# gpio_expander_core

### Clock wires, drivers and flops, gpio_expander_core

The bar under the picture is 20 µm long.
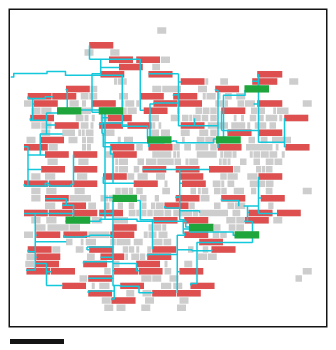
--- config.mk ---
export PLATFORM = sky130hd
export DESIGN_NAME = gpio_expander_core
export DESIGN_NICKNAME = d
export VERILOG_FILES = /design/src/rtl/gpio_exp_pkg.sv /design/src/rtl/gpio_sync.sv /design/src/rtl/gpio_expander_core.sv
export SDC_FILE = /design/constraint.sdc
export NUM_CORES = 1
export LEC_CHECK = 0
export CORE_MARGIN = 5
export CORE_UTILIZATION = 35
export DETAILED_ROUTE_END_ITERATION = 16
export SYNTH_ARGS = -nofsm -noshare
export SYNTH_HDL_FRONTEND = slang
export SYNTH_SLANG_ARGS = --single-unit
--- constraint.sdc ---
create_clock -name clk -period 2 [get_ports clk]
set_clock_uncertainty 0.05 [all_clocks]
set_input_delay 0.2 -clock clk [delete_from_list [all_inputs] [get_ports clk]]
set_output_delay 0.2 -clock clk [all_outputs]
set_load 0.05 [all_outputs]
--- src/rtl/gpio_exp_pkg.sv ---
// Shared definitions for the SPI-controlled GPIO expander: register map,
// frame geometry and frame FSM states.
package gpio_exp_pkg;

  localparam int unsigned FRAME_BITS = 16;
  localparam int unsigned CMD_BITS   = 8;
  localparam int unsigned CNT_W      = 5;
  localparam int unsigned ADDR_W     = 7;

  // Base addresses; addr[0] selects the byte lane within a 16-bit register.
  localparam logic [ADDR_W-1:0] ADDR_DIR      = 7'h00;
  localparam logic [ADDR_W-1:0] ADDR_OUT      = 7'h02;
  localparam logic [ADDR_W-1:0] ADDR_IN       = 7'h04;
  localparam logic [ADDR_W-1:0] ADDR_IRQ_EN   = 7'h06;
  localparam logic [ADDR_W-1:0] ADDR_IRQ_STAT = 7'h08;
  localparam logic [ADDR_W-1:0] ADDR_ID       = 7'h0A;

  typedef enum logic [1:0] {
    IDLE = 2'd0,
    CMD  = 2'd1,
    DATA = 2'd2,
    DONE = 2'd3
  } frame_state_e;

endpackage

--- src/rtl/gpio_sync.sv ---
// Multi-stage flop synchroniser for asynchronous inputs, with a
// per-bit reset value so idle-high lines come out of reset inactive.
module gpio_sync #(
  parameter int unsigned      WIDTH     = 1,
  parameter int unsigned      STAGES    = 2,
  parameter logic [WIDTH-1:0] RESET_VAL = '0
) (
  input  logic             clk,
  input  logic             rst_n,
  input  logic [WIDTH-1:0] i_d,
  output logic [WIDTH-1:0] o_q
);

  logic [WIDTH-1:0] r_stage [STAGES];

  always_ff @(posedge clk or negedge rst_n) begin
    if (!rst_n) begin
      for (int i = 0; i < STAGES; i++) r_stage[i] <= RESET_VAL;
    end else begin
      r_stage[0] <= i_d;
      for (int i = 1; i < STAGES; i++) r_stage[i] <= r_stage[i-1];
    end
  end

  assign o_q = r_stage[STAGES-1];

endmodule

--- src/rtl/gpio_expander_core.sv ---
// SPI-controlled GPIO expander: 16-bit mode-0 frames access DIR/OUT/IN/
// IRQ_EN/IRQ_STAT/ID registers; interrupt-on-change with W1C status.
module gpio_expander_core
  import gpio_exp_pkg::*;
#(
  parameter int unsigned N_PINS      = 8,
  parameter int unsigned SYNC_STAGES = 2,
  parameter logic [7:0]  ID_VALUE    = 8'hA5
) (
  input  logic              clk,
  input  logic              rst_n,
  input  logic              spi_sclk,
  input  logic              spi_cs_n,
  input  logic              spi_mosi,
  output logic              spi_miso,
  output logic              spi_miso_oe,
  input  logic [N_PINS-1:0] gpio_in,
  output logic [N_PINS-1:0] gpio_out,
  output logic [N_PINS-1:0] gpio_oe,
  output logic              irq
);

  logic [2:0]        w_spi_s;
  logic              w_sclk, w_cs_n, w_mosi;
  logic              w_sclk_rise, w_sclk_fall, w_cs_fall, w_cs_rise;
  logic [N_PINS-1:0] w_gpio_s;

  logic              r_sclk_d, r_cs_n_d;
  frame_state_e      r_state, w_state_nxt;
  logic [CNT_W-1:0]  r_bit_cnt;
  logic [FRAME_BITS-1:0] r_frame;
  logic [7:0]        r_miso_sr;
  logic              r_miso, r_miso_oe, r_irq;
  logic [N_PINS-1:0] r_dir, r_out, r_irq_en, r_irq_stat, r_gpio_prev;

  logic              w_load_rd, w_commit, w_shift_en, w_miso_shift;
  logic [ADDR_W-1:0] w_rd_addr, w_wr_addr;
  logic [15:0]       w_rd_reg16, w_lane_mask16, w_wdata16;
  logic [7:0]        w_rd_byte;
  logic [N_PINS-1:0] w_wmask, w_wdata, w_w1c, w_change;
  logic              w_wr_dir, w_wr_out, w_wr_en, w_wr_stat;

  // SPI lines share one synchroniser; cs_n idles high through reset.
  gpio_sync #(
    .WIDTH    (3),
    .STAGES   (SYNC_STAGES),
    .RESET_VAL(3'b010)
  ) u_spi_sync (
    .clk  (clk),
    .rst_n(rst_n),
    .i_d  ({spi_sclk, spi_cs_n, spi_mosi}),
    .o_q  (w_spi_s)
  );

  gpio_sync #(
    .WIDTH    (N_PINS),
    .STAGES   (SYNC_STAGES),
    .RESET_VAL('0)
  ) u_gpio_sync (
    .clk  (clk),
    .rst_n(rst_n),
    .i_d  (gpio_in),
    .o_q  (w_gpio_s)
  );

  assign w_sclk      = w_spi_s[2];
  assign w_cs_n      = w_spi_s[1];
  assign w_mosi      = w_spi_s[0];
  assign w_sclk_rise = w_sclk & ~r_sclk_d;
  assign w_sclk_fall = ~w_sclk & r_sclk_d;
  assign w_cs_fall   = ~w_cs_n & r_cs_n_d;
  assign w_cs_rise   = w_cs_n & ~r_cs_n_d;

  assign w_shift_en = w_sclk_rise &&
                      ((r_state == CMD  && r_bit_cnt < CNT_W'(CMD_BITS)) ||
                       (r_state == DATA && r_bit_cnt < CNT_W'(FRAME_BITS)));
  // Data-phase MISO shifts only after the first data rise; MSB is preloaded.
  assign w_miso_shift = w_sclk_fall && r_state == DATA &&
                        r_bit_cnt > CNT_W'(CMD_BITS) && r_bit_cnt < CNT_W'(FRAME_BITS);

  always_ff @(posedge clk or negedge rst_n) begin
    if (!rst_n) r_state <= IDLE;
    else        r_state <= w_state_nxt;
  end

  always_comb begin
    w_state_nxt = r_state;
    w_load_rd   = 1'b0;
    w_commit    = 1'b0;
    unique case (r_state)
      IDLE: if (w_cs_fall) w_state_nxt = CMD;
      CMD: begin
        if (r_bit_cnt == CNT_W'(CMD_BITS)) begin
          w_state_nxt = DATA;
          w_load_rd   = ~r_frame[7];
        end
      end
      DATA: begin
        if (r_bit_cnt == CNT_W'(FRAME_BITS)) begin
          w_state_nxt = DONE;
          w_commit    = r_frame[15];
        end
      end
      DONE:    w_state_nxt = DONE;
      default: w_state_nxt = IDLE;
    endcase
    if (w_cs_rise) w_state_nxt = IDLE;
  end

  // Read mux: lane 1 of narrow builds reads 0 through zero extension.
  assign w_rd_addr = r_frame[6:0];
  always_comb begin
    w_rd_reg16 = '0;
    case (w_rd_addr[6:1])
      ADDR_DIR[6:1]:      w_rd_reg16 = 16'(r_dir);
      ADDR_OUT[6:1]:      w_rd_reg16 = 16'(r_out);
      ADDR_IN[6:1]:       w_rd_reg16 = 16'(w_gpio_s);
      ADDR_IRQ_EN[6:1]:   w_rd_reg16 = 16'(r_irq_en);
      ADDR_IRQ_STAT[6:1]: w_rd_reg16 = 16'(r_irq_stat);
      ADDR_ID[6:1]:       w_rd_reg16 = {8'h00, ID_VALUE};
      default:            w_rd_reg16 = '0;
    endcase
  end
  assign w_rd_byte = w_rd_addr[0] ? w_rd_reg16[15:8] : w_rd_reg16[7:0];

  always_ff @(posedge clk or negedge rst_n) begin
    if (!rst_n) begin
      r_sclk_d  <= 1'b0;
      r_cs_n_d  <= 1'b1;
      r_frame   <= '0;
      r_bit_cnt <= '0;
      r_miso_sr <= '0;
      r_miso    <= 1'b0;
      r_miso_oe <= 1'b0;
    end else begin
      r_sclk_d  <= w_sclk;
      r_cs_n_d  <= w_cs_n;
      r_miso_oe <= ~w_cs_n;
      if (w_cs_fall) begin
        r_bit_cnt <= '0;
        r_frame   <= '0;
      end else if (w_shift_en) begin
        r_frame   <= {r_frame[14:0], w_mosi};
        r_bit_cnt <= r_bit_cnt + CNT_W'(1);
      end
      if (w_cs_fall) begin
        r_miso    <= 1'b0;
        r_miso_sr <= '0;
      end else if (w_load_rd) begin
        r_miso    <= w_rd_byte[7];
        r_miso_sr <= {w_rd_byte[6:0], 1'b0};
      end else if (w_miso_shift) begin
        r_miso    <= r_miso_sr[7];
        r_miso_sr <= {r_miso_sr[6:0], 1'b0};
      end
    end
  end

  // Write decode: the lane mask confines a byte write to pins that exist.
  assign w_wr_addr     = r_frame[14:8];
  assign w_lane_mask16 = w_wr_addr[0] ? 16'hFF00 : 16'h00FF;
  assign w_wdata16     = w_wr_addr[0] ? {r_frame[7:0], 8'h00} : {8'h00, r_frame[7:0]};
  assign w_wmask       = N_PINS'(w_lane_mask16);
  assign w_wdata       = N_PINS'(w_wdata16) & w_wmask;
  assign w_wr_dir      = w_commit && (w_wr_addr[6:1] == ADDR_DIR[6:1]);
  assign w_wr_out      = w_commit && (w_wr_addr[6:1] == ADDR_OUT[6:1]);
  assign w_wr_en       = w_commit && (w_wr_addr[6:1] == ADDR_IRQ_EN[6:1]);
  assign w_wr_stat     = w_commit && (w_wr_addr[6:1] == ADDR_IRQ_STAT[6:1]);
  assign w_w1c         = w_wr_stat ? w_wdata : '0;
  assign w_change      = w_gpio_s ^ r_gpio_prev;

  always_ff @(posedge clk or negedge rst_n) begin
    if (!rst_n) begin
      r_dir       <= '0;
      r_out       <= '0;
      r_irq_en    <= '0;
      r_irq_stat  <= '0;
      r_gpio_prev <= '0;
      r_irq       <= 1'b0;
    end else begin
      if (w_wr_dir) r_dir    <= (r_dir & ~w_wmask) | w_wdata;
      if (w_wr_out) r_out    <= (r_out & ~w_wmask) | w_wdata;
      if (w_wr_en)  r_irq_en <= (r_irq_en & ~w_wmask) | w_wdata;
      // A new change event overrides a simultaneous clear.
      r_irq_stat  <= (r_irq_stat & ~w_w1c) | (w_change & r_irq_en);
      r_gpio_prev <= w_gpio_s;
      r_irq       <= |r_irq_stat;
    end
  end

  assign spi_miso    = r_miso;
  assign spi_miso_oe = r_miso_oe;
  assign gpio_out    = r_out;
  assign gpio_oe     = r_dir;
  assign irq         = r_irq;

endmodule
==> run summary <==
impl run done, here's what came out: Commonest Layout Cell=dfrtp_1, Layout area overhead=28.4%, Post-Place Worst Slack=-0.0885 ns, M3 GR Usage=0.0408, total power divided by cell area=801 nW/µm², crit path max fanout=8, DP Wirelength=6.05 mm, flop share of the area=0.466, Register Area=2430 µm², initial antenna violation count=0, Post-Place Cells=504, clock buf count=11, Non-clock buffer share=0.122, Power Total=4180 µW, CTS tree=done, Post-Route Utilization=0.457, status=finished, final reports clean, Main logic family=multiplexers, WP data required=2.19 ns, Complex Gates by Area=0.0753, Non-clk bufs=69, met3 wire len=307 µm, comb pwr=290 µW, Mux area share=0.157, ys async rst share=1.00, grt peak-use layer=met2, IO Pins=32, Total Wirelength=8.90 mm, Switching Fraction=0.234
About 'Clock wires, drivers and flops' of gpio_expander_core:
[red] flip-flops | count: 97
[green] clock drivers | count: 9
[cyan] clock wires | length: 1240 µm
routed clock nets	10
Clk power: 1850 µW
clk latency of the worst-skew pair: 0.35 ns
Clk pwr share: 0.442


# id_stage

File: src/rtl/mips_pkg.sv
// ---------------------------------------------------------------------------
// mips_pkg
//   Shared MIPS32 decode constants for the ID stage:
//     - opcode / funct field values of the supported instruction subset
//     - ALU operation encodings
//     - bit positions of the 8-bit control word carried in ID/EX
//     - the control-word and ID/EX pipeline-register typedefs
//     - a 16->32 sign-extension helper
// ---------------------------------------------------------------------------
package mips_pkg;

  // Primary opcodes (instr[31:26])
  localparam logic [5:0] OP_RTYPE = 6'h00;
  localparam logic [5:0] OP_J     = 6'h02;
  localparam logic [5:0] OP_BEQ   = 6'h04;
  localparam logic [5:0] OP_BNE   = 6'h05;
  localparam logic [5:0] OP_ADDI  = 6'h08;
  localparam logic [5:0] OP_ANDI  = 6'h0C;
  localparam logic [5:0] OP_ORI   = 6'h0D;
  localparam logic [5:0] OP_LW    = 6'h23;
  localparam logic [5:0] OP_SW    = 6'h2B;

  // R-type funct codes (instr[5:0])
  localparam logic [5:0] FN_ADD = 6'h20;
  localparam logic [5:0] FN_SUB = 6'h22;
  localparam logic [5:0] FN_AND = 6'h24;
  localparam logic [5:0] FN_OR  = 6'h25;
  localparam logic [5:0] FN_SLT = 6'h2A;

  // ALU operations understood by EX
  typedef enum logic [2:0] {
    ALU_ADD = 3'd0,
    ALU_SUB = 3'd1,
    ALU_AND = 3'd2,
    ALU_OR  = 3'd3,
    ALU_SLT = 3'd4
  } alu_op_e;

  // Bit positions inside idex_ctrl
  localparam int CTRL_REG_WRITE  = 7;
  localparam int CTRL_MEM_READ   = 6;
  localparam int CTRL_MEM_WRITE  = 5;
  localparam int CTRL_MEM_TO_REG = 4;
  localparam int CTRL_ALU_SRC    = 3;
  localparam int CTRL_ALU_OP_MSB = 2;
  localparam int CTRL_ALU_OP_LSB = 0;

  // 8-bit control word; field order matches the bit positions above
  typedef struct packed {
    logic    reg_write;
    logic    mem_read;
    logic    mem_write;
    logic    mem_to_reg;
    logic    alu_src;
    alu_op_e alu_op;
  } ctrl_t;

  localparam ctrl_t CTRL_NONE = '0;

  // ID/EX pipeline register contents; all-zero is a bubble
  typedef struct packed {
    logic        valid;
    ctrl_t       ctrl;
    logic [31:0] rs_data;
    logic [31:0] rt_data;
    logic [31:0] imm;
    logic [4:0]  rs;
    logic [4:0]  rt;
    logic [4:0]  rd;
    logic [31:0] pc4;
  } idex_t;

  function automatic logic [31:0] sext16(input logic [15:0] v);
    return {{16{v[15]}}, v};
  endfunction

endpackage

File: src/rtl/id_regfile.sv
// ---------------------------------------------------------------------------
// id_regfile
//   32 x 32-bit general register file, two combinational read ports and one
//   write port clocked on the rising edge. r0 always reads 0 and ignores
//   writes. Asynchronous active-high reset clears every register.
//
//   Optional feature macro: RF_BYPASS_EN
//     defined   : a write in progress to a non-zero address is forwarded to
//                 any read port addressing the same register (same cycle).
//     undefined : reads return the value held before this cycle's write.
//
// Ports
//   clk_i, rst_i           clock, async active-high reset
//   raddr_a_i / rdata_a_o  read port A (rs)
//   raddr_b_i / rdata_b_o  read port B (rt)
//   we_i, waddr_i, wdata_i write port (from WB)
// ---------------------------------------------------------------------------
module id_regfile
  import mips_pkg::*;
(
  input  logic        clk_i,
  input  logic        rst_i,
  input  logic [4:0]  raddr_a_i,
  input  logic [4:0]  raddr_b_i,
  output logic [31:0] rdata_a_o,
  output logic [31:0] rdata_b_o,
  input  logic        we_i,
  input  logic [4:0]  waddr_i,
  input  logic [31:0] wdata_i
);

  logic [31:0] regs_q [32];

  always_ff @(posedge clk_i or posedge rst_i) begin
    if (rst_i) begin
      for (int i = 0; i < 32; i++) begin
        regs_q[i] <= '0;
      end
    end else if (we_i && (waddr_i != 5'd0)) begin
      regs_q[waddr_i] <= wdata_i;
    end
  end

  function automatic logic [31:0] read_port(input logic [4:0] addr);
    logic [31:0] val;
    if (addr == 5'd0) begin
      val = '0;
`ifdef RF_BYPASS_EN
    end else if (we_i && (waddr_i == addr)) begin
      val = wdata_i;
`endif
    end else begin
      val = regs_q[addr];
    end
    return val;
  endfunction

  always_comb begin
    rdata_a_o = read_port(raddr_a_i);
    rdata_b_o = read_port(raddr_b_i);
  end

endmodule

File: src/rtl/id_stage.sv
// ---------------------------------------------------------------------------
// id_stage
//   Instruction-decode stage of a five-stage MIPS32 pipeline. Reads the
//   register file, decodes the IF/ID instruction, detects load-use,
//   branch-operand and (without RF_BYPASS_EN) WB read-after-write hazards,
//   resolves beq/bne/j, and owns the ID/EX pipeline register.
//
//   Optional feature macro: RF_BYPASS_EN (register-file write bypass; when
//   defined the WB hazard disappears because reads see the WB data).
//
// Ports
//   clk, rst                 clock, async active-high reset
//   if_valid/if_instr/if_pc4 IF/ID register contents
//   mem_we, mem_waddr        register write pending in MEM
//   wb_we/wb_waddr/wb_wdata  register-file write from WB
//   stall                    hold PC and IF/ID this cycle
//   redirect_valid/_pc       taken branch/jump target for IF
//   illegal                  one-cycle pulse for an undecodable instruction
//   idex_*                   ID/EX pipeline register outputs
//
// Handshake: IF presents an instruction with if_valid=1. It is consumed at
// the next rising edge unless stall=1 in this cycle, in which case IF must
// present the same instruction again. There is no ready from EX; ID/EX
// advances every cycle and receives a bubble whenever nothing is consumed.
// ---------------------------------------------------------------------------
module id_stage
  import mips_pkg::*;
(
  input  logic        clk,
  input  logic        rst,
  input  logic        if_valid,
  input  logic [31:0] if_instr,
  input  logic [31:0] if_pc4,
  input  logic        mem_we,
  input  logic [4:0]  mem_waddr,
  input  logic        wb_we,
  input  logic [4:0]  wb_waddr,
  input  logic [31:0] wb_wdata,
  output logic        stall,
  output logic        redirect_valid,
  output logic [31:0] redirect_pc,
  output logic        illegal,
  output logic        idex_valid,
  output logic [7:0]  idex_ctrl,
  output logic [31:0] idex_rs_data,
  output logic [31:0] idex_rt_data,
  output logic [31:0] idex_imm,
  output logic [4:0]  idex_rs,
  output logic [4:0]  idex_rt,
  output logic [4:0]  idex_rd,
  output logic [31:0] idex_pc4
);

  // Instruction fields
  logic [5:0]  opcode;
  logic [5:0]  funct;
  logic [4:0]  rs_a;
  logic [4:0]  rt_a;
  logic [4:0]  rd_a;
  logic [15:0] imm16;

  assign opcode = if_instr[31:26];
  assign funct  = if_instr[5:0];
  assign rs_a   = if_instr[25:21];
  assign rt_a   = if_instr[20:16];
  assign rd_a   = if_instr[15:11];
  assign imm16  = if_instr[15:0];

  // Register file
  logic [31:0] rs_data;
  logic [31:0] rt_data;

  id_regfile u_regfile (
    .clk_i     (clk),
    .rst_i     (rst),
    .raddr_a_i (rs_a),
    .raddr_b_i (rt_a),
    .rdata_a_o (rs_data),
    .rdata_b_o (rt_data),
    .we_i      (wb_we),
    .waddr_i   (wb_waddr),
    .wdata_i   (wb_wdata)
  );

  // -------------------------------------------------------------------------
  // Decode
  // -------------------------------------------------------------------------
  ctrl_t       dec_ctrl;
  logic        dec_legal;
  logic [4:0]  dec_dest;
  logic [31:0] dec_imm;
  logic        use_rs;
  logic        use_rt;
  logic        is_beq;
  logic        is_bne;
  logic        is_j;

  always_comb begin
    dec_ctrl  = CTRL_NONE;
    dec_legal = 1'b1;
    dec_dest  = 5'd0;
    dec_imm   = sext16(imm16);
    use_rs    = (opcode != OP_J);
    use_rt    = 1'b0;
    is_beq    = 1'b0;
    is_bne    = 1'b0;
    is_j      = 1'b0;

    case (opcode)
      OP_RTYPE: begin
        use_rt = 1'b1;
        case (funct)
          FN_ADD:  dec_ctrl.alu_op = ALU_ADD;
          FN_SUB:  dec_ctrl.alu_op = ALU_SUB;
          FN_AND:  dec_ctrl.alu_op = ALU_AND;
          FN_OR:   dec_ctrl.alu_op = ALU_OR;
          FN_SLT:  dec_ctrl.alu_op = ALU_SLT;
          default: dec_legal = 1'b0;
        endcase
        if (dec_legal) begin
          dec_ctrl.reg_write = 1'b1;
          dec_dest           = rd_a;
        end
      end
      OP_ADDI: begin
        dec_ctrl.reg_write = 1'b1;
        dec_ctrl.alu_src   = 1'b1;
        dec_ctrl.alu_op    = ALU_ADD;
        dec_dest           = rt_a;
      end
      OP_ANDI: begin
        dec_ctrl.reg_write = 1'b1;
        dec_ctrl.alu_src   = 1'b1;
        dec_ctrl.alu_op    = ALU_AND;
        dec_dest           = rt_a;
        dec_imm            = {16'h0000, imm16};
      end
      OP_ORI: begin
        dec_ctrl.reg_write = 1'b1;
        dec_ctrl.alu_src   = 1'b1;
        dec_ctrl.alu_op    = ALU_OR;
        dec_dest           = rt_a;
        dec_imm            = {16'h0000, imm16};
      end
      OP_LW: begin
        // Address = rs + offset, so the immediate feeds the ALU.
        dec_ctrl.reg_write  = 1'b1;
        dec_ctrl.mem_read   = 1'b1;
        dec_ctrl.mem_to_reg = 1'b1;
        dec_ctrl.alu_src    = 1'b1;
        dec_ctrl.alu_op     = ALU_ADD;
        dec_dest            = rt_a;
      end
      OP_SW: begin
        dec_ctrl.mem_write = 1'b1;
        dec_ctrl.alu_src   = 1'b1;
        dec_ctrl.alu_op    = ALU_ADD;
        use_rt             = 1'b1;
      end
      OP_BEQ: begin
        is_beq = 1'b1;
        use_rt = 1'b1;
      end
      OP_BNE: begin
        is_bne = 1'b1;
        use_rt = 1'b1;
      end
      OP_J: begin
        is_j = 1'b1;
      end
      default: dec_legal = 1'b0;
    endcase
  end

  // -------------------------------------------------------------------------
  // Hazard detection
  // -------------------------------------------------------------------------
  idex_t idex_q;
  idex_t idex_d;

  function automatic logic src_match(input logic [4:0] src, input logic used,
                                     input logic [4:0] dst);
    return used && (src != 5'd0) && (src == dst);
  endfunction

  logic any_match_ex;
  logic any_match_mem;
  logic load_use_hz;
  logic branch_hz;
  logic wb_hz;
  logic stall_raw;

  always_comb begin
    any_match_ex  = src_match(rs_a, use_rs, idex_q.rd) ||
                    src_match(rt_a, use_rt, idex_q.rd);
    any_match_mem = src_match(rs_a, use_rs, mem_waddr) ||
                    src_match(rt_a, use_rt, mem_waddr);

    load_use_hz = idex_q.valid && idex_q.ctrl.mem_read && any_match_ex;

    // Branches compare in ID, so any producer still in EX or MEM blocks them.
    branch_hz = (is_beq || is_bne) &&
                ((idex_q.ctrl.reg_write && any_match_ex) ||
                 (mem_we && any_match_mem));

`ifdef RF_BYPASS_EN
    wb_hz = 1'b0;
`else
    wb_hz = wb_we && (src_match(rs_a, use_rs, wb_waddr) ||
                      src_match(rt_a, use_rt, wb_waddr));
`endif

    stall_raw = if_valid && (load_use_hz || branch_hz || wb_hz);
  end

  // -------------------------------------------------------------------------
  // Branch / jump resolution
  // -------------------------------------------------------------------------
  logic        taken;
  logic [31:0] target;
  logic        issue;

  assign issue = if_valid && !stall_raw;

  always_comb begin
    taken  = is_j || (is_beq && (rs_data == rt_data)) ||
                     (is_bne && (rs_data != rt_data));
    if (is_j) begin
      target = {if_pc4[31:28], if_instr[25:0], 2'b00};
    end else begin
      target = if_pc4 + {dec_imm[29:0], 2'b00};
    end
  end

  // Reset forces the control outputs low even though they are combinational.
  assign stall          = !rst && stall_raw;
  assign redirect_valid = !rst && issue && taken;
  assign redirect_pc    = redirect_valid ? target : 32'h0;
  assign illegal        = !rst && issue && !dec_legal;

  // -------------------------------------------------------------------------
  // ID/EX pipeline register
  // -------------------------------------------------------------------------
  always_comb begin
    idex_d = '0;
    if (issue) begin
      // Branches, jumps and illegal instructions carry ctrl=0 from decode.
      idex_d.valid   = 1'b1;
      idex_d.ctrl    = dec_ctrl;
      idex_d.rs_data = rs_data;
      idex_d.rt_data = rt_data;
      idex_d.imm     = dec_imm;
      idex_d.rs      = rs_a;
      idex_d.rt      = rt_a;
      idex_d.rd      = dec_dest;
      idex_d.pc4     = if_pc4;
    end
  end

  always_ff @(posedge clk or posedge rst) begin
    if (rst) begin
      idex_q <= '0;
    end else begin
      idex_q <= idex_d;
    end
  end

  assign idex_valid   = idex_q.valid;
  assign idex_ctrl    = idex_q.ctrl;
  assign idex_rs_data = idex_q.rs_data;
  assign idex_rt_data = idex_q.rt_data;
  assign idex_imm     = idex_q.imm;
  assign idex_rs      = idex_q.rs;
  assign idex_rt      = idex_q.rt;
  assign idex_rd      = idex_q.rd;
  assign idex_pc4     = idex_q.pc4;

endmodule
File: config.mk
export PLATFORM = sky130hd
export DESIGN_NAME = id_stage
export DESIGN_NICKNAME = d
export VERILOG_FILES = /design/src/rtl/mips_pkg.sv /design/src/rtl/id_regfile.sv /design/src/rtl/id_stage.sv
export SDC_FILE = /design/constraint.sdc
export NUM_CORES = 2
export LEC_CHECK = 0
export CORE_MARGIN = 4
export CORE_UTILIZATION = 40
export DETAILED_ROUTE_END_ITERATION = 10
export PLACE_DENSITY = 0.61
export SYNTH_ARGS = -nofsm -noshare
export SYNTH_HDL_FRONTEND = slang
export SYNTH_SLANG_ARGS = --single-unit
File: constraint.sdc
create_clock -name clk -period 33.2 [get_ports clk]
set_input_delay 3.32 -clock clk [delete_from_list [all_inputs] [get_ports clk]]
set_output_delay 3.32 -clock clk [all_outputs]
set_load 0.02 [all_outputs]
### Routed metal, one color a layer, id_stage

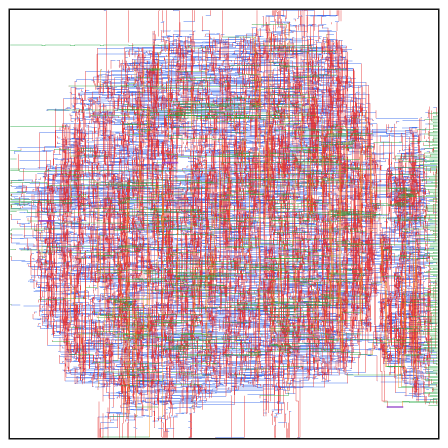
color	layer	wire length
blue	metal 1	85.0 mm
purple	metal 5	41.4 µm
red	metal 2	93.9 mm
orange	metal 4	7510 µm
green	metal 3	16900 µm
Total Wirelength: 203 mm
Avg WL per Cell: 31.7 µm

### Clock wires, drivers and flops, id_stage

The bar under the picture is 100 µm long.
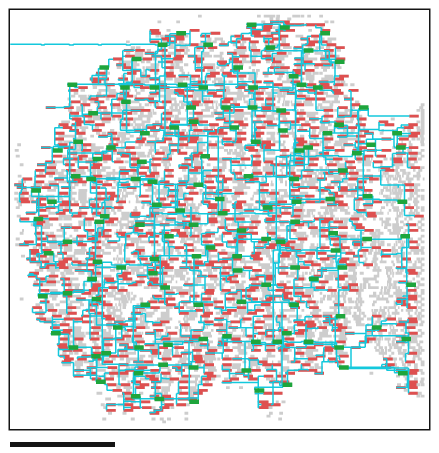
[red] flip-flops | count: 1160
[cyan] clock wires | length: 16200 µm
[green] clock drivers | count: 134
routed clock nets	135
flops lie	all over the die
Fin Clk Skew: 0.0187 ns
Clk power: 1460 µW
clk latency of the worst-skew pair: 0.77 ns
Clk pwr share: 0.352

==> run summary <==
impl run done, here's what came out: hold endpoint=u_regfile.regs_q[1016], met3 wire len=16.9 mm, flip-flops with a built-in enable=0, global-route wire length before repair=296 mm, CORE AREA=152000 µm², DP Wirelength=118 mm, Synth Seq Share=0.475, Iter 0 DRT Violations=3682, maxcap violations=0, hold crit path type=flip-flop to flip-flop, Reg with most FFs=u_regfile.regs_q, status=finished, final reports clean, Cell Int Power=3010 µW, Syn Inst Count=4221, Flops=1160, crit path time final=14.24 ns, Peak VDD IR=0.0539 mV, Complex Gates by Area=0.0320, leakage power=0.0297 µW, critical setup path kind=input pin to output port, Fin Setup TNS=0 ns, RSZ-0062 raised after global routing=no, IO Pins=298, number of global-route vias before repair=40.9k, Max Slew Vio Count=0, worst setup path endpoint=redirect_pc[26], Post-synth top flop=dfrtp_1, XOR/XNOR Area Share=0.0119, fin crit share=0.429, Avg Cell Area, Syn=14.5 µm², Critical-path top delay cell=nor4_2, final setup vio count=0, total number of vias=40.2k
### Cell placement, id_stage

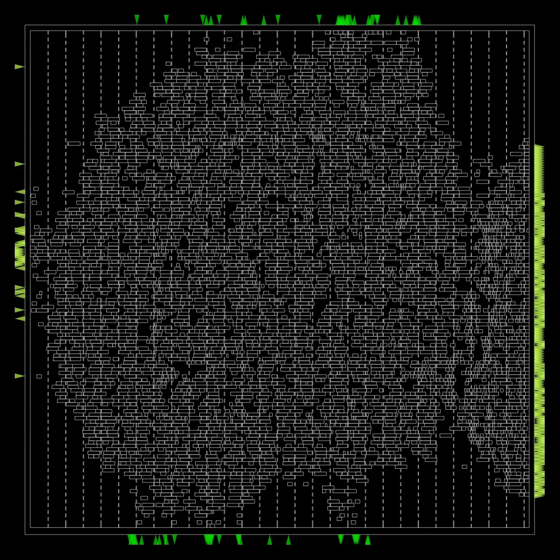
site row count: 143
tap cell count: 2030


# i2s_tx_ser

==> src/rtl/i2s_tx_ser.sv <==
// i2s_tx_ser: Philips I2S transmit serializer with a one-word prefetch buffer.
// sck_i/ws_i come from an external bit-clock domain and are oversampled by clk_i.
module i2s_tx_ser #(
  parameter int SYNC_STAGES = 2
) (
  input  logic        clk_i,
  input  logic        rst_i,
  input  logic        en_i,
  input  logic        lsb_i,
  input  logic        mono_i,
  input  logic [1:0]  dal_i,
  input  logic        sck_i,
  input  logic        ws_i,
  input  logic        tx_valid_i,
  output logic        tx_ready_o,
  input  logic [31:0] tx_data_i,
  output logic        sd_o,
  output logic        busy_o,
  output logic        underrun_o
);

  // state | meaning
  // IDLE  | disabled; datapath held clear
  // SYNC  | enabled, waiting for the first left-channel word start
  // RUN   | serializing one word per ws slot

  typedef enum logic [1:0] {
    IDLE = 2'd0,
    SYNC = 2'd1,
    RUN  = 2'd2
  } state_t;

  state_t state_q, state_d;

  logic [SYNC_STAGES-1:0] sck_sync;
  logic [SYNC_STAGES-1:0] ws_sync;
  logic        sck_d;
  logic        sck_s, ws_s;
  logic        sck_rise, sck_fall;
  logic        ws_smp, ws_prv;
  logic        word_start;

  logic [31:0] shift_q;
  logic [31:0] hold_data;
  logic [31:0] last_left;
  logic        hold_vld;
  logic        lsb_q;
  logic        sd_q;
  logic        underrun_q;
  logic [4:0]  bits_left;

  logic        clr, accept, load, need_hold, consume;
  logic [31:0] src_word, aligned, masked, load_word, load_shifted;
  logic [4:0]  load_cnt;
  logic        load_bit;

  assign sck_s      = sck_sync[SYNC_STAGES-1];
  assign ws_s       = ws_sync[SYNC_STAGES-1];
  assign sck_rise   = sck_s & ~sck_d;
  assign sck_fall   = ~sck_s & sck_d;
  assign word_start = sck_fall & (ws_smp != ws_prv);

  // A disabled block clears the datapath one edge after en_i drops.
  assign clr        = ~en_i | (state_q == IDLE);
  assign tx_ready_o = en_i & ~hold_vld & ~rst_i;
  assign accept     = tx_valid_i & tx_ready_o;
  // SYNC only leaves on a left word start, so loads there are always left words.
  assign load       = word_start & ((state_q == RUN) | ((state_q == SYNC) & ~ws_smp));
  // Mono right channel repeats the last left word and leaves the prefetch alone.
  assign need_hold  = ~(mono_i & ws_smp);
  assign consume    = load & need_hold;

  assign sd_o       = sd_q;
  assign underrun_o = underrun_q;
  assign busy_o     = (state_q == RUN) & ((bits_left != 5'd0) | hold_vld);

  // Bring the bit clock and word select into clk_i and keep the previous sck level.
  always_ff @(posedge clk_i or posedge rst_i) begin
    if (rst_i) begin
      sck_sync <= '0;
      ws_sync  <= '0;
      sck_d    <= 1'b0;
    end else begin
      sck_sync <= {sck_sync[SYNC_STAGES-2:0], sck_i};
      ws_sync  <= {ws_sync[SYNC_STAGES-2:0], ws_i};
      sck_d    <= sck_s;
    end
  end

  // State register.
  always_ff @(posedge clk_i or posedge rst_i) begin
    if (rst_i) state_q <= IDLE;
    else       state_q <= state_d;
  end

  // Next-state: wait for a left word start before emitting anything.
  always_comb begin
    state_d = state_q;
    if (!en_i) begin
      state_d = IDLE;
    end else begin
      case (state_q)
        IDLE:    state_d = SYNC;
        SYNC:    if (word_start && !ws_smp) state_d = RUN;
        RUN:     state_d = RUN;
        default: state_d = IDLE;
      endcase
    end
  end

  // Shape the outgoing word for the configuration seen at this word start.
  always_comb begin
    src_word = 32'h0;
    if (mono_i && ws_smp) src_word = last_left;
    else if (hold_vld)    src_word = hold_data;
    aligned  = src_word;
    masked   = src_word;
    load_cnt = 5'd31;
    case (dal_i)
      2'd0: begin
        aligned  = {src_word[7:0], 24'h0};
        masked   = {24'h0, src_word[7:0]};
        load_cnt = 5'd7;
      end
      2'd1: begin
        aligned  = {src_word[15:0], 16'h0};
        masked   = {16'h0, src_word[15:0]};
        load_cnt = 5'd15;
      end
      2'd2: begin
        aligned  = {src_word[23:0], 8'h0};
        masked   = {8'h0, src_word[23:0]};
        load_cnt = 5'd23;
      end
      default: begin
        aligned  = src_word;
        masked   = src_word;
        load_cnt = 5'd31;
      end
    endcase
    load_word    = lsb_i ? masked : aligned;
    load_bit     = lsb_i ? load_word[0] : load_word[31];
    load_shifted = lsb_i ? {1'b0, load_word[31:1]} : {load_word[30:0], 1'b0};
  end

  // Serializer datapath: ws sampling, prefetch buffer, shifter and bit timer.
  // The bit on sd_o has already left shift_q; bits_left counts the rest down.
  always_ff @(posedge clk_i or posedge rst_i) begin
    if (rst_i) begin
      ws_smp     <= 1'b0;
      ws_prv     <= 1'b0;
      shift_q    <= 32'h0;
      hold_data  <= 32'h0;
      last_left  <= 32'h0;
      hold_vld   <= 1'b0;
      lsb_q      <= 1'b0;
      sd_q       <= 1'b0;
      underrun_q <= 1'b0;
      bits_left  <= 5'd0;
    end else if (clr) begin
      ws_smp     <= 1'b0;
      ws_prv     <= 1'b0;
      shift_q    <= 32'h0;
      last_left  <= 32'h0;
      lsb_q      <= 1'b0;
      sd_q       <= 1'b0;
      underrun_q <= 1'b0;
      bits_left  <= 5'd0;
      // A handshake taken while leaving IDLE must not be dropped.
      hold_vld   <= accept;
      if (accept) hold_data <= tx_data_i;
    end else begin
      underrun_q <= consume & ~hold_vld;
      if (sck_rise) begin
        ws_smp <= ws_s;
        ws_prv <= ws_smp;
      end
      if (load) begin
        shift_q   <= load_shifted;
        sd_q      <= load_bit;
        bits_left <= load_cnt;
        lsb_q     <= lsb_i;
        if (!ws_smp) last_left <= src_word;
      end else if (sck_fall && state_q == RUN) begin
        if (bits_left != 5'd0) begin
          sd_q      <= lsb_q ? shift_q[0] : shift_q[31];
          shift_q   <= lsb_q ? {1'b0, shift_q[31:1]} : {shift_q[30:0], 1'b0};
          bits_left <= bits_left - 5'd1;
        end else begin
          sd_q <= 1'b0;
        end
      end
      hold_vld <= (hold_vld & ~consume) | accept;
      if (accept) hold_data <= tx_data_i;
    end
  end

endmodule
==> config.mk <==
export PLATFORM = sky130hd
export DESIGN_NAME = i2s_tx_ser
export DESIGN_NICKNAME = d
export VERILOG_FILES = /design/src/rtl/i2s_tx_ser.sv
export SDC_FILE = /design/constraint.sdc
export NUM_CORES = 1
export LEC_CHECK = 0
export CAP_MARGIN = 20
export CELL_PAD_IN_SITES_DETAIL_PLACEMENT = 0
export CELL_PAD_IN_SITES_GLOBAL_PLACEMENT = 1
export CORE_ASPECT_RATIO = 0.6
export CORE_MARGIN = 2
export CORE_UTILIZATION = 50
export CTS_BUF_LIST = sky130_fd_sc_hd__clkbuf_16
export DETAILED_ROUTE_END_ITERATION = 16
export PLACE_DENSITY = 0.95
export SYNTH_ARGS = -nofsm -noshare
export SYNTH_HDL_FRONTEND = slang
export SYNTH_SLANG_ARGS = --single-unit
==> constraint.sdc <==
create_clock -name clk_i -period 11.7 [get_ports clk_i]
set_input_delay 2.925 -clock clk_i [delete_from_list [all_inputs] [get_ports clk_i]]
set_output_delay 2.925 -clock clk_i [all_outputs]
set_load 0.03 [all_outputs]
==> run summary <==
impl run done, here's what came out: Non-clock buffer share=0.0790, clk latency of the worst-skew pair=0.41 ns, Tool Warnings=29, Peak VDD IR=0.0792 mV, crit path cell chain=clkdlybuf4s50_1 > nor3b_1 > clkdlybuf4s50_1, Switch Pwr=334 µW, initial antenna violation count=0, total number of vias=5451, status=finished, final reports clean, Critical Path Start=en_i, crit start category=input pin, distinct cell type count after synthesis=55, CORE AREA=12200 µm², top-count cell post-synth=dfrtp_1, fin crit share=0.639, cts repair resizes=0, comb pwr=181 µW, Hold Crit Depth=0, yosys cell count=643, Synth Cell Area=6360 µm², Worst Path Buf+Inv=2, Switching Fraction=0.288, post-route insts no fill=846, Chip Area, Yosys=6360 µm², synthesized-area fraction occupied by and/or/nand/nor cells=0.136, Reg power frac=0.388, most used cell along the critical path=clkdlybuf4s50_1
### M3 wires, i2s_tx_ser

The bar under the picture is 50 µm long.
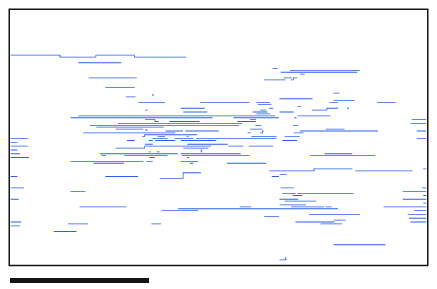
wire length on this layer	1510 µm
share of all routed wire	8.3%
nets with wire on the layer	96
Total Wirelength: 18.1 mm
M3 GR Usage: 0.0623


# maxnet_cnt_flat

### M3 wires, maxnet_cnt_flat

The bar under the picture is 20 µm long.
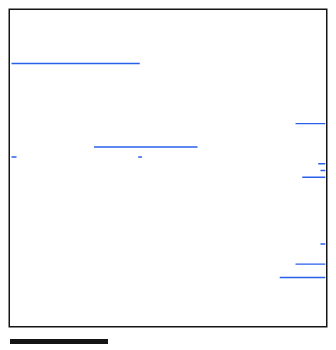
### Clock wires, drivers and flops, maxnet_cnt_flat

The bar under the picture is 20 µm long.
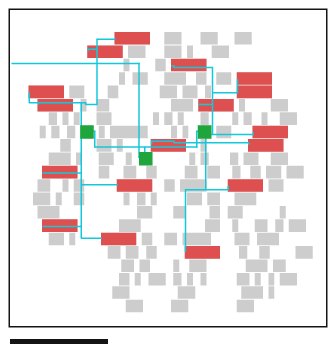
File: config.mk
export PLATFORM = sky130hd
export DESIGN_NAME = maxnet_cnt_flat
export DESIGN_NICKNAME = d
export VERILOG_FILES = /design/src/rtl/maxnet_cnt_if.sv /design/src/rtl/maxnet_cnt.sv /design/src/flat_wrapper.sv
export SDC_FILE = /design/constraint.sdc
export NUM_CORES = 1
export LEC_CHECK = 0
export CELL_PAD_IN_SITES_DETAIL_PLACEMENT = 1
export CELL_PAD_IN_SITES_GLOBAL_PLACEMENT = 2
export CORE_MARGIN = 2
export CORE_UTILIZATION = 29
export CTS_CLUSTER_SIZE = 30
export DETAILED_ROUTE_END_ITERATION = 16
export GPL_TIMING_DRIVEN = 1
export PLACE_DENSITY = 0.81
export SYNTH_ARGS = -nofsm -noshare
export SYNTH_HDL_FRONTEND = slang
export SYNTH_SLANG_ARGS = --single-unit
export TNS_END_PERCENT = 1
File: constraint.sdc
create_clock -name clk -period 2.9 [get_ports clk]
set_input_delay 0.725 -clock clk [delete_from_list [all_inputs] [get_ports clk]]
set_output_delay 0.725 -clock clk [all_outputs]
set_load 0.05 [all_outputs]
File: src/rtl/maxnet_cnt_if.sv
// Maxnet controller bundle: start request, PLU handshake, activation write enables, run status.
// Pure wiring, no latency of its own.
// No backpressure: plu_start/plu_done is a pulse handshake; the controller guards it with a watchdog.
interface maxnet_cnt_if #(
    parameter int N_UNITS = 4,
    parameter int IDX_W   = 2,
    parameter int ITER_W  = 5
);
    // requests and status flowing into the controller
    logic               start;
    logic               plu_done;
    logic [N_UNITS-1:0] nz_flags;

    // strobes and status driven by the controller
    logic               plu_start;
    logic               ld_we;
    logic               upd_we;
    logic               busy;
    logic               done;
    logic               winner_valid;
    logic [IDX_W-1:0]   winner_idx;
    logic               iter_limit;
    logic               plu_err;
    logic [ITER_W-1:0]  iter_cnt;

    // master: the iteration controller (initiator of the PLU handshake)
    modport master (
        input  start, plu_done, nz_flags,
        output plu_start, ld_we, upd_we, busy, done,
               winner_valid, winner_idx, iter_limit, plu_err, iter_cnt
    );

    // slave: the environment (PLU, activation registers, host)
    modport slave (
        output start, plu_done, nz_flags,
        input  plu_start, ld_we, upd_we, busy, done,
               winner_valid, winner_idx, iter_limit, plu_err, iter_cnt
    );
endinterface

File: src/rtl/maxnet_cnt.sv
// Maxnet iteration controller: load activations, fire PLU passes until <=1 unit survives, limit or timeout.
// Latency: start -> ld_we +1 cycle, plu_start +2; plu_done -> upd_we +1; UPDATE -> CHECK -> FINISH 1 cycle each.
// No backpressure: start is ignored while busy; plu_done is only honoured in WAIT; a watchdog bounds WAIT.
module maxnet_cnt #(
    parameter int N_UNITS  = 4,
    parameter int IDX_W    = 2,
    parameter int MAX_ITER = 16,
    parameter int ITER_W   = 5,
    parameter int WAIT_MAX = 15
) (
    input  logic            clk,
    input  logic            rst,
    maxnet_cnt_if.master    bus
);
    localparam int WD_W = $clog2(WAIT_MAX + 1);
    localparam int PC_W = $clog2(N_UNITS + 1);

    typedef enum logic [2:0] {
        S_IDLE   = 3'd0,
        S_LOAD   = 3'd1,
        S_FIRE   = 3'd2,
        S_WAIT   = 3'd3,
        S_UPDATE = 3'd4,
        S_CHECK  = 3'd5,
        S_FINISH = 3'd6
    } state_t;

    state_t             r_state;
    state_t             w_state_nxt;

    logic [WD_W-1:0]    r_wdog;
    logic [WD_W-1:0]    w_wdog_inc;
    logic               w_wdog_expire;

    logic [PC_W-1:0]    w_popcnt;
    logic [IDX_W-1:0]   w_set_idx;
    logic               w_at_most_one;
    logic               w_exactly_one;
    logic               w_at_limit;

    logic               r_winner_valid;
    logic [IDX_W-1:0]   r_winner_idx;
    logic               r_iter_limit;
    logic               r_plu_err;
    logic [ITER_W-1:0]  r_iter_cnt;

    logic               w_plu_start;
    logic               w_ld_we;
    logic               w_upd_we;
    logic               w_busy;
    logic               w_done;

    // The watchdog expires on the WAIT cycle whose increment would reach WAIT_MAX.
    assign w_wdog_inc    = r_wdog + WD_W'(1);
    assign w_wdog_expire = (w_wdog_inc == WD_W'(WAIT_MAX));
    assign w_at_limit    = (r_iter_cnt == ITER_W'(MAX_ITER));
    assign w_at_most_one = (w_popcnt <= PC_W'(1));
    assign w_exactly_one = (w_popcnt == PC_W'(1));

    // Count surviving units and locate the set bit; the index is only meaningful when exactly one is set.
    always_comb begin
        w_popcnt  = '0;
        w_set_idx = '0;
        for (int i = 0; i < N_UNITS; i++) begin
            if (bus.nz_flags[i]) begin
                w_popcnt  = w_popcnt + PC_W'(1);
                w_set_idx = IDX_W'(i);
            end
        end
    end

    // State register; rst dominates every state.
    always_ff @(posedge clk) begin
        if (rst) begin
            r_state <= S_IDLE;
        end else begin
            r_state <= w_state_nxt;
        end
    end

    // Next-state logic and Moore decode of the strobes; illegal encodings fall back to IDLE with outputs low.
    always_comb begin
        w_state_nxt = r_state;
        w_plu_start = 1'b0;
        w_ld_we     = 1'b0;
        w_upd_we    = 1'b0;
        w_done      = 1'b0;
        w_busy      = 1'b1;
        case (r_state)
            S_IDLE: begin
                w_busy = 1'b0;
                if (bus.start) begin
                    w_state_nxt = S_LOAD;
                end
            end
            S_LOAD: begin
                w_ld_we     = 1'b1;
                w_state_nxt = S_FIRE;
            end
            S_FIRE: begin
                w_plu_start = 1'b1;
                w_state_nxt = S_WAIT;
            end
            S_WAIT: begin
                // plu_done beats a watchdog expiring on the same edge
                if (bus.plu_done) begin
                    w_state_nxt = S_UPDATE;
                end else if (w_wdog_expire) begin
                    w_state_nxt = S_FINISH;
                end
            end
            S_UPDATE: begin
                w_upd_we    = 1'b1;
                w_state_nxt = S_CHECK;
            end
            S_CHECK: begin
                if (w_at_most_one || w_at_limit) begin
                    w_state_nxt = S_FINISH;
                end else begin
                    w_state_nxt = S_FIRE;
                end
            end
            S_FINISH: begin
                w_done      = 1'b1;
                w_state_nxt = S_IDLE;
            end
            default: begin
                w_busy      = 1'b0;
                w_state_nxt = S_IDLE;
            end
        endcase
    end

    // Watchdog: cleared when a pass is fired, counts WAIT cycles without plu_done.
    always_ff @(posedge clk) begin
        if (rst) begin
            r_wdog <= '0;
        end else if (r_state == S_FIRE) begin
            r_wdog <= '0;
        end else if ((r_state == S_WAIT) && !bus.plu_done && !w_wdog_expire) begin
            r_wdog <= w_wdog_inc;
        end
    end

    // Run status: cleared on an accepted start, updated as the run progresses, held after FINISH.
    always_ff @(posedge clk) begin
        if (rst) begin
            r_winner_valid <= 1'b0;
            r_winner_idx   <= '0;
            r_iter_limit   <= 1'b0;
            r_plu_err      <= 1'b0;
            r_iter_cnt     <= '0;
        end else begin
            case (r_state)
                S_IDLE: begin
                    if (bus.start) begin
                        r_winner_valid <= 1'b0;
                        r_winner_idx   <= '0;
                        r_iter_limit   <= 1'b0;
                        r_plu_err      <= 1'b0;
                        r_iter_cnt     <= '0;
                    end
                end
                S_WAIT: begin
                    if (!bus.plu_done && w_wdog_expire) begin
                        r_plu_err <= 1'b1;
                    end
                end
                S_UPDATE: begin
                    r_iter_cnt <= r_iter_cnt + ITER_W'(1);
                end
                S_CHECK: begin
                    // a settled winner (or an empty field) takes precedence over the pass limit
                    if (w_at_most_one) begin
                        r_winner_valid <= w_exactly_one;
                        r_winner_idx   <= w_exactly_one ? w_set_idx : '0;
                    end else if (w_at_limit) begin
                        r_iter_limit <= 1'b1;
                    end
                end
                S_LOAD, S_FIRE, S_FINISH: begin
                end
                default: begin
                    r_winner_valid <= 1'b0;
                    r_winner_idx   <= '0;
                    r_iter_limit   <= 1'b0;
                    r_plu_err      <= 1'b0;
                    r_iter_cnt     <= '0;
                end
            endcase
        end
    end

    assign bus.plu_start    = w_plu_start;
    assign bus.ld_we        = w_ld_we;
    assign bus.upd_we       = w_upd_we;
    assign bus.busy         = w_busy;
    assign bus.done         = w_done;
    assign bus.winner_valid = r_winner_valid;
    assign bus.winner_idx   = r_winner_idx;
    assign bus.iter_limit   = r_iter_limit;
    assign bus.plu_err      = r_plu_err;
    assign bus.iter_cnt     = r_iter_cnt;
endmodule

File: src/flat_wrapper.sv
// flat-port wrapper written by rule: the top's interface ports become plain ports
module maxnet_cnt_flat 
#(
    parameter int N_UNITS  = 4,
    parameter int IDX_W    = 2,
    parameter int MAX_ITER = 16,
    parameter int ITER_W   = 5,
    parameter int WAIT_MAX = 15
)
  (clk, rst, bus_start, bus_plu_done, bus_nz_flags, bus_plu_start, bus_ld_we, bus_upd_we, bus_busy, bus_done, bus_winner_valid, bus_winner_idx, bus_iter_limit, bus_plu_err, bus_iter_cnt);
  maxnet_cnt_if #(.N_UNITS(N_UNITS), .IDX_W(IDX_W), .ITER_W(ITER_W)) bus_i ();
  input  logic clk;
  input  logic rst;
  input wire logic [$bits(bus_i.start)-1:0] bus_start;
  input wire logic [$bits(bus_i.plu_done)-1:0] bus_plu_done;
  input wire logic [$bits(bus_i.nz_flags)-1:0] bus_nz_flags;
  output wire logic [$bits(bus_i.plu_start)-1:0] bus_plu_start;
  output wire logic [$bits(bus_i.ld_we)-1:0] bus_ld_we;
  output wire logic [$bits(bus_i.upd_we)-1:0] bus_upd_we;
  output wire logic [$bits(bus_i.busy)-1:0] bus_busy;
  output wire logic [$bits(bus_i.done)-1:0] bus_done;
  output wire logic [$bits(bus_i.winner_valid)-1:0] bus_winner_valid;
  output wire logic [$bits(bus_i.winner_idx)-1:0] bus_winner_idx;
  output wire logic [$bits(bus_i.iter_limit)-1:0] bus_iter_limit;
  output wire logic [$bits(bus_i.plu_err)-1:0] bus_plu_err;
  output wire logic [$bits(bus_i.iter_cnt)-1:0] bus_iter_cnt;
  assign bus_i.start = bus_start;
  assign bus_i.plu_done = bus_plu_done;
  assign bus_i.nz_flags = bus_nz_flags;
  assign bus_plu_start = bus_i.plu_start;
  assign bus_ld_we = bus_i.ld_we;
  assign bus_upd_we = bus_i.upd_we;
  assign bus_busy = bus_i.busy;
  assign bus_done = bus_i.done;
  assign bus_winner_valid = bus_i.winner_valid;
  assign bus_winner_idx = bus_i.winner_idx;
  assign bus_iter_limit = bus_i.iter_limit;
  assign bus_plu_err = bus_i.plu_err;
  assign bus_iter_cnt = bus_i.iter_cnt;
  maxnet_cnt #(.N_UNITS(N_UNITS), .IDX_W(IDX_W), .MAX_ITER(MAX_ITER), .ITER_W(ITER_W), .WAIT_MAX(WAIT_MAX)) u_core (.clk(clk), .rst(rst), .bus(bus_i));
endmodule
==> run summary <==
impl run done, here's what came out: Placed Instance Area=1330 µm², reg2reg start=u_core.r_state[0], Critical Path Start=u_core.r_state[1], Worst Reg2Reg Path Length in Cells=5, die width=64.2 µm, comb pwr=142 µW, leakage power=0.000508 µW, Post-layout nets=165, Avg Cell Area, Syn=8.42 µm², Power Total=530 µW, Fin Setup TNS=0 ns, power share of the combinational group=0.269, crit path max fanout=13, Clk power=132 µW, Mux area share=0, initial antenna violation count=0, synth warn=0, Diodes inserted=0, met3 wire len=74 µm, top-count cell post-synth=nor2_1, CTS sink count=17, IO buf count=22, total number of vias=928, Combinational Gates=95, Layout area overhead=28.9%, Filler cells=413, CTS Buf Count=3, routed length on met2=1.25 mm, status=finished, final reports clean, clk latency of the worst-skew pair=0.29 ns, Max power group=sequential cells, hold_sp=u_core.bus.winner_valid, Peak VDD IR=0.211 mV, total power divided by cell area=391 nW/µm², Post-synth top flop=dfxtp_1, Hold Crit Depth=1, comb. cell area=659 µm², layout cells sized above 1=0.101, Tool Warnings=29, leading area contributor after synthesis=dfxtp_1, top cells by count, synth=nor2_1 (18), dfxtp_1 (17), nand2_1 (8), ha_1 (7), inv_1 (7), crit start category=flip-flop
About 'M3 wires' of maxnet_cnt_flat:
nets with wire on the layer	10
share of all routed wire	3.0%
M3 GR Usage: 0.0335
Total Wirelength: 2.49 mm

About 'Clock wires, drivers and flops' of maxnet_cnt_flat:
[cyan] clock wires | length: 269 µm
[red] flip-flops | count: 17
[green] clock drivers | count: 3
routed clock nets	4
Clk pwr share: 0.248
Fin Clk Skew: 0.00220 ns


# mux_2_to_1

### Cell placement, mux_2_to_1

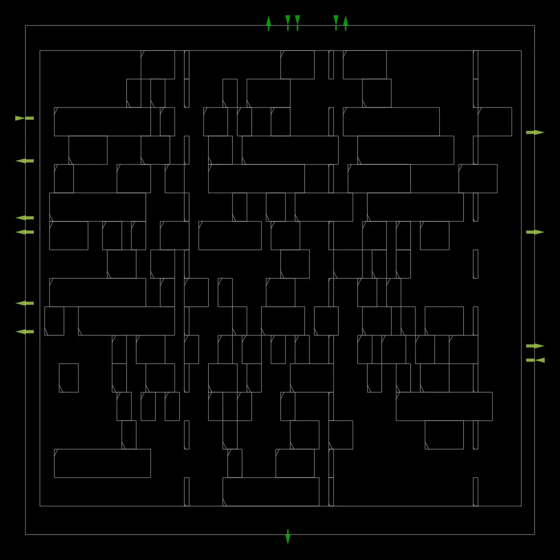
### Signal metal coverage by tile, mux_2_to_1

10 x 10 tiles, from dark purple (low) to yellow (high), scaled to the fullest tile. Values are wire area over tile area, all layers added.
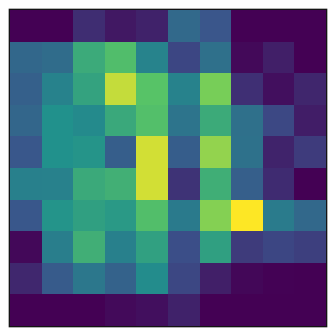
`src/rtl/mux_2_to_1.sv`:
```
// Two-input selector with a combinational output, a registered copy of the
// selected data, and select-change debug outputs (pulse + saturating counter).
module mux_2_to_1 #(
    parameter int WIDTH = 1,
    parameter int CNT_W = 8
) (
    input  logic               clk,
    input  logic               rst_n,
    input  logic [2*WIDTH-1:0] data_in,
    input  logic               sel,
    output logic [WIDTH-1:0]   mux_out,
    output logic [WIDTH-1:0]   mux_out_q,
    output logic               sel_changed,
    output logic [CNT_W-1:0]   switch_cnt
);

    logic [WIDTH-1:0] in_a;
    logic [WIDTH-1:0] in_b;
    logic             sel_q;
    logic             sel_diff;

    assign in_a     = data_in[WIDTH-1:0];
    assign in_b     = data_in[2*WIDTH-1:WIDTH];
    assign sel_diff = (sel != sel_q);

    // NOTE: every path assigns mux_out, so no latch is inferred; an unknown
    // select deliberately yields X rather than silently favouring one input.
    always_comb begin
        case (sel)
            1'b0:    mux_out = in_a;
            1'b1:    mux_out = in_b;
            default: mux_out = 'x;
        endcase
    end

    // NOTE: non-blocking assignments keep every register sampling the values
    // present before the edge, independent of statement order.
    always_ff @(posedge clk or negedge rst_n) begin
        if (!rst_n) begin
            mux_out_q   <= '0;
            sel_q       <= 1'b0;
            sel_changed <= 1'b0;
            switch_cnt  <= '0;
        end else begin
            mux_out_q   <= mux_out;
            sel_q       <= sel;
            sel_changed <= sel_diff;
            // Counter sticks at all-ones so a long run never reads as "few switches".
            if (sel_diff && (switch_cnt != '1)) begin
                switch_cnt <= switch_cnt + CNT_W'(1);
            end
        end
    end

endmodule

```
`config.mk`:
```
export PLATFORM = sky130hd
export DESIGN_NAME = mux_2_to_1
export DESIGN_NICKNAME = d
export VERILOG_FILES = /design/src/rtl/mux_2_to_1.sv
export SDC_FILE = /design/constraint.sdc
export NUM_CORES = 1
export LEC_CHECK = 0
export ABC_AREA = 1
export CAP_MARGIN = 25
export CELL_PAD_IN_SITES_DETAIL_PLACEMENT = 1
export CELL_PAD_IN_SITES_GLOBAL_PLACEMENT = 2
export CORE_UTILIZATION = 26
export CTS_CLUSTER_SIZE = 16
export DETAILED_ROUTE_END_ITERATION = 10
export GPL_TIMING_DRIVEN = 1
export HOLD_SLACK_MARGIN = 0.06
export PLACE_DENSITY = 0.81
export SLEW_MARGIN = 20
export SYNTH_ARGS = -nofsm -noshare
export SYNTH_HDL_FRONTEND = slang
export SYNTH_SLANG_ARGS = --single-unit
```
`constraint.sdc`:
```
create_clock -name clk -period 1.4 [get_ports clk]
set_input_delay 0.42 -clock clk [delete_from_list [all_inputs] [get_ports clk]]
set_output_delay 0.42 -clock clk [all_outputs]
set_load 0.02 [all_outputs]
```
==> run summary <==
impl run done, here's what came out: Clk pwr share=0.175, clock buf count=4, top cells by count, synth=nand2_1 (28), dfrtp_1 (11), inv_1 (4), nand3_1 (4), nor2_1 (3), Worst Reg2Reg Path Length in Cells=9, post-route insts no fill=124, Synth Net Count=71, Longest Clk Path Bufs=2, grt peak-use layer=met2, Adder Area Share=0.0221, CTS sink count=11, flop share of the area=0.317, gr ovfl total=0, leading area contributor after synthesis=dfrtp_1, status=finished, final reports clean, Syn Inst Count=65, final setup vio count=0, cts repair resizes=32, hold crit path type=input pin to flip-flop, FMAX=730 MHz, reg2reg start=switch_cnt[0], CORE AREA=2000 µm², CP endpoint kind=output port, hold endpoint=sel_q, met3 wire len=58 µm, routed length on met2=664 µm, distinct cell type count after synthesis=16, tap cell count=27, M2 GR Usage=0.213, Cell Int Power=787 µW, die area=2370 µm², Register Area=275 µm², top-count cell post-synth=nand2_1, Reg with most FFs=switch_cnt, DP Wirelength=1.07 mm, Tool Warnings=26, crit path time final=1.37 ns, yosys cell count=65, total power divided by cell area=1480 nW/µm², Max Slew Vio Count=0, global-route wire length before repair=2.36 mm, Setup Buffers After CTS=0, inverters=5
## Picture notes: 'Cell placement' of mux_2_to_1
Filler cells: 265
Flops: 11

## Picture notes: 'Signal metal coverage by tile' of mux_2_to_1
tiles over half the peak	26%
densest ninth of the die	middle
mean over tiles	0.090
emptiest ninth of the die	top right
total number of vias: 530
gr usage total: 0.133
Avg WL per Cell: 11.0 µm
Total Wirelength: 1.36 mm


# spi_mem_responder

## config.mk

```make
export PLATFORM = sky130hd
export DESIGN_NAME = spi_mem_responder
export DESIGN_NICKNAME = d
export VERILOG_FILES = /design/src/rtl/spi_mem_pkg.sv /design/src/rtl/spi_mem_array.sv /design/src/rtl/spi_mem_responder.sv
export SDC_FILE = /design/constraint.sdc
export NUM_CORES = 2
export LEC_CHECK = 0
export CAP_MARGIN = 30
export CORE_MARGIN = 4
export CORE_UTILIZATION = 40
export CTS_BUF_LIST = sky130_fd_sc_hd__clkbuf_4
export DETAILED_ROUTE_END_ITERATION = 12
export GPL_ROUTABILITY_DRIVEN = 0
export GPL_TIMING_DRIVEN = 0
export SETUP_SLACK_MARGIN = 0.2
export SKIP_LAST_GASP = 1
export SYNTH_ARGS = -nofsm -noshare
export SYNTH_HDL_FRONTEND = slang
export SYNTH_HIERARCHICAL = 1
export SYNTH_SLANG_ARGS = --single-unit
```

## constraint.sdc

```tcl
create_clock -name clk -period 12.3 [get_ports clk]
set_input_delay 1.23 -clock clk [delete_from_list [all_inputs] [get_ports clk]]
set_output_delay 1.23 -clock clk [all_outputs]
set_load 0.05 [all_outputs]
```

## src/rtl/spi_mem_pkg.sv

```systemverilog
// Shared constants for the SPI memory responder family: opcodes, widths and
// the responder state encoding.
package spi_mem_pkg;

   localparam int unsigned BYTE_W     = 8;
   localparam int unsigned ADDR_BYTES = 3;

   // Opcodes already used by other responders on this bus
   localparam logic [7:0] OP_WREN = 8'h06;
   localparam logic [7:0] OP_RDSR = 8'h05;
   localparam logic [7:0] OP_RDID = 8'h9F;

   // Default read/write opcodes for spi_mem_responder
   localparam logic [7:0] CMD_READ_DEF  = 8'h03;
   localparam logic [7:0] CMD_WRITE_DEF = 8'h02;

   typedef enum logic [2:0] {
      ST_IDLE    = 3'd0,
      ST_CMD     = 3'd1,
      ST_ADDR    = 3'd2,
      ST_RD_DATA = 3'd3,
      ST_WR_DATA = 3'd4,
      ST_IGNORE  = 3'd5
   } state_t;

endpackage

```

## src/rtl/spi_mem_array.sv

```systemverilog
// Byte memory behind the SPI responder.
// Ports: rd_addr/rd_data_c  asynchronous read port
//        load_*             backdoor write (has priority)
//        spi_we/addr/data   write from the SPI side
// Contents are not reset.
module spi_mem_array
   import spi_mem_pkg::*;
#(
   parameter int unsigned DEPTH_BITS = 8
) (
   input  logic                  clk,
   input  logic [DEPTH_BITS-1:0] rd_addr,
   output logic [BYTE_W-1:0]     rd_data_c,
   input  logic                  load_en,
   input  logic [DEPTH_BITS-1:0] load_addr,
   input  logic [BYTE_W-1:0]     load_data,
   input  logic                  spi_we,
   input  logic [DEPTH_BITS-1:0] spi_addr,
   input  logic [BYTE_W-1:0]     spi_data
);

   localparam int unsigned MEM_BYTES = 1 << DEPTH_BITS;

   logic [BYTE_W-1:0] mem [MEM_BYTES];

   assign rd_data_c = mem[rd_addr];

   // Single write port: a backdoor load in the same cycle drops the SPI byte
   always_ff @(posedge clk) begin
      if (load_en) begin
         mem[load_addr] <= load_data;
      end else if (spi_we) begin
         mem[spi_addr] <= spi_data;
      end
   end

endmodule

```

## src/rtl/spi_mem_responder.sv

```systemverilog
// SPI mode-0 memory responder (command, 24-bit address, streaming data).
// Ports: clk/rst          system clock, synchronous active-high reset
//        sclk/mosi/cs_n   SPI inputs, asynchronous to clk
//        miso/miso_oe     serial data out and its enable
//        load_*           backdoor byte write into the memory
//        busy             frame in progress
//        cmd_err          sticky unrecognised-command flag
module spi_mem_responder
   import spi_mem_pkg::*;
#(
   parameter int unsigned DEPTH_BITS = 8,
   parameter logic [7:0]  CMD_READ   = CMD_READ_DEF,
   parameter logic [7:0]  CMD_WRITE  = CMD_WRITE_DEF
) (
   input  logic                  clk,
   input  logic                  rst,
   input  logic                  sclk,
   input  logic                  mosi,
   input  logic                  cs_n,
   output logic                  miso,
   output logic                  miso_oe,
   input  logic                  load_en,
   input  logic [DEPTH_BITS-1:0] load_addr,
   input  logic [7:0]            load_data,
   output logic                  busy,
   output logic                  cmd_err
);

   state_t state, state_nxt;

   logic sclk_meta, sclk_sync, sclk_prev;
   logic mosi_meta, mosi_sync;
   logic cs_meta, cs_sync, cs_prev;

   logic [2:0]            bit_cnt;
   logic [1:0]            byte_cnt;
   logic [BYTE_W-1:0]     rx_sh;
   logic [BYTE_W-1:0]     tx_sh;
   logic [DEPTH_BITS-1:0] addr_sh;
   logic [DEPTH_BITS-1:0] ptr;
   logic                  is_read;
   logic                  reload;

   logic                  sclk_rise_c, sclk_fall_c, cs_fall_c;
   logic [BYTE_W-1:0]     rx_byte_c;
   logic [DEPTH_BITS-1:0] addr_c;
   logic [BYTE_W-1:0]     rd_data_c;
   logic                  start_c, rx_en_c, cmd_bad_c, ptr_load_c, spi_we_c, tx_en_c;

   assign sclk_rise_c = sclk_sync & ~sclk_prev;
   assign sclk_fall_c = ~sclk_sync & sclk_prev;
   assign cs_fall_c   = ~cs_sync & cs_prev;
   assign rx_byte_c   = {rx_sh[BYTE_W-2:0], mosi_sync};
   // Only the low DEPTH_BITS of the 24-bit address are kept
   assign addr_c      = {addr_sh[DEPTH_BITS-2:0], mosi_sync};

   // State register
   always_ff @(posedge clk) begin
      if (rst) state <= ST_IDLE;
      else     state <= state_nxt;
   end

   // Next-state logic; deselect always returns to IDLE
   always_comb begin
      state_nxt = state;
      if (cs_sync) begin
         state_nxt = ST_IDLE;
      end else begin
         case (state)
            ST_IDLE: if (cs_fall_c) state_nxt = ST_CMD;
            ST_CMD: begin
               if (sclk_rise_c && bit_cnt == 3'd7) begin
                  if (rx_byte_c == CMD_READ || rx_byte_c == CMD_WRITE) state_nxt = ST_ADDR;
                  else                                                  state_nxt = ST_IGNORE;
               end
            end
            ST_ADDR: begin
               if (sclk_rise_c && bit_cnt == 3'd7 && byte_cnt == 2'(ADDR_BYTES - 1))
                  state_nxt = is_read ? ST_RD_DATA : ST_WR_DATA;
            end
            default: state_nxt = state;
         endcase
      end
   end

   // Datapath strobes decoded from state and synchronised SPI events
   always_comb begin
      start_c    = 1'b0;
      rx_en_c    = 1'b0;
      cmd_bad_c  = 1'b0;
      ptr_load_c = 1'b0;
      spi_we_c   = 1'b0;
      tx_en_c    = 1'b0;
      if (!cs_sync) begin
         case (state)
            ST_IDLE: start_c = cs_fall_c;
            ST_CMD: begin
               rx_en_c   = sclk_rise_c;
               cmd_bad_c = (state_nxt == ST_IGNORE);
            end
            ST_ADDR: begin
               rx_en_c    = sclk_rise_c;
               ptr_load_c = (state_nxt != ST_ADDR);
            end
            ST_WR_DATA: begin
               rx_en_c  = sclk_rise_c;
               spi_we_c = sclk_rise_c && (bit_cnt == 3'd7);
            end
            ST_RD_DATA: tx_en_c = sclk_fall_c;
            default: ;
         endcase
      end
   end

   // Synchronisers, counters, shift registers and registered outputs
   always_ff @(posedge clk) begin
      if (rst) begin
         sclk_meta <= 1'b0;
         sclk_sync <= 1'b0;
         sclk_prev <= 1'b0;
         mosi_meta <= 1'b0;
         mosi_sync <= 1'b0;
         cs_meta   <= 1'b1;
         cs_sync   <= 1'b1;
         cs_prev   <= 1'b1;
         bit_cnt   <= '0;
         byte_cnt  <= '0;
         rx_sh     <= '0;
         tx_sh     <= '0;
         addr_sh   <= '0;
         ptr       <= '0;
         is_read   <= 1'b0;
         reload    <= 1'b0;
         miso      <= 1'b0;
         miso_oe   <= 1'b0;
         busy      <= 1'b0;
         cmd_err   <= 1'b0;
      end else begin
         sclk_meta <= sclk;
         sclk_sync <= sclk_meta;
         sclk_prev <= sclk_sync;
         mosi_meta <= mosi;
         mosi_sync <= mosi_meta;
         cs_meta   <= cs_n;
         cs_sync   <= cs_meta;
         cs_prev   <= cs_sync;
         // Loaded from the same flop as cs_sync, so it tracks ~cs_sync exactly
         miso_oe   <= ~cs_meta;
         busy      <= (state_nxt != ST_IDLE);
         reload    <= 1'b0;

         if (cmd_bad_c) cmd_err <= 1'b1;

         if (start_c) begin
            bit_cnt  <= '0;
            byte_cnt <= '0;
         end

         if (rx_en_c) begin
            bit_cnt <= bit_cnt + 3'd1;
            rx_sh   <= rx_byte_c;
            if (state == ST_CMD && bit_cnt == 3'd7) is_read <= (rx_byte_c == CMD_READ);
            if (state == ST_ADDR) begin
               addr_sh <= addr_c;
               if (bit_cnt == 3'd7) byte_cnt <= byte_cnt + 2'd1;
            end
         end

         // Pointer moves first; the byte it selects is captured one cycle later
         if (ptr_load_c) begin
            ptr    <= addr_c;
            reload <= 1'b1;
         end
         if (spi_we_c) ptr <= ptr + DEPTH_BITS'(1);
         if (reload)   tx_sh <= rd_data_c;

         if (tx_en_c) begin
            miso    <= tx_sh[BYTE_W-1];
            bit_cnt <= bit_cnt + 3'd1;
            if (bit_cnt == 3'd7) begin
               ptr    <= ptr + DEPTH_BITS'(1);
               reload <= 1'b1;
            end else begin
               tx_sh <= {tx_sh[BYTE_W-2:0], 1'b0};
            end
         end

         if (state_nxt != ST_RD_DATA) miso <= 1'b0;
      end
   end

   spi_mem_array #(
      .DEPTH_BITS (DEPTH_BITS)
   ) u_array (
      .clk       (clk),
      .rd_addr   (ptr),
      .rd_data_c (rd_data_c),
      .load_en   (load_en),
      .load_addr (load_addr),
      .load_data (load_data),
      .spi_we    (spi_we_c),
      .spi_addr  (ptr),
      .spi_data  (rx_byte_c)
   );

endmodule

```

### Zoomed window, spi_mem_responder

Window x 211 to 251, y 119 to 159 µm. Cells in gray, sequential cells in the stronger gray; small squares are vias.
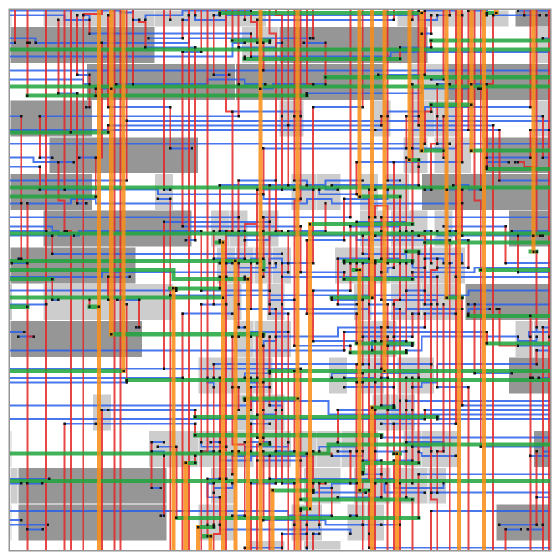
color	layer
blue	metal 1
orange	metal 4
red	metal 2
green	metal 3
netlist names of flops here include	u_array/mem (15)
cells with their middle in the window	82
sequential cells in the window	15
most frequent	nand2_1 (19), edfxtp_1 (15), nand3b_1 (12)

### Routed metal, one color a layer, spi_mem_responder

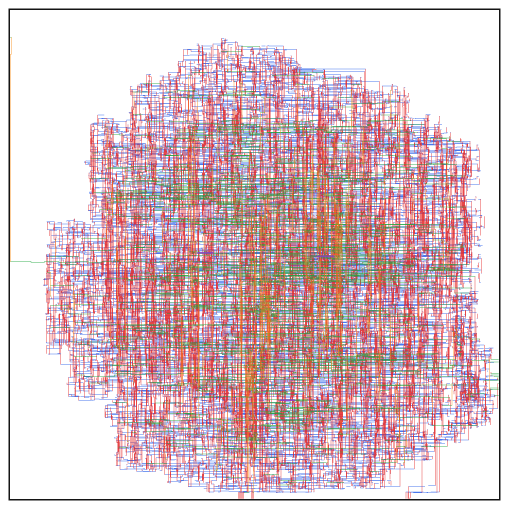
color	layer	wire length
purple	metal 5	41.4 µm
green	metal 3	29.0 mm
blue	metal 1	97.0 mm
orange	metal 4	10400 µm
red	metal 2	115 mm
gr usage total: 0.231
total number of vias: 46.4k
Total Wirelength: 252 mm

==> run summary <==
impl run done, here's what came out: top-count cell post-synth=edfxtp_1, Power Total=14000 µW, RSZ-0062 raised after global routing=no, site row count=166, Synth Net Count=4104, layout cells sized above 1=0.293, status=finished, final reports clean, drc violations=0, Avg Cell Area, Syn=20.3 µm², Max power group=sequential cells, Switch Pwr=2970 µW, cts repair resizes=0, total power divided by cell area=148 nW/µm², Commonest Layout Cell=edfxtp_1, initial antenna violation count=11, Largest regs=u_array/mem x2048, ptr x8, tx_sh x8, leading area contributor after synthesis=edfxtp_1, WP data arrival=7.13 ns, Cell Int Power=11000 µW, final setup vio count=0, Critical Path Start=ptr[1], Longest Clk Path Bufs=4, yosys cell count=4078, Max Slew Vio Count=0, FMAX=171 MHz

# seq_mac

### src/rtl/seq_mac.sv
// ============================================================================
//  Module      : seq_mac
//  Description : Sequential shift-and-add multiplier with a running
//                accumulator. One multiplier bit is consumed per CALC cycle,
//                so latency is fixed regardless of operand values. Signed
//                operands are multiplied as magnitudes and the result is
//                negated when the operand signs differ.
//  Revision    : 1.0 - initial release
// ----------------------------------------------------------------------------
//  Parameters
//    NBITS    operand width (2..32)
//    ACC_EXT  accumulator guard bits above the 2*NBITS product
//  Ports
//    clk              rising-edge clock
//    rst              asynchronous active-low reset
//    i_start          request a multiplication (sampled only in IDLE)
//    i_signed_mode    1 = two's-complement operands, 0 = unsigned
//    i_acc_en         add the product into the accumulator at completion
//    i_clear_acc      synchronous clear of accumulator and overflow flag
//    i_multiplicand   operand A
//    i_multiplier     operand B
//    o_busy           high while an operation is in CALC or DONE
//    o_done           single-cycle completion pulse
//    o_product        last completed product (held until next done)
//    o_acc_out        running accumulator
//    o_overflow       sticky accumulator overflow flag
// ============================================================================
`default_nettype none

module seq_mac #(
  parameter int NBITS   = 8,
  parameter int ACC_EXT = 4
) (
  input  logic                         clk,
  input  logic                         rst,
  input  logic                         i_start,
  input  logic                         i_signed_mode,
  input  logic                         i_acc_en,
  input  logic                         i_clear_acc,
  input  logic [NBITS-1:0]             i_multiplicand,
  input  logic [NBITS-1:0]             i_multiplier,
  output logic                         o_busy,
  output logic                         o_done,
  output logic [2*NBITS-1:0]           o_product,
  output logic [2*NBITS+ACC_EXT-1:0]   o_acc_out,
  output logic                         o_overflow
);

  localparam int c_PW    = 2 * NBITS;
  localparam int c_ACC_W = 2 * NBITS + ACC_EXT;
  localparam int c_CW    = $clog2(NBITS + 1);

  localparam logic [1:0] c_S_IDLE = 2'd0;
  localparam logic [1:0] c_S_CALC = 2'd1;
  localparam logic [1:0] c_S_DONE = 2'd2;

  // --------------------------------------------------------------------------
  // State
  // --------------------------------------------------------------------------
  logic [1:0]          r_state;
  logic [c_CW-1:0]     r_cnt;
  logic [c_PW-1:0]     r_mcand;     // multiplicand magnitude, shifted left each step
  logic [NBITS-1:0]    r_mplier;    // multiplier magnitude, shifted right each step
  logic [c_PW-1:0]     r_pp;        // partial product (magnitude)
  logic                r_neg;       // result must be negated
  logic                r_signed;
  logic                r_acc_en;
  logic                r_done;
  logic [c_PW-1:0]     r_product;
  logic [c_ACC_W-1:0]  r_acc;
  logic                r_ovf;

  // --------------------------------------------------------------------------
  // Operand magnitudes. Unary minus in NBITS width maps -2^(NBITS-1) onto
  // itself, which read as unsigned is exactly the required magnitude.
  // --------------------------------------------------------------------------
  logic                w_a_neg;
  logic                w_b_neg;
  logic [NBITS-1:0]    w_a_mag;
  logic [NBITS-1:0]    w_b_mag;

  assign w_a_neg = i_signed_mode & i_multiplicand[NBITS-1];
  assign w_b_neg = i_signed_mode & i_multiplier[NBITS-1];
  assign w_a_mag = w_a_neg ? -i_multiplicand : i_multiplicand;
  assign w_b_mag = w_b_neg ? -i_multiplier   : i_multiplier;

  // --------------------------------------------------------------------------
  // Multiply FSM
  // --------------------------------------------------------------------------
  always_ff @(posedge clk or negedge rst) begin
    if (!rst) begin
      r_state  <= c_S_IDLE;
      r_cnt    <= '0;
      r_mcand  <= '0;
      r_mplier <= '0;
      r_pp     <= '0;
      r_neg    <= 1'b0;
      r_signed <= 1'b0;
      r_acc_en <= 1'b0;
    end else begin
      case (r_state)
        c_S_IDLE: begin
          if (i_start) begin
            r_mcand  <= c_PW'(w_a_mag);
            r_mplier <= w_b_mag;
            r_pp     <= '0;
            r_cnt    <= c_CW'(NBITS);
            r_neg    <= w_a_neg ^ w_b_neg;
            r_signed <= i_signed_mode;
            r_acc_en <= i_acc_en;
            r_state  <= c_S_CALC;
          end
        end
        c_S_CALC: begin
          // Every bit is visited even when the remaining multiplier is zero,
          // keeping the latency independent of the operands.
          if (r_mplier[0]) begin
            r_pp <= r_pp + r_mcand;
          end
          r_mcand  <= r_mcand << 1;
          r_mplier <= r_mplier >> 1;
          r_cnt    <= r_cnt - c_CW'(1);
          if (r_cnt == c_CW'(1)) begin
            r_state <= c_S_DONE;
          end
        end
        c_S_DONE: begin
          r_state <= c_S_IDLE;
        end
        default: begin
          r_state <= c_S_IDLE;
        end
      endcase
    end
  end

  // --------------------------------------------------------------------------
  // Result formation and accumulator arithmetic
  // --------------------------------------------------------------------------
  logic [c_PW-1:0]     w_prod_res;
  logic [c_ACC_W-1:0]  w_ext;
  logic [c_ACC_W:0]    w_sum;
  logic                w_add_ovf;
  logic                w_in_done;

  assign w_in_done  = (r_state == c_S_DONE);
  assign w_prod_res = r_neg ? -r_pp : r_pp;

  always_comb begin
    w_ext = c_ACC_W'(w_prod_res);
    if (r_signed) begin
      w_ext = c_ACC_W'($signed(w_prod_res));
    end
  end

  // One extra bit captures the unsigned carry-out.
  assign w_sum = {1'b0, r_acc} + {1'b0, w_ext};

  // Signed overflow: both addends share a sign that the result does not.
  always_comb begin
    w_add_ovf = w_sum[c_ACC_W];
    if (r_signed) begin
      w_add_ovf = (r_acc[c_ACC_W-1] == w_ext[c_ACC_W-1]) &&
                  (w_sum[c_ACC_W-1] != r_acc[c_ACC_W-1]);
    end
  end

  // --------------------------------------------------------------------------
  // Product register and done pulse
  // --------------------------------------------------------------------------
  always_ff @(posedge clk or negedge rst) begin
    if (!rst) begin
      r_done    <= 1'b0;
      r_product <= '0;
    end else begin
      r_done <= w_in_done;
      if (w_in_done) begin
        r_product <= w_prod_res;
      end
    end
  end

  // --------------------------------------------------------------------------
  // Accumulator. A clear coinciding with an accumulate loads the extended
  // product alone, i.e. the clear applies to the old value.
  // --------------------------------------------------------------------------
  always_ff @(posedge clk or negedge rst) begin
    if (!rst) begin
      r_acc <= '0;
      r_ovf <= 1'b0;
    end else if (w_in_done && r_acc_en) begin
      if (i_clear_acc) begin
        r_acc <= w_ext;
        r_ovf <= 1'b0;
      end else begin
        r_acc <= w_sum[c_ACC_W-1:0];
        r_ovf <= r_ovf | w_add_ovf;
      end
    end else if (i_clear_acc) begin
      r_acc <= '0;
      r_ovf <= 1'b0;
    end
  end

  // --------------------------------------------------------------------------
  // Outputs
  // --------------------------------------------------------------------------
  assign o_busy     = (r_state != c_S_IDLE);
  assign o_done     = r_done;
  assign o_product  = r_product;
  assign o_acc_out  = r_acc;
  assign o_overflow = r_ovf;

endmodule

`default_nettype wire

### config.mk
export PLATFORM = sky130hd
export DESIGN_NAME = seq_mac
export DESIGN_NICKNAME = d
export VERILOG_FILES = /design/src/rtl/seq_mac.sv
export SDC_FILE = /design/constraint.sdc
export NUM_CORES = 1
export LEC_CHECK = 0
export CAP_MARGIN = 10
export CORE_MARGIN = 2
export CORE_UTILIZATION = 55
export DETAILED_ROUTE_END_ITERATION = 8
export HOLD_SLACK_MARGIN = 0.15
export PLACE_DENSITY = 0.78
export SLEW_MARGIN = 10
export SYNTH_ARGS = -nofsm -noshare
export SYNTH_HDL_FRONTEND = slang
export SYNTH_SLANG_ARGS = --single-unit
### constraint.sdc
create_clock -name clk -period 5.9 [get_ports clk]
set_clock_uncertainty 0.05 [all_clocks]
set_input_delay 0.885 -clock clk [delete_from_list [all_inputs] [get_ports clk]]
set_output_delay 0.885 -clock clk [all_outputs]
set_load 0.1 [all_outputs]
==> run summary <==
impl run done, here's what came out: clock buf count=13, Switching Fraction=0.501, Synth Net Count=699, Adder Area Share=0.0904, routing usage on met1=0.312, Routed Antenna Nets=0, logic share of the area=0.490, gr usage total=0.244, total power divided by cell area=503 nW/µm², Post-Place Worst Slack=1.64 ns, comb pwr=1850 µW, clock root cell=clkbuf_8, Max Slew Vio Count=0, ys async rst share=1.00, Max power group=combinational cells, Worst Reg2Reg Path Length in Cells=14, distinct cell type count after synthesis=53, register clock-pin slew on the reported worst setup and hold paths=0.09 ns, critical setup path kind=flip-flop to flip-flop, Synth top area share=0.391, worst setup path endpoint=o_acc_out[17], Mux area share=0.00899, IO buf count=60, hold crit path type=input pin to async pin, Avg Cell Area, Syn=8.72 µm², die y size=105 µm, Combinational Gates=495, Seq power=976 µW, Worst Path Buf+Inv=1, top-count cell post-synth=dfrtp_1, fin crit share=0.724, CTS Buf Count=9, Largest stage delay, worst path=0.57 ns, leading area contributor after synthesis=dfrtp_1, ys flops=87, status=finished, final reports clean, Largest delay share family, worst path=simple AND/OR/NAND/NOR gates, inverters=33
### Zoomed window, seq_mac

Window x 32 to 72, y 11 to 51 µm. Cells in gray, sequential cells in the stronger gray; small squares are vias.
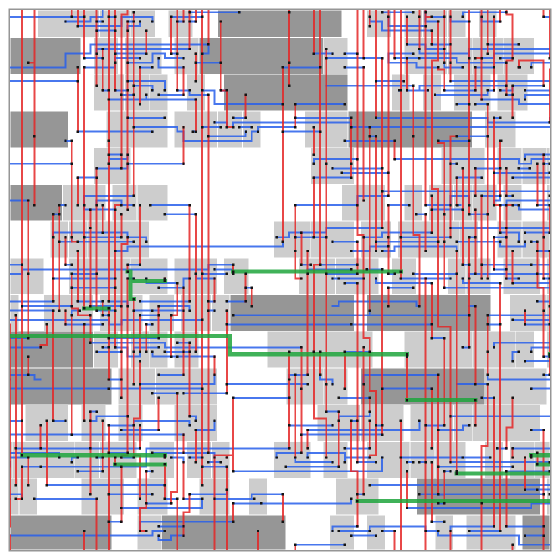
color	layer
green	metal 3
red	metal 2
blue	metal 1
sequential cells in the window	13
netlist names of flops here include	r_pp (7), o_acc_out (2), o_product (2)
most frequent	o21ai_0 (19), dfrtp_1 (13), nand2_1 (12)
cells with their middle in the window	131

### Cell placement, seq_mac

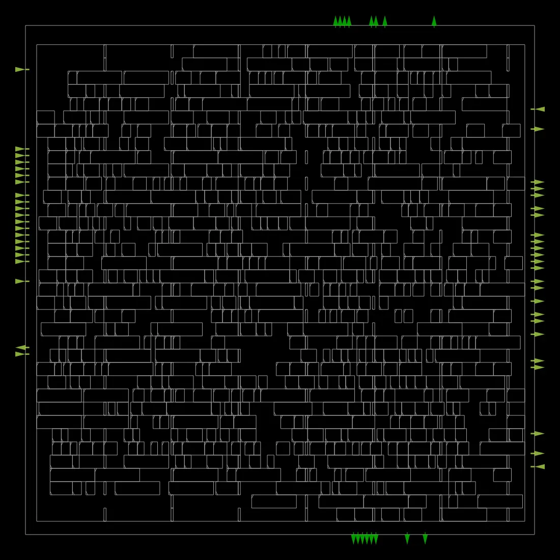
Flops: 87
site row count: 36
CORE AREA: 9820 µm²

### Clock wires, drivers and flops, seq_mac

The bar under the picture is 20 µm long.
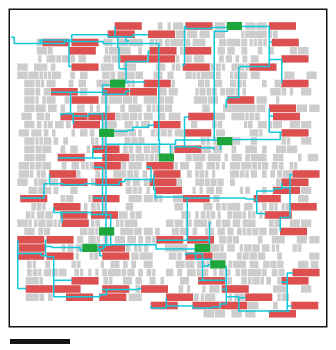
[cyan] clock wires | length: 1140 µm
[green] clock drivers | count: 9
[red] flip-flops | count: 87
flops lie	all over the die
routed clock nets	10
Clk power: 432 µW
Clk pwr share: 0.133
clk latency of the worst-skew pair: 0.36 ns


# huc_mem_seq

### Clock wires, drivers and flops, huc_mem_seq

The bar under the picture is 20 µm long.
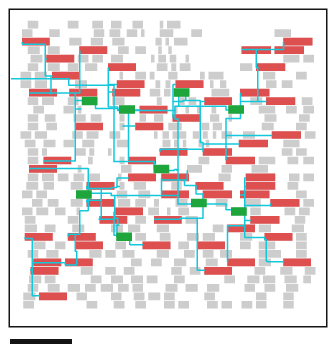
### Routed metal, one color a layer, huc_mem_seq

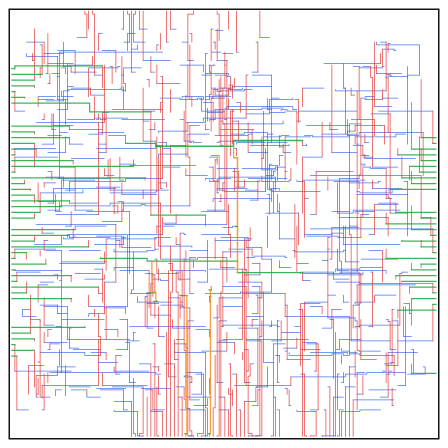
### Zoomed window, huc_mem_seq

Window x 31 to 71, y 10 to 50 µm. Cells in gray, sequential cells in the stronger gray; small squares are vias.
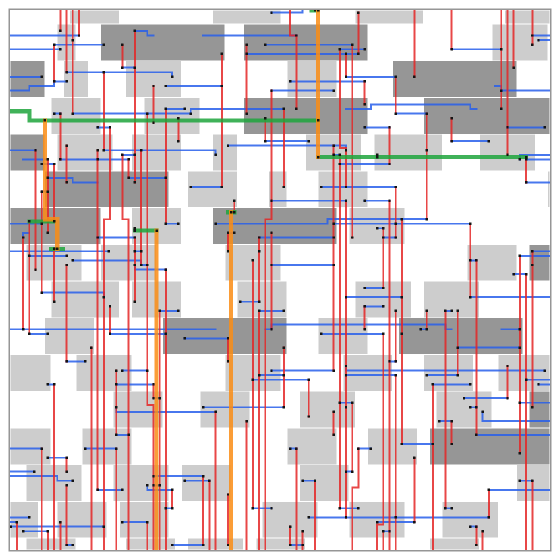
File: src/rtl/huc_mem_seq.sv
// HuCard external memory sequencer: turns mapper rom/ram strobes into timed async SRAM cycles.
// Optional: define HUC_MEM_WRPROT_EN to drop rom-region writes (rom we+oe becomes a plain read).
module huc_mem_seq #(
  parameter int RD_WAIT = 3,
  parameter int WR_WAIT = 3,
  parameter int AW      = 24
) (
  input  logic          clk,
  input  logic          rst_n,
  input  logic [AW-1:0] rom_addr,
  input  logic [7:0]    rom_dati,
  input  logic          rom_ce,
  input  logic          rom_ce2,
  input  logic          rom_oe,
  input  logic          rom_we,
  input  logic [AW-1:0] ram_addr,
  input  logic [7:0]    ram_dati,
  input  logic          ram_ce,
  input  logic          ram_ce2,
  input  logic          ram_oe,
  input  logic          ram_we,
  output logic [AW-1:0] mem_addr,
  input  logic [7:0]    mem_dq_i,
  output logic [7:0]    mem_dq_o,
  output logic          mem_dq_oe,
  output logic [1:0]    mem_ce_n,
  output logic          mem_oe_n,
  output logic          mem_we_n,
  output logic [7:0]    rom_dato,
  output logic [7:0]    ram_dato,
  output logic          busy
);

  generate
    if (RD_WAIT < 1 || RD_WAIT > 15) begin : g_bad_rd_wait
      $error("huc_mem_seq: RD_WAIT must be in 1..15");
    end
    if (WR_WAIT < 1 || WR_WAIT > 15) begin : g_bad_wr_wait
      $error("huc_mem_seq: WR_WAIT must be in 1..15");
    end
  endgenerate

  typedef enum logic [2:0] {
    IDLE,
    SETUP,
    RD,
    WR,
    REC,
    HOLD
  } state_t;

  state_t        state;
  state_t        next_state;
  logic          ce2_or;
  logic          ce2_q;
  logic          start;
  logic          req_we;
  logic          req_oe;
  logic          eff_we;
  logic          eff_rd;
  logic          has_cycle;
  logic [3:0]    cnt;
  logic [AW-1:0] addr_q;
  logic [7:0]    dati_q;
  logic          sel_ram_q;
  logic          wr_q;
  logic          active;

  assign ce2_or = rom_ce2 | ram_ce2;
  assign start  = (state == IDLE) && ce2_or && !ce2_q;

  // Request classification from the bundle that wins selection (rom over ram).
  always_comb begin
    req_we = rom_ce ? rom_we : ram_we;
    req_oe = rom_ce ? rom_oe : ram_oe;
`ifdef HUC_MEM_WRPROT_EN
    eff_we = rom_ce ? 1'b0 : req_we;
`else
    eff_we = req_we;
`endif
    eff_rd    = req_oe && !eff_we;
    has_cycle = (rom_ce || ram_ce) && (eff_we || eff_rd);
  end

  always_ff @(posedge clk or negedge rst_n) begin
    if (!rst_n) state <= IDLE;
    else        state <= next_state;
  end

  always_comb begin
    next_state = state;
    case (state)
      IDLE:    if (start) next_state = has_cycle ? SETUP : HOLD;
      SETUP:   next_state = wr_q ? WR : RD;
      RD:      if (cnt == 4'd1) next_state = REC;
      WR:      if (cnt == 4'd1) next_state = REC;
      REC:     next_state = HOLD;
      HOLD:    if (!ce2_or) next_state = IDLE;
      default: next_state = IDLE;
    endcase
  end

  // Request latch, wait counter and read-data capture.
  always_ff @(posedge clk or negedge rst_n) begin
    if (!rst_n) begin
      ce2_q     <= 1'b0;
      cnt       <= 4'd0;
      addr_q    <= '0;
      dati_q    <= 8'h00;
      sel_ram_q <= 1'b0;
      wr_q      <= 1'b0;
      rom_dato  <= 8'hFF;
      ram_dato  <= 8'hFF;
    end else begin
      ce2_q <= ce2_or;
      if (start && has_cycle) begin
        addr_q    <= rom_ce ? rom_addr : ram_addr;
        dati_q    <= rom_ce ? rom_dati : ram_dati;
        sel_ram_q <= !rom_ce;
        wr_q      <= eff_we;
      end
      if (state == SETUP) begin
        cnt <= wr_q ? 4'(WR_WAIT) : 4'(RD_WAIT);
      end else if ((state == RD || state == WR) && cnt != 4'd0) begin
        cnt <= cnt - 4'd1;
      end
      if (state == RD && cnt == 4'd1) begin
        if (sel_ram_q) ram_dato <= mem_dq_i;
        else           rom_dato <= mem_dq_i;
      end
    end
  end

  // Strobes decode straight from state so reset deasserts them immediately.
  always_comb begin
    active    = (state == SETUP) || (state == RD) || (state == WR) || (state == REC);
    mem_addr  = addr_q;
    mem_dq_o  = dati_q;
    mem_ce_n  = active ? (sel_ram_q ? 2'b01 : 2'b10) : 2'b11;
    mem_oe_n  = (state != RD);
    mem_we_n  = (state != WR);
    mem_dq_oe = active && wr_q;
    busy      = (state != IDLE);
  end

endmodule

File: config.mk
export PLATFORM = sky130hd
export DESIGN_NAME = huc_mem_seq
export DESIGN_NICKNAME = d
export VERILOG_FILES = /design/src/rtl/huc_mem_seq.sv
export SDC_FILE = /design/constraint.sdc
export NUM_CORES = 1
export LEC_CHECK = 0
export ABC_CLOCK_PERIOD_IN_PS = 2470
export CELL_PAD_IN_SITES_DETAIL_PLACEMENT = 1
export CELL_PAD_IN_SITES_GLOBAL_PLACEMENT = 1
export CORE_MARGIN = 3
export CORE_UTILIZATION = 31
export DETAILED_ROUTE_END_ITERATION = 12
export GPL_TIMING_DRIVEN = 0
export PLACE_DENSITY_LB_ADDON = 0.1
export SLEW_MARGIN = 20
export SYNTH_ARGS = -nofsm -noshare
export SYNTH_HDL_FRONTEND = slang
export SYNTH_SLANG_ARGS = --single-unit
File: constraint.sdc
create_clock -name clk -period 2.47 [get_ports clk]
set_clock_uncertainty 0.05 [all_clocks]
set_input_delay 0.247 -clock clk [delete_from_list [all_inputs] [get_ports clk]]
set_output_delay 0.247 -clock clk [all_outputs]
set_load 0.05 [all_outputs]
==> run summary <==
impl run done, here's what came out: synth warn=0, Switch Pwr=2770 µW, Critical Path Start=state[2], logic share of the area=0.284, Cell Int Power=3170 µW, post-route setup slack=0.236 ns, global-route wire length before repair=12.0 mm, Switching Fraction=0.466, top-count cell post-synth=mux2_2, fin crit share=0.905, Routed Antenna Nets=0, Synth Net Count=286, Post-Route Utilization=0.512, Register Area=1470 µm², flop share of the area=0.328, Post-Place Worst Slack=0.269 ns, Post-layout nets=433, Reg power frac=0.293, synthesized-area fraction occupied by and/or/nand/nor cells=0.0618, r2r endpoint=ram_dato[4], Seq power=1740 µW, maxcap violations=0, Post-CTS Hold Fix Bufs=1, die y size=101 µm, flip-flop count of the largest register after layout=24, leading area contributor after synthesis=dfrtp_1, Post-synth top flop=dfrtp_1, total power divided by cell area=1330 nW/µm², Vias/cell=4.71, register clock-pin slew on the reported worst setup and hold paths=0.06 ns, drc violations=0, final setup vio count=0, Synth Cell Area=2810 µm², DP Wirelength=5.98 mm, Synth top area share=0.374, IO Pins=136, status=finished, final reports clean, Tool Warnings=27, CTS tree=done, Largest delay share family, worst path=buffers and inverters, Syn Inst Count=202
About 'Clock wires, drivers and flops' of huc_mem_seq:
[red] flip-flops | count: 58
[cyan] clock wires | length: 826 µm
[green] clock drivers | count: 9
routed clock nets	10
clk latency of the worst-skew pair: 0.33 ns
Clk pwr share: 0.125

About 'Routed metal, one color a layer' of huc_mem_seq:
color	layer	wire length
blue	metal 1	2890 µm
red	metal 2	3740 µm
green	metal 3	677 µm
orange	metal 4	108 µm
gr usage total: 0.152
total number of vias: 2178
Total Wirelength: 7.41 mm
Avg WL per Cell: 16.0 µm

About 'Zoomed window' of huc_mem_seq:
color	layer
orange	metal 4
red	metal 2
blue	metal 1
green	metal 3
sequential cells in the window	11
cells with their middle in the window	65
netlist names of flops here include	mem_addr (5), mem_dq_o (4)
most frequent	clkdlybuf4s50_1 (25), mux2_2 (17), dfrtp_1 (10)


# jtdd_shram_arb_flat

### Routed metal, one color a layer, jtdd_shram_arb_flat

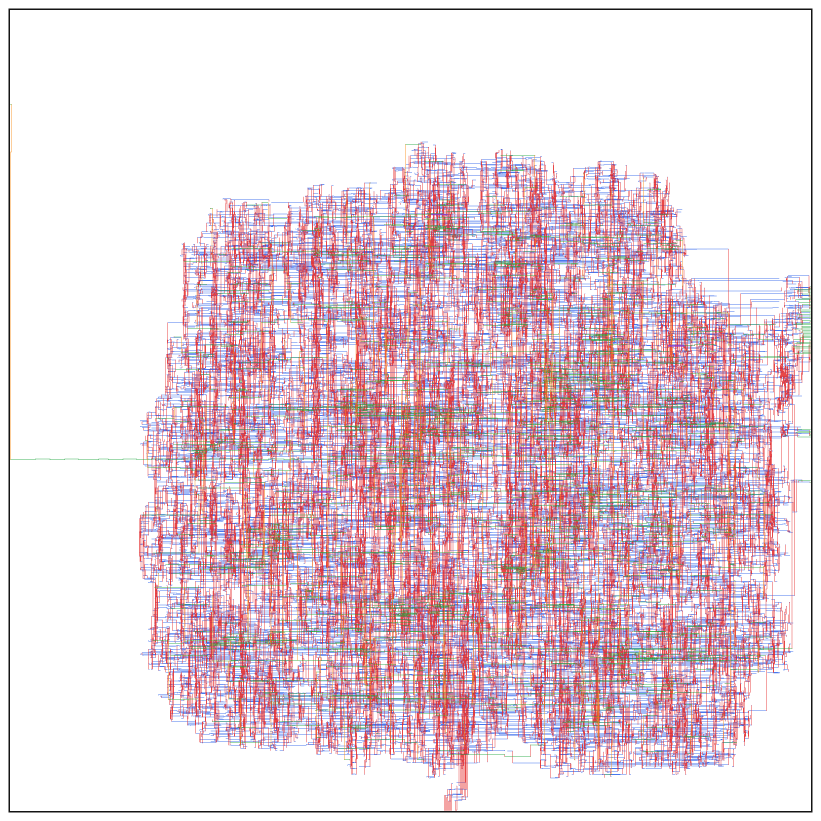
File: src/rtl/jtdd_shram_pkg.sv
// Shared types for the host/MCU shared-RAM arbiter: grant FSM states, owner codes
// and the per-side access phase tracker.
package jtdd_shram_pkg;

  typedef enum logic [1:0] {IDLE, GNT_H, GNT_M} state_t;

  // PH_RDAT: access done, read data lands in dout on the next cen
  // PH_DONE: wait is low for this requester until the next cen
  typedef enum logic [1:0] {PH_IDLE, PH_RDAT, PH_DONE} phase_t;

  localparam logic OWN_H = 1'b1;
  localparam logic OWN_M = 1'b0;

  function automatic phase_t ph_next(phase_t ph, logic gnt, logic we);
    if (gnt) return we ? PH_DONE : PH_RDAT;
    return (ph == PH_RDAT) ? PH_DONE : PH_IDLE;
  endfunction

endpackage

File: src/rtl/jtdd_shram_arb_if.sv
// Host and MCU request buses into the shared-RAM arbiter.
// master = bus decoder / MCU side, slave = arbiter.
interface jtdd_shram_arb_if #(
  parameter int AW = 9,
  parameter int DW = 8
);
  logic          host_cs;
  logic          host_we;
  logic [AW-1:0] host_addr;
  logic [DW-1:0] host_din;
  logic [DW-1:0] host_dout;
  logic          host_wait;
  logic          mcu_cs;
  logic          mcu_we;
  logic [AW-1:0] mcu_addr;
  logic [DW-1:0] mcu_din;
  logic [DW-1:0] mcu_dout;
  logic          mcu_wait;

  modport master (
    output host_cs, host_we, host_addr, host_din,
    output mcu_cs, mcu_we, mcu_addr, mcu_din,
    input  host_dout, host_wait, mcu_dout, mcu_wait
  );

  modport slave (
    input  host_cs, host_we, host_addr, host_din,
    input  mcu_cs, mcu_we, mcu_addr, mcu_din,
    output host_dout, host_wait, mcu_dout, mcu_wait
  );
endinterface

File: src/rtl/jtdd_doorbell.sv
// One doorbell channel: rising edge on set raises irq, clr level drops it.
// Latency one clk from edge to irq; an edge beats a simultaneous clr.
module jtdd_doorbell (
  input  logic clk,
  input  logic rstn,
  input  logic set,
  input  logic clr,
  output logic irq
);
  logic set_l;

  always_ff @(posedge clk or negedge rstn) begin
    if (!rstn) begin
      set_l <= 1'b0;
      irq   <= 1'b0;
    end else begin
      set_l <= set;
      if (set && !set_l) irq <= 1'b1;
      else if (clr)      irq <= 1'b0;
    end
  end
endmodule

File: src/rtl/jtframe_ram.sv
// Single-port synchronous RAM, read-before-write, one cycle read latency.
// Accesses only happen on cen; contents are never reset.
module jtframe_ram #(
  parameter int dw = 8,
  parameter int aw = 9
)(
  input  logic          clk,
  input  logic          cen,
  input  logic [dw-1:0] data,
  input  logic [aw-1:0] addr,
  input  logic          we,
  output logic [dw-1:0] q
);
  logic [dw-1:0] mem [2**aw];

  always_ff @(posedge clk) begin
    if (cen) begin
      q <= mem[addr];
      if (we) mem[addr] <= data;
    end
  end
endmodule

File: src/rtl/jtdd_shram_arb.sv
// Round-robin host/MCU shared-RAM arbiter with MCU halt override and doorbells.
// Write completes one cen after grant, read one cen later; stalls via x_wait.
module jtdd_shram_arb
  import jtdd_shram_pkg::*;
#(
  parameter int AW         = 9,
  parameter int DW         = 8,
  parameter int MBOX_N     = 2,
  parameter bit HOST_FIRST = 1'b0
)(
  input  logic              clk,
  input  logic              rstn,
  input  logic              cen,
  jtdd_shram_arb_if.slave   bus,
  input  logic              mcu_haltn,
  input  logic [MBOX_N-1:0] door_set,
  input  logic [MBOX_N-1:0] door_clr,
  output logic [MBOX_N-1:0] door_irq
);
  state_t        state, nxt;
  phase_t        ph_h, ph_m;
  logic          last_owner;
  logic          req_h, req_m;
  logic          ram_we;
  logic [AW-1:0] ram_addr;
  logic [DW-1:0] ram_din, ram_q;

  // A side being served, or waiting for its read data, is not a new request.
  always_comb begin
    req_h = bus.host_cs && (ph_h != PH_RDAT) && (state != GNT_H);
    req_m = bus.mcu_cs && mcu_haltn && (ph_m != PH_RDAT) && (state != GNT_M);
    nxt   = IDLE;
    if (req_h && req_m) nxt = (last_owner == OWN_H) ? GNT_M : GNT_H;
    else if (req_h)     nxt = GNT_H;
    else if (req_m)     nxt = GNT_M;
  end

  assign ram_addr = (state == GNT_M) ? bus.mcu_addr : bus.host_addr;
  assign ram_din  = (state == GNT_M) ? bus.mcu_din  : bus.host_din;
  assign ram_we   = ((state == GNT_H) && bus.host_cs && bus.host_we) ||
                    ((state == GNT_M) && bus.mcu_cs  && bus.mcu_we);

  assign bus.host_wait = bus.host_cs && (ph_h != PH_DONE);
  assign bus.mcu_wait  = bus.mcu_cs  && (ph_m != PH_DONE);

  always_ff @(posedge clk or negedge rstn) begin
    if (!rstn) begin
      state        <= IDLE;
      last_owner   <= ~HOST_FIRST;
      ph_h         <= PH_IDLE;
      ph_m         <= PH_IDLE;
      bus.host_dout <= '0;
      bus.mcu_dout  <= '0;
    end else if (cen) begin
      state <= nxt;
      if (state == GNT_H)      last_owner <= OWN_H;
      else if (state == GNT_M) last_owner <= OWN_M;
      ph_h <= ph_next(ph_h, state == GNT_H, bus.host_we);
      ph_m <= ph_next(ph_m, state == GNT_M, bus.mcu_we);
      if (ph_h == PH_RDAT) bus.host_dout <= ram_q;
      if (ph_m == PH_RDAT) bus.mcu_dout  <= ram_q;
    end
  end

  jtframe_ram #(.dw(DW), .aw(AW)) u_ram (
    .clk  (clk),
    .cen  (cen),
    .data (ram_din),
    .addr (ram_addr),
    .we   (ram_we),
    .q    (ram_q)
  );

  for (genvar i = 0; i < MBOX_N; i++) begin : g_door
    jtdd_doorbell u_door (
      .clk  (clk),
      .rstn (rstn),
      .set  (door_set[i]),
      .clr  (door_clr[i]),
      .irq  (door_irq[i])
    );
  end
endmodule

File: src/flat_wrapper.sv
// flat-port wrapper written by rule: the top's interface ports become plain ports
module jtdd_shram_arb_flat import jtdd_shram_pkg::*;
#(
  parameter int AW         = 9,
  parameter int DW         = 8,
  parameter int MBOX_N     = 2,
  parameter bit HOST_FIRST = 1'b0
)
  (clk, rstn, cen, mcu_haltn, door_set, door_clr, door_irq, bus_host_cs, bus_host_we, bus_host_addr, bus_host_din, bus_mcu_cs, bus_mcu_we, bus_mcu_addr, bus_mcu_din, bus_host_dout, bus_host_wait, bus_mcu_dout, bus_mcu_wait);
  jtdd_shram_arb_if #(.AW(AW), .DW(DW)) bus_i ();
  input  logic clk;
  input  logic rstn;
  input  logic cen;
  input  logic mcu_haltn;
  input  logic [MBOX_N-1:0] door_set;
  input  logic [MBOX_N-1:0] door_clr;
  output logic [MBOX_N-1:0] door_irq;
  input wire logic [$bits(bus_i.host_cs)-1:0] bus_host_cs;
  input wire logic [$bits(bus_i.host_we)-1:0] bus_host_we;
  input wire logic [$bits(bus_i.host_addr)-1:0] bus_host_addr;
  input wire logic [$bits(bus_i.host_din)-1:0] bus_host_din;
  input wire logic [$bits(bus_i.mcu_cs)-1:0] bus_mcu_cs;
  input wire logic [$bits(bus_i.mcu_we)-1:0] bus_mcu_we;
  input wire logic [$bits(bus_i.mcu_addr)-1:0] bus_mcu_addr;
  input wire logic [$bits(bus_i.mcu_din)-1:0] bus_mcu_din;
  output wire logic [$bits(bus_i.host_dout)-1:0] bus_host_dout;
  output wire logic [$bits(bus_i.host_wait)-1:0] bus_host_wait;
  output wire logic [$bits(bus_i.mcu_dout)-1:0] bus_mcu_dout;
  output wire logic [$bits(bus_i.mcu_wait)-1:0] bus_mcu_wait;
  assign bus_i.host_cs = bus_host_cs;
  assign bus_i.host_we = bus_host_we;
  assign bus_i.host_addr = bus_host_addr;
  assign bus_i.host_din = bus_host_din;
  assign bus_i.mcu_cs = bus_mcu_cs;
  assign bus_i.mcu_we = bus_mcu_we;
  assign bus_i.mcu_addr = bus_mcu_addr;
  assign bus_i.mcu_din = bus_mcu_din;
  assign bus_host_dout = bus_i.host_dout;
  assign bus_host_wait = bus_i.host_wait;
  assign bus_mcu_dout = bus_i.mcu_dout;
  assign bus_mcu_wait = bus_i.mcu_wait;
  jtdd_shram_arb #(.AW(AW), .DW(DW), .MBOX_N(MBOX_N), .HOST_FIRST(HOST_FIRST)) u_core (.clk(clk), .rstn(rstn), .cen(cen), .bus(bus_i), .mcu_haltn(mcu_haltn), .door_set(door_set), .door_clr(door_clr), .door_irq(door_irq));
endmodule
File: config.mk
export PLATFORM = sky130hd
export DESIGN_NAME = jtdd_shram_arb_flat
export DESIGN_NICKNAME = d
export VERILOG_FILES = /design/src/rtl/jtdd_shram_pkg.sv /design/src/rtl/jtdd_shram_arb_if.sv /design/src/rtl/jtdd_doorbell.sv /design/src/rtl/jtframe_ram.sv /design/src/rtl/jtdd_shram_arb.sv /design/src/flat_wrapper.sv
export SDC_FILE = /design/constraint.sdc
export NUM_CORES = 2
export LEC_CHECK = 0
export CORE_MARGIN = 8
export CORE_UTILIZATION = 30
export CTS_BUF_LIST = sky130_fd_sc_hd__clkbuf_16
export DETAILED_ROUTE_END_ITERATION = 12
export PLACE_DENSITY = 0.54
export SLEW_MARGIN = 20
export SYNTH_ARGS = -nofsm -noshare
export SYNTH_HDL_FRONTEND = slang
export SYNTH_SLANG_ARGS = --single-unit
export TNS_END_PERCENT = 20
File: constraint.sdc
create_clock -name clk -period 6 [get_ports clk]
set_input_delay 0.6 -clock clk [delete_from_list [all_inputs] [get_ports clk]]
set_output_delay 0.6 -clock clk [all_outputs]
set_load 0.02 [all_outputs]
==> run summary <==
impl run done, here's what came out: status=finished, final reports clean, Reg with most FFs=u_core.u_ram.mem, clock root cell=clkbuf_16, logic share of the area=0.182, Register Area=124000 µm², Non-clock buffer share=0.0217, Post-Route Utilization=0.345, Filler cells=49.6k, post-route setup slack=0.115 ns, Post-Place Worst Slack=-0.199 ns, clock buf count=430, crit path cell chain=inv_1 > ha_4 > mux2i_4 > buf_12 > buf_6 > mux2i_1 > o22ai_1 > nor4_1 > o22ai_1 > o21ai_0 > and4_1 > nand4_1, Non-clk bufs=356, Max Slew Vio Count=0, top cells by count, synth=edfxtp_1 (4104), mux2i_1 (1859), o22ai_1 (1019), nor2_1 (528), nand2_1 (440), CTS sink count=4131, comb pwr=5890 µW, Mux area share=0.118, first-pass detailed-route iteration total=6, Crit path depth=12, gr ovfl total=0, RSZ-0062 raised after global routing=no, flip-flop count of the largest register after layout=4096, Worst Reg2Reg Path Length in Cells=12, Vias/cell=5.10, Setup Buffers After CTS=0, DP Wirelength=264 mm, number of global-route vias before repair=84.9k, Iter 0 DRT Violations=9306, actual slew at the worst max-slew pin=1.25 ns, Clk pwr share=0.400, reg2reg start=u_core.state[0], Relative slew margins=0.154, Tool Warnings=101, Leading cell kind=flip-flops and latches, Post-synth area hogs=edfxtp_1 (77%), mux2i_1 (12%), o22ai_1 (4.0%), Switching Fraction=0.238, routing usage on met1=0.211
About 'Routed metal, one color a layer' of jtdd_shram_arb_flat:
color	layer	wire length
green	metal 3	27.6 mm
orange	metal 4	12900 µm
blue	metal 1	194 mm
purple	metal 5	54.3 µm
red	metal 2	210 mm
Avg WL per Cell: 26.5 µm
total number of vias: 85.8k
gr usage total: 0.152
Total Wirelength: 445 mm


# sgdmac_cfg_mc

[src/rtl/sgdmac_cfg_pkg.sv]
// Shared register map, channel state type and default version for the
// multi-channel scatter-gather DMA configuration block.
package sgdmac_cfg_pkg;

  localparam logic [11:0] VERSION_OFS  = 12'h000;
  localparam logic [11:0] NCH_OFS      = 12'h004;
  localparam logic [11:0] IRQ_STAT_OFS = 12'h008;
  localparam logic [11:0] IRQ_MASK_OFS = 12'h00C;
  localparam logic [11:0] CH_BASE      = 12'h100;
  localparam logic [11:0] CH_STRIDE    = 12'h010;
  localparam logic [3:0]  DESC_OFS     = 4'h0;
  localparam logic [3:0]  CTRL_OFS     = 4'h4;
  localparam logic [3:0]  STAT_OFS     = 4'h8;

  localparam logic [31:0] VERSION_DEFAULT = 32'h0201_2025;

  typedef enum logic {
    IDLE = 1'b0,
    BUSY = 1'b1
  } ch_state_e;

endpackage

[src/rtl/sgdmac_cfg_ch.sv]
// One DMA channel: descriptor pointer, IDLE/BUSY tracking, start pulse and
// done flag; reports rejected writes back to the APB decoder.
module sgdmac_cfg_ch
  import sgdmac_cfg_pkg::*;
(
  input  logic        clk,
  input  logic        rst_n,
  input  logic        desc_wr,
  input  logic [31:0] wdata,
  input  logic        start_wr,
  input  logic        done_in,
  output logic [31:0] desc_ptr,
  output logic        start,
  output logic        busy,
  output logic        done_flag,
  output logic        done_evt,
  output logic        reject
);

  ch_state_e   state_r;
  ch_state_e   state_nxt_s;
  logic        accept_s;
  logic        done_evt_s;
  logic [31:0] desc_ptr_r;
  logic        start_r;
  logic        done_r;

  // Next-state logic; both start and done are judged against the pre-edge state.
  always_comb begin
    state_nxt_s = state_r;
    accept_s    = 1'b0;
    done_evt_s  = 1'b0;
    case (state_r)
      IDLE: begin
        if (start_wr) begin
          state_nxt_s = BUSY;
          accept_s    = 1'b1;
        end else begin
          state_nxt_s = IDLE;
        end
      end
      BUSY: begin
        if (done_in) begin
          state_nxt_s = IDLE;
          done_evt_s  = 1'b1;
        end else begin
          state_nxt_s = BUSY;
        end
      end
      default: state_nxt_s = IDLE;
    endcase
  end

  // Channel state, pointer, start pulse and done flag registers.
  always_ff @(posedge clk or negedge rst_n) begin
    if (!rst_n) begin
      state_r    <= IDLE;
      desc_ptr_r <= 32'h0000_0000;
      start_r    <= 1'b0;
      done_r     <= 1'b0;
    end else begin
      state_r <= state_nxt_s;
      start_r <= accept_s;
      if (desc_wr && (state_r == IDLE)) begin
        desc_ptr_r <= wdata;
      end
      if (accept_s) begin
        done_r <= 1'b0;
      end else if (done_evt_s) begin
        done_r <= 1'b1;
      end
    end
  end

  assign desc_ptr  = desc_ptr_r;
  assign start     = start_r;
  assign busy      = (state_r == BUSY);
  assign done_flag = done_r;
  assign done_evt  = done_evt_s;
  assign reject    = (state_r == BUSY) & (start_wr | desc_wr);

endmodule

[src/rtl/sgdmac_cfg_mc.sv]
// Multi-channel APB config/status block: address decode, read mux, error
// signalling and (with SGDMAC_IRQ_EN defined) interrupt status/mask.
module sgdmac_cfg_mc
  import sgdmac_cfg_pkg::*;
#(
  parameter int          CH_CNT  = 4,
  parameter logic [31:0] VERSION = VERSION_DEFAULT
) (
  input  logic                  clk,
  input  logic                  rst_n,
  input  logic                  psel_i,
  input  logic                  penable_i,
  input  logic                  pwrite_i,
  input  logic [11:0]           paddr_i,
  input  logic [31:0]           pwdata_i,
  output logic                  pready_o,
  output logic [31:0]           prdata_o,
  output logic                  pslverr_o,
  output logic [32*CH_CNT-1:0]  start_pointer_o,
  output logic [CH_CNT-1:0]     start_o,
  input  logic [CH_CNT-1:0]     done_i,
  output logic                  irq_o
);

  logic              access_s;
  logic              wr_s;
  logic              aligned_s;
  logic              glob_hit_s;
  logic              ch_hit_s;
  logic [7:0]        ch_idx_s;
  logic [3:0]        ch_sel_s;
  logic [3:0]        ofs_s;
  logic [CH_CNT-1:0] desc_wr_s;
  logic [CH_CNT-1:0] start_wr_s;
  logic [CH_CNT-1:0] busy_s;
  logic [CH_CNT-1:0] done_flag_s;
  logic [CH_CNT-1:0] done_evt_s;
  logic [CH_CNT-1:0] reject_s;
  logic [31:0]       desc_ptr_s [CH_CNT];
  logic [31:0]       sel_ptr_s;
  logic              sel_busy_s;
  logic              sel_done_s;
  logic [CH_CNT-1:0] irq_stat_s;
  logic [CH_CNT-1:0] irq_mask_s;
  logic [31:0]       rdata_s;
  logic              err_s;
  logic [31:0]       prdata_r;

  assign access_s   = psel_i & penable_i;
  assign wr_s       = access_s & pwrite_i;
  assign ofs_s      = paddr_i[3:0];
  assign aligned_s  = (paddr_i[1:0] == 2'b00);
  assign glob_hit_s = (paddr_i[11:4] == 8'h00) & aligned_s;
  assign ch_idx_s   = paddr_i[11:4] - CH_BASE[11:4];
  assign ch_sel_s   = ch_idx_s[3:0];
  assign ch_hit_s   = (paddr_i[11:8] != 4'h0) & aligned_s &
                      (ch_idx_s < 8'(CH_CNT)) & (ofs_s != 4'hC);

  for (genvar n = 0; n < CH_CNT; n++) begin : g_ch
    assign desc_wr_s[n]  = wr_s & ch_hit_s & (ch_sel_s == 4'(n)) & (ofs_s == DESC_OFS);
    assign start_wr_s[n] = wr_s & ch_hit_s & (ch_sel_s == 4'(n)) & (ofs_s == CTRL_OFS) & pwdata_i[0];

    sgdmac_cfg_ch u_ch (
      .clk       (clk),
      .rst_n     (rst_n),
      .desc_wr   (desc_wr_s[n]),
      .wdata     (pwdata_i),
      .start_wr  (start_wr_s[n]),
      .done_in   (done_i[n]),
      .desc_ptr  (desc_ptr_s[n]),
      .start     (start_o[n]),
      .busy      (busy_s[n]),
      .done_flag (done_flag_s[n]),
      .done_evt  (done_evt_s[n]),
      .reject    (reject_s[n])
    );

    assign start_pointer_o[32*n +: 32] = desc_ptr_s[n];
  end

`ifdef SGDMAC_IRQ_EN
  logic [CH_CNT-1:0] irq_stat_r;
  logic [CH_CNT-1:0] irq_mask_r;
  logic [CH_CNT-1:0] irq_stat_nxt_s;
  logic [CH_CNT-1:0] irq_mask_nxt_s;
  logic              irq_r;

  // W1C clear first, then OR in completions so a same-cycle done wins.
  always_comb begin
    irq_stat_nxt_s = irq_stat_r;
    irq_mask_nxt_s = irq_mask_r;
    if (wr_s && glob_hit_s && (ofs_s == IRQ_STAT_OFS[3:0])) begin
      irq_stat_nxt_s = irq_stat_r & ~pwdata_i[CH_CNT-1:0];
    end else begin
      irq_stat_nxt_s = irq_stat_r;
    end
    irq_stat_nxt_s = irq_stat_nxt_s | done_evt_s;
    if (wr_s && glob_hit_s && (ofs_s == IRQ_MASK_OFS[3:0])) begin
      irq_mask_nxt_s = pwdata_i[CH_CNT-1:0];
    end else begin
      irq_mask_nxt_s = irq_mask_r;
    end
  end

  // Interrupt status, mask and registered interrupt line.
  always_ff @(posedge clk or negedge rst_n) begin
    if (!rst_n) begin
      irq_stat_r <= '0;
      irq_mask_r <= '0;
      irq_r      <= 1'b0;
    end else begin
      irq_stat_r <= irq_stat_nxt_s;
      irq_mask_r <= irq_mask_nxt_s;
      irq_r      <= |(irq_stat_nxt_s & irq_mask_nxt_s);
    end
  end

  assign irq_stat_s = irq_stat_r;
  assign irq_mask_s = irq_mask_r;
  assign irq_o      = irq_r;
`else
  logic unused_irq_s;
  assign unused_irq_s = ^done_evt_s;
  assign irq_stat_s   = '0;
  assign irq_mask_s   = '0;
  assign irq_o        = 1'b0;
`endif

  // AND-OR select of the addressed channel's readable state.
  always_comb begin
    sel_ptr_s  = 32'h0000_0000;
    sel_busy_s = 1'b0;
    sel_done_s = 1'b0;
    for (int n = 0; n < CH_CNT; n++) begin
      sel_ptr_s  = sel_ptr_s  | (desc_ptr_s[n] & {32{ch_sel_s == 4'(n)}});
      sel_busy_s = sel_busy_s | (busy_s[n] & (ch_sel_s == 4'(n)));
      sel_done_s = sel_done_s | (done_flag_s[n] & (ch_sel_s == 4'(n)));
    end
  end

  // Read mux and error decode; unmapped locations read 0.
  always_comb begin
    rdata_s = 32'h0000_0000;
    err_s   = 1'b0;
    if (glob_hit_s) begin
      case (ofs_s)
        VERSION_OFS[3:0]: begin
          rdata_s = VERSION;
          err_s   = pwrite_i;
        end
        NCH_OFS[3:0]: begin
          rdata_s = 32'(CH_CNT);
          err_s   = pwrite_i;
        end
        IRQ_STAT_OFS[3:0]: rdata_s = 32'(irq_stat_s);
        IRQ_MASK_OFS[3:0]: rdata_s = 32'(irq_mask_s);
        default:           err_s   = 1'b1;
      endcase
    end else if (ch_hit_s) begin
      case (ofs_s)
        DESC_OFS: begin
          rdata_s = sel_ptr_s;
          err_s   = |reject_s;
        end
        CTRL_OFS: err_s = |reject_s;
        STAT_OFS: begin
          rdata_s = {30'h0000_0000, sel_done_s, sel_busy_s};
          err_s   = pwrite_i;
        end
        default:  err_s = 1'b1;
      endcase
    end else begin
      err_s = 1'b1;
    end
  end

  // Read data captured at the end of the setup phase.
  always_ff @(posedge clk or negedge rst_n) begin
    if (!rst_n) begin
      prdata_r <= 32'h0000_0000;
    end else if (psel_i && !penable_i) begin
      prdata_r <= rdata_s;
    end
  end

  assign prdata_o  = prdata_r;
  assign pready_o  = 1'b1;
  assign pslverr_o = access_s & err_s;

endmodule

[config.mk]
export PLATFORM = sky130hd
export DESIGN_NAME = sgdmac_cfg_mc
export DESIGN_NICKNAME = d
export VERILOG_FILES = /design/src/rtl/sgdmac_cfg_pkg.sv /design/src/rtl/sgdmac_cfg_ch.sv /design/src/rtl/sgdmac_cfg_mc.sv
export SDC_FILE = /design/constraint.sdc
export NUM_CORES = 1
export LEC_CHECK = 0
export CAP_MARGIN = 0
export CORE_ASPECT_RATIO = 0.8
export CORE_MARGIN = 2
export CORE_UTILIZATION = 48
export DETAILED_ROUTE_END_ITERATION = 12
export HOLD_SLACK_MARGIN = 0.03
export PLACE_DENSITY = 0.81
export SLEW_MARGIN = 20
export SYNTH_ARGS = -nofsm -noshare
export SYNTH_HDL_FRONTEND = slang
export SYNTH_SLANG_ARGS = --single-unit
[constraint.sdc]
create_clock -name clk -period 2.2 [get_ports clk]
set_clock_uncertainty 0.2 [all_clocks]
set_input_delay 0.22 -clock clk [delete_from_list [all_inputs] [get_ports clk]]
set_output_delay 0.22 -clock clk [all_outputs]
set_load 0.005 [all_outputs]
### Zoomed window, sgdmac_cfg_mc

Window x 53 to 93, y 16 to 56 µm. Cells in gray, sequential cells in the stronger gray; small squares are vias.
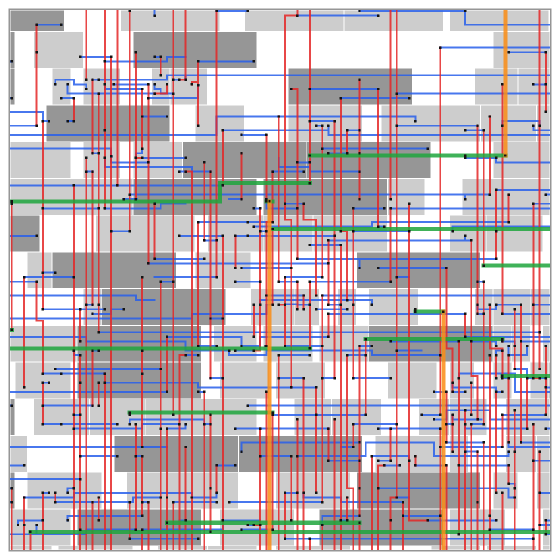
color	layer
orange	metal 4
blue	metal 1
green	metal 3
red	metal 2
most frequent	dfrtp_1 (18), clkdlybuf4s50_1 (11), nand2_1 (9)
sequential cells in the window	18
cells with their middle in the window	84
netlist names of flops here include	g_ch.u_ch.desc_ptr (12), prdata_o (6)

==> run summary <==
impl run done, here's what came out: worst setup path endpoint=pslverr_o, power share of the combinational group=0.051, drc violations=0, XOR/XNOR Area Share=0, CP endpoint kind=output port, initial core utilization=0.494, leakage power=0.00548 µW, Largest stage delay, worst path=0.51 ns, final instance area=11300 µm², Critical Path Start=g_ch[3].u_ch.busy, crit path time final=2.29 ns, Adder Area Share=0, Post-Place Cells=978, final setup vio count=1, initial antenna violation count=0, Post-Place Worst Slack=-0.708 ns, clock root cell=clkbuf_16, routing usage on met1=0.356, status=finished with violations, Max power group=clock, top-count cell post-synth=dfrtp_1, post-route setup slack=-0.0898 ns, critical setup path kind=flip-flop to output port, Non-clock buffer share=0.239, Top Metal Used=met4, Max Slew Vio Count=0, Commonest Layout Cell=clkdlybuf4s50_1, violated checks=negative setup slack, Largest delay share family, worst path=multiplexers, FMAX=437 MHz, Longest Clk Path Bufs=2, Combinational Gates=320, clock buf count=20, Crit path depth=4, Synth Seq Share=0.548, comb. cell area=3350 µm², die y size=118 µm, synthesized-area fraction occupied by and/or/nand/nor cells=0.0596, Critical-path top delay cell=mux4_2, clk latency of the worst-skew pair=0.43 ns, Filler cells=1068
### M3 wires, sgdmac_cfg_mc

The bar under the picture is 50 µm long.
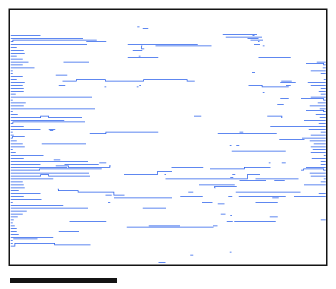
share of all routed wire	8.9%
main direction	horizontal
nets with wire on the layer	164
wire length on this layer	2060 µm
Total Wirelength: 23.3 mm
total number of vias: 5753
M3 GR Usage: 0.0876



==> notes/layouts.md <==
Pictures saved along the way, in no particular order.

Routed metal, one color a layer.
image #1
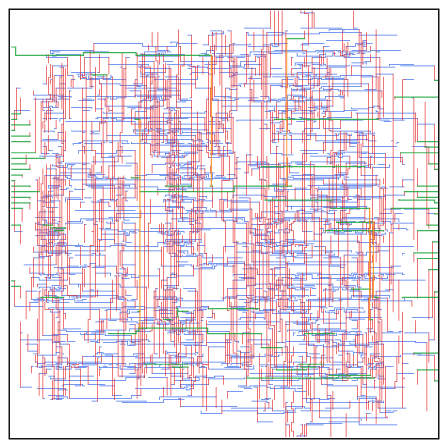
image #2
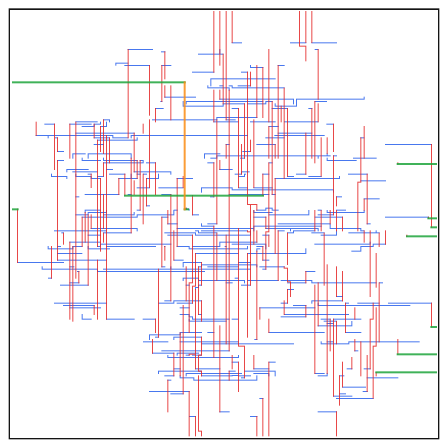
image #3
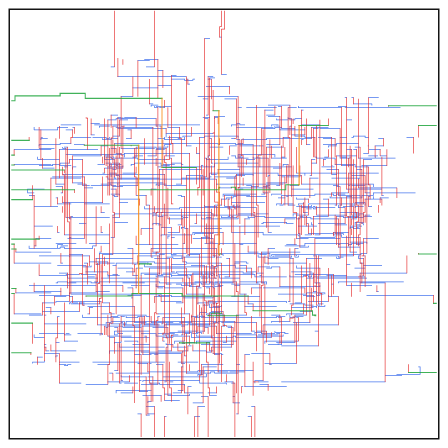
image #4
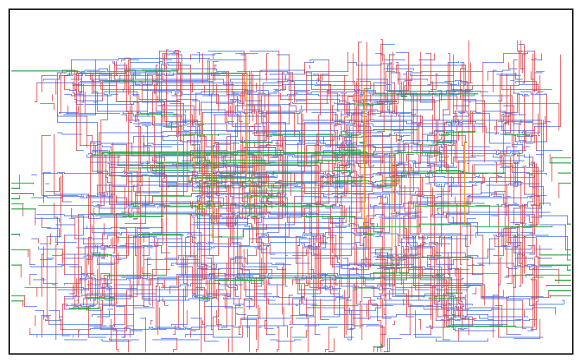
image #5
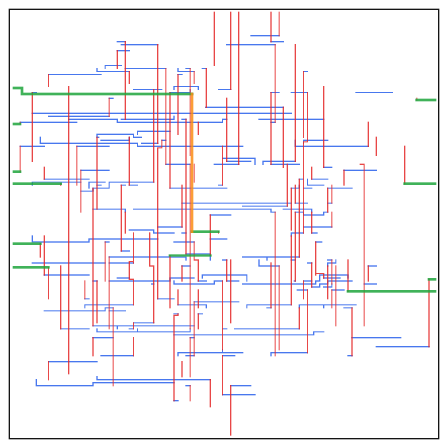
image #6
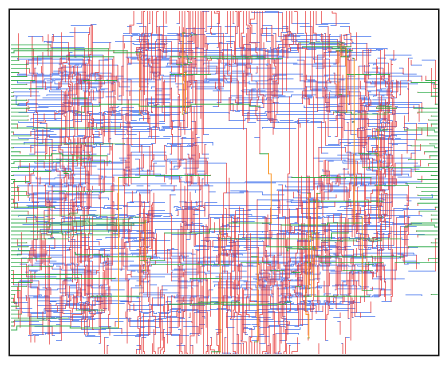
image #3: gpio_expander_core
image #6: sgdmac_cfg_mc
image #1: seq_mac
image #5: mux_2_to_1
image #4: i2s_tx_ser
image #2: maxnet_cnt_flat
Of these, least wire: image #5


## Gallery

M3 wires.
(a)
The bar under the picture is 20 µm long.
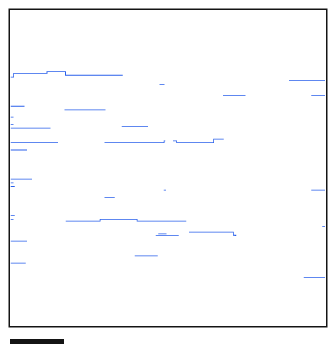
(b)
The bar under the picture is 20 µm long.
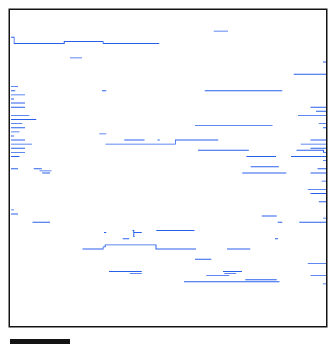
(c)
The bar under the picture is 100 µm long.
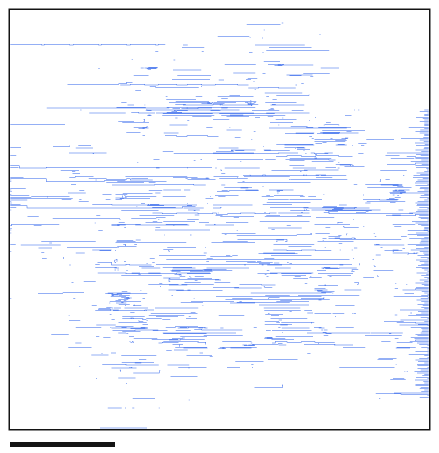
(d)
The bar under the picture is 100 µm long.
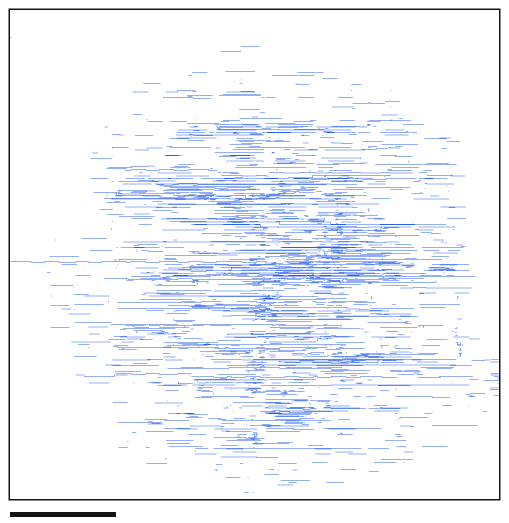
(e)
The bar under the picture is 200 µm long.
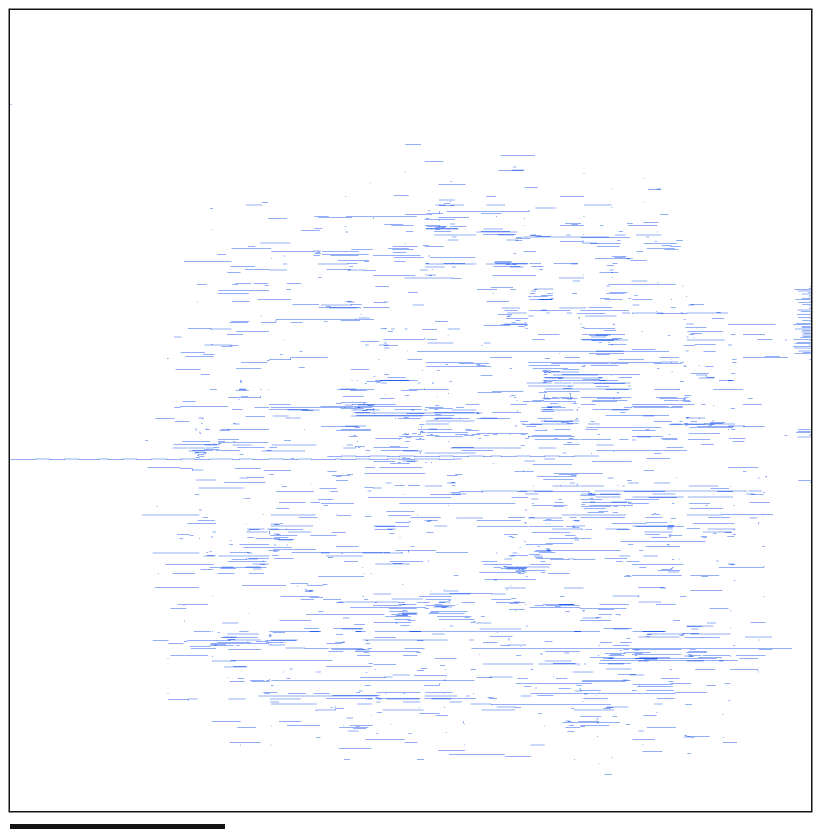
(f)
The bar under the picture is 20 µm long.
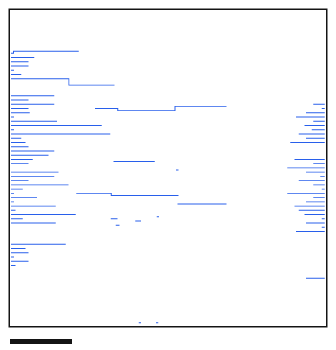
(a): gpio_expander_core
(b): seq_mac
(e): jtdd_shram_arb_flat
(c): id_stage
(d): spi_mem_responder
(f): huc_mem_seq
Of these, largest die: (e)

Power and IR drop assume default switching activity.
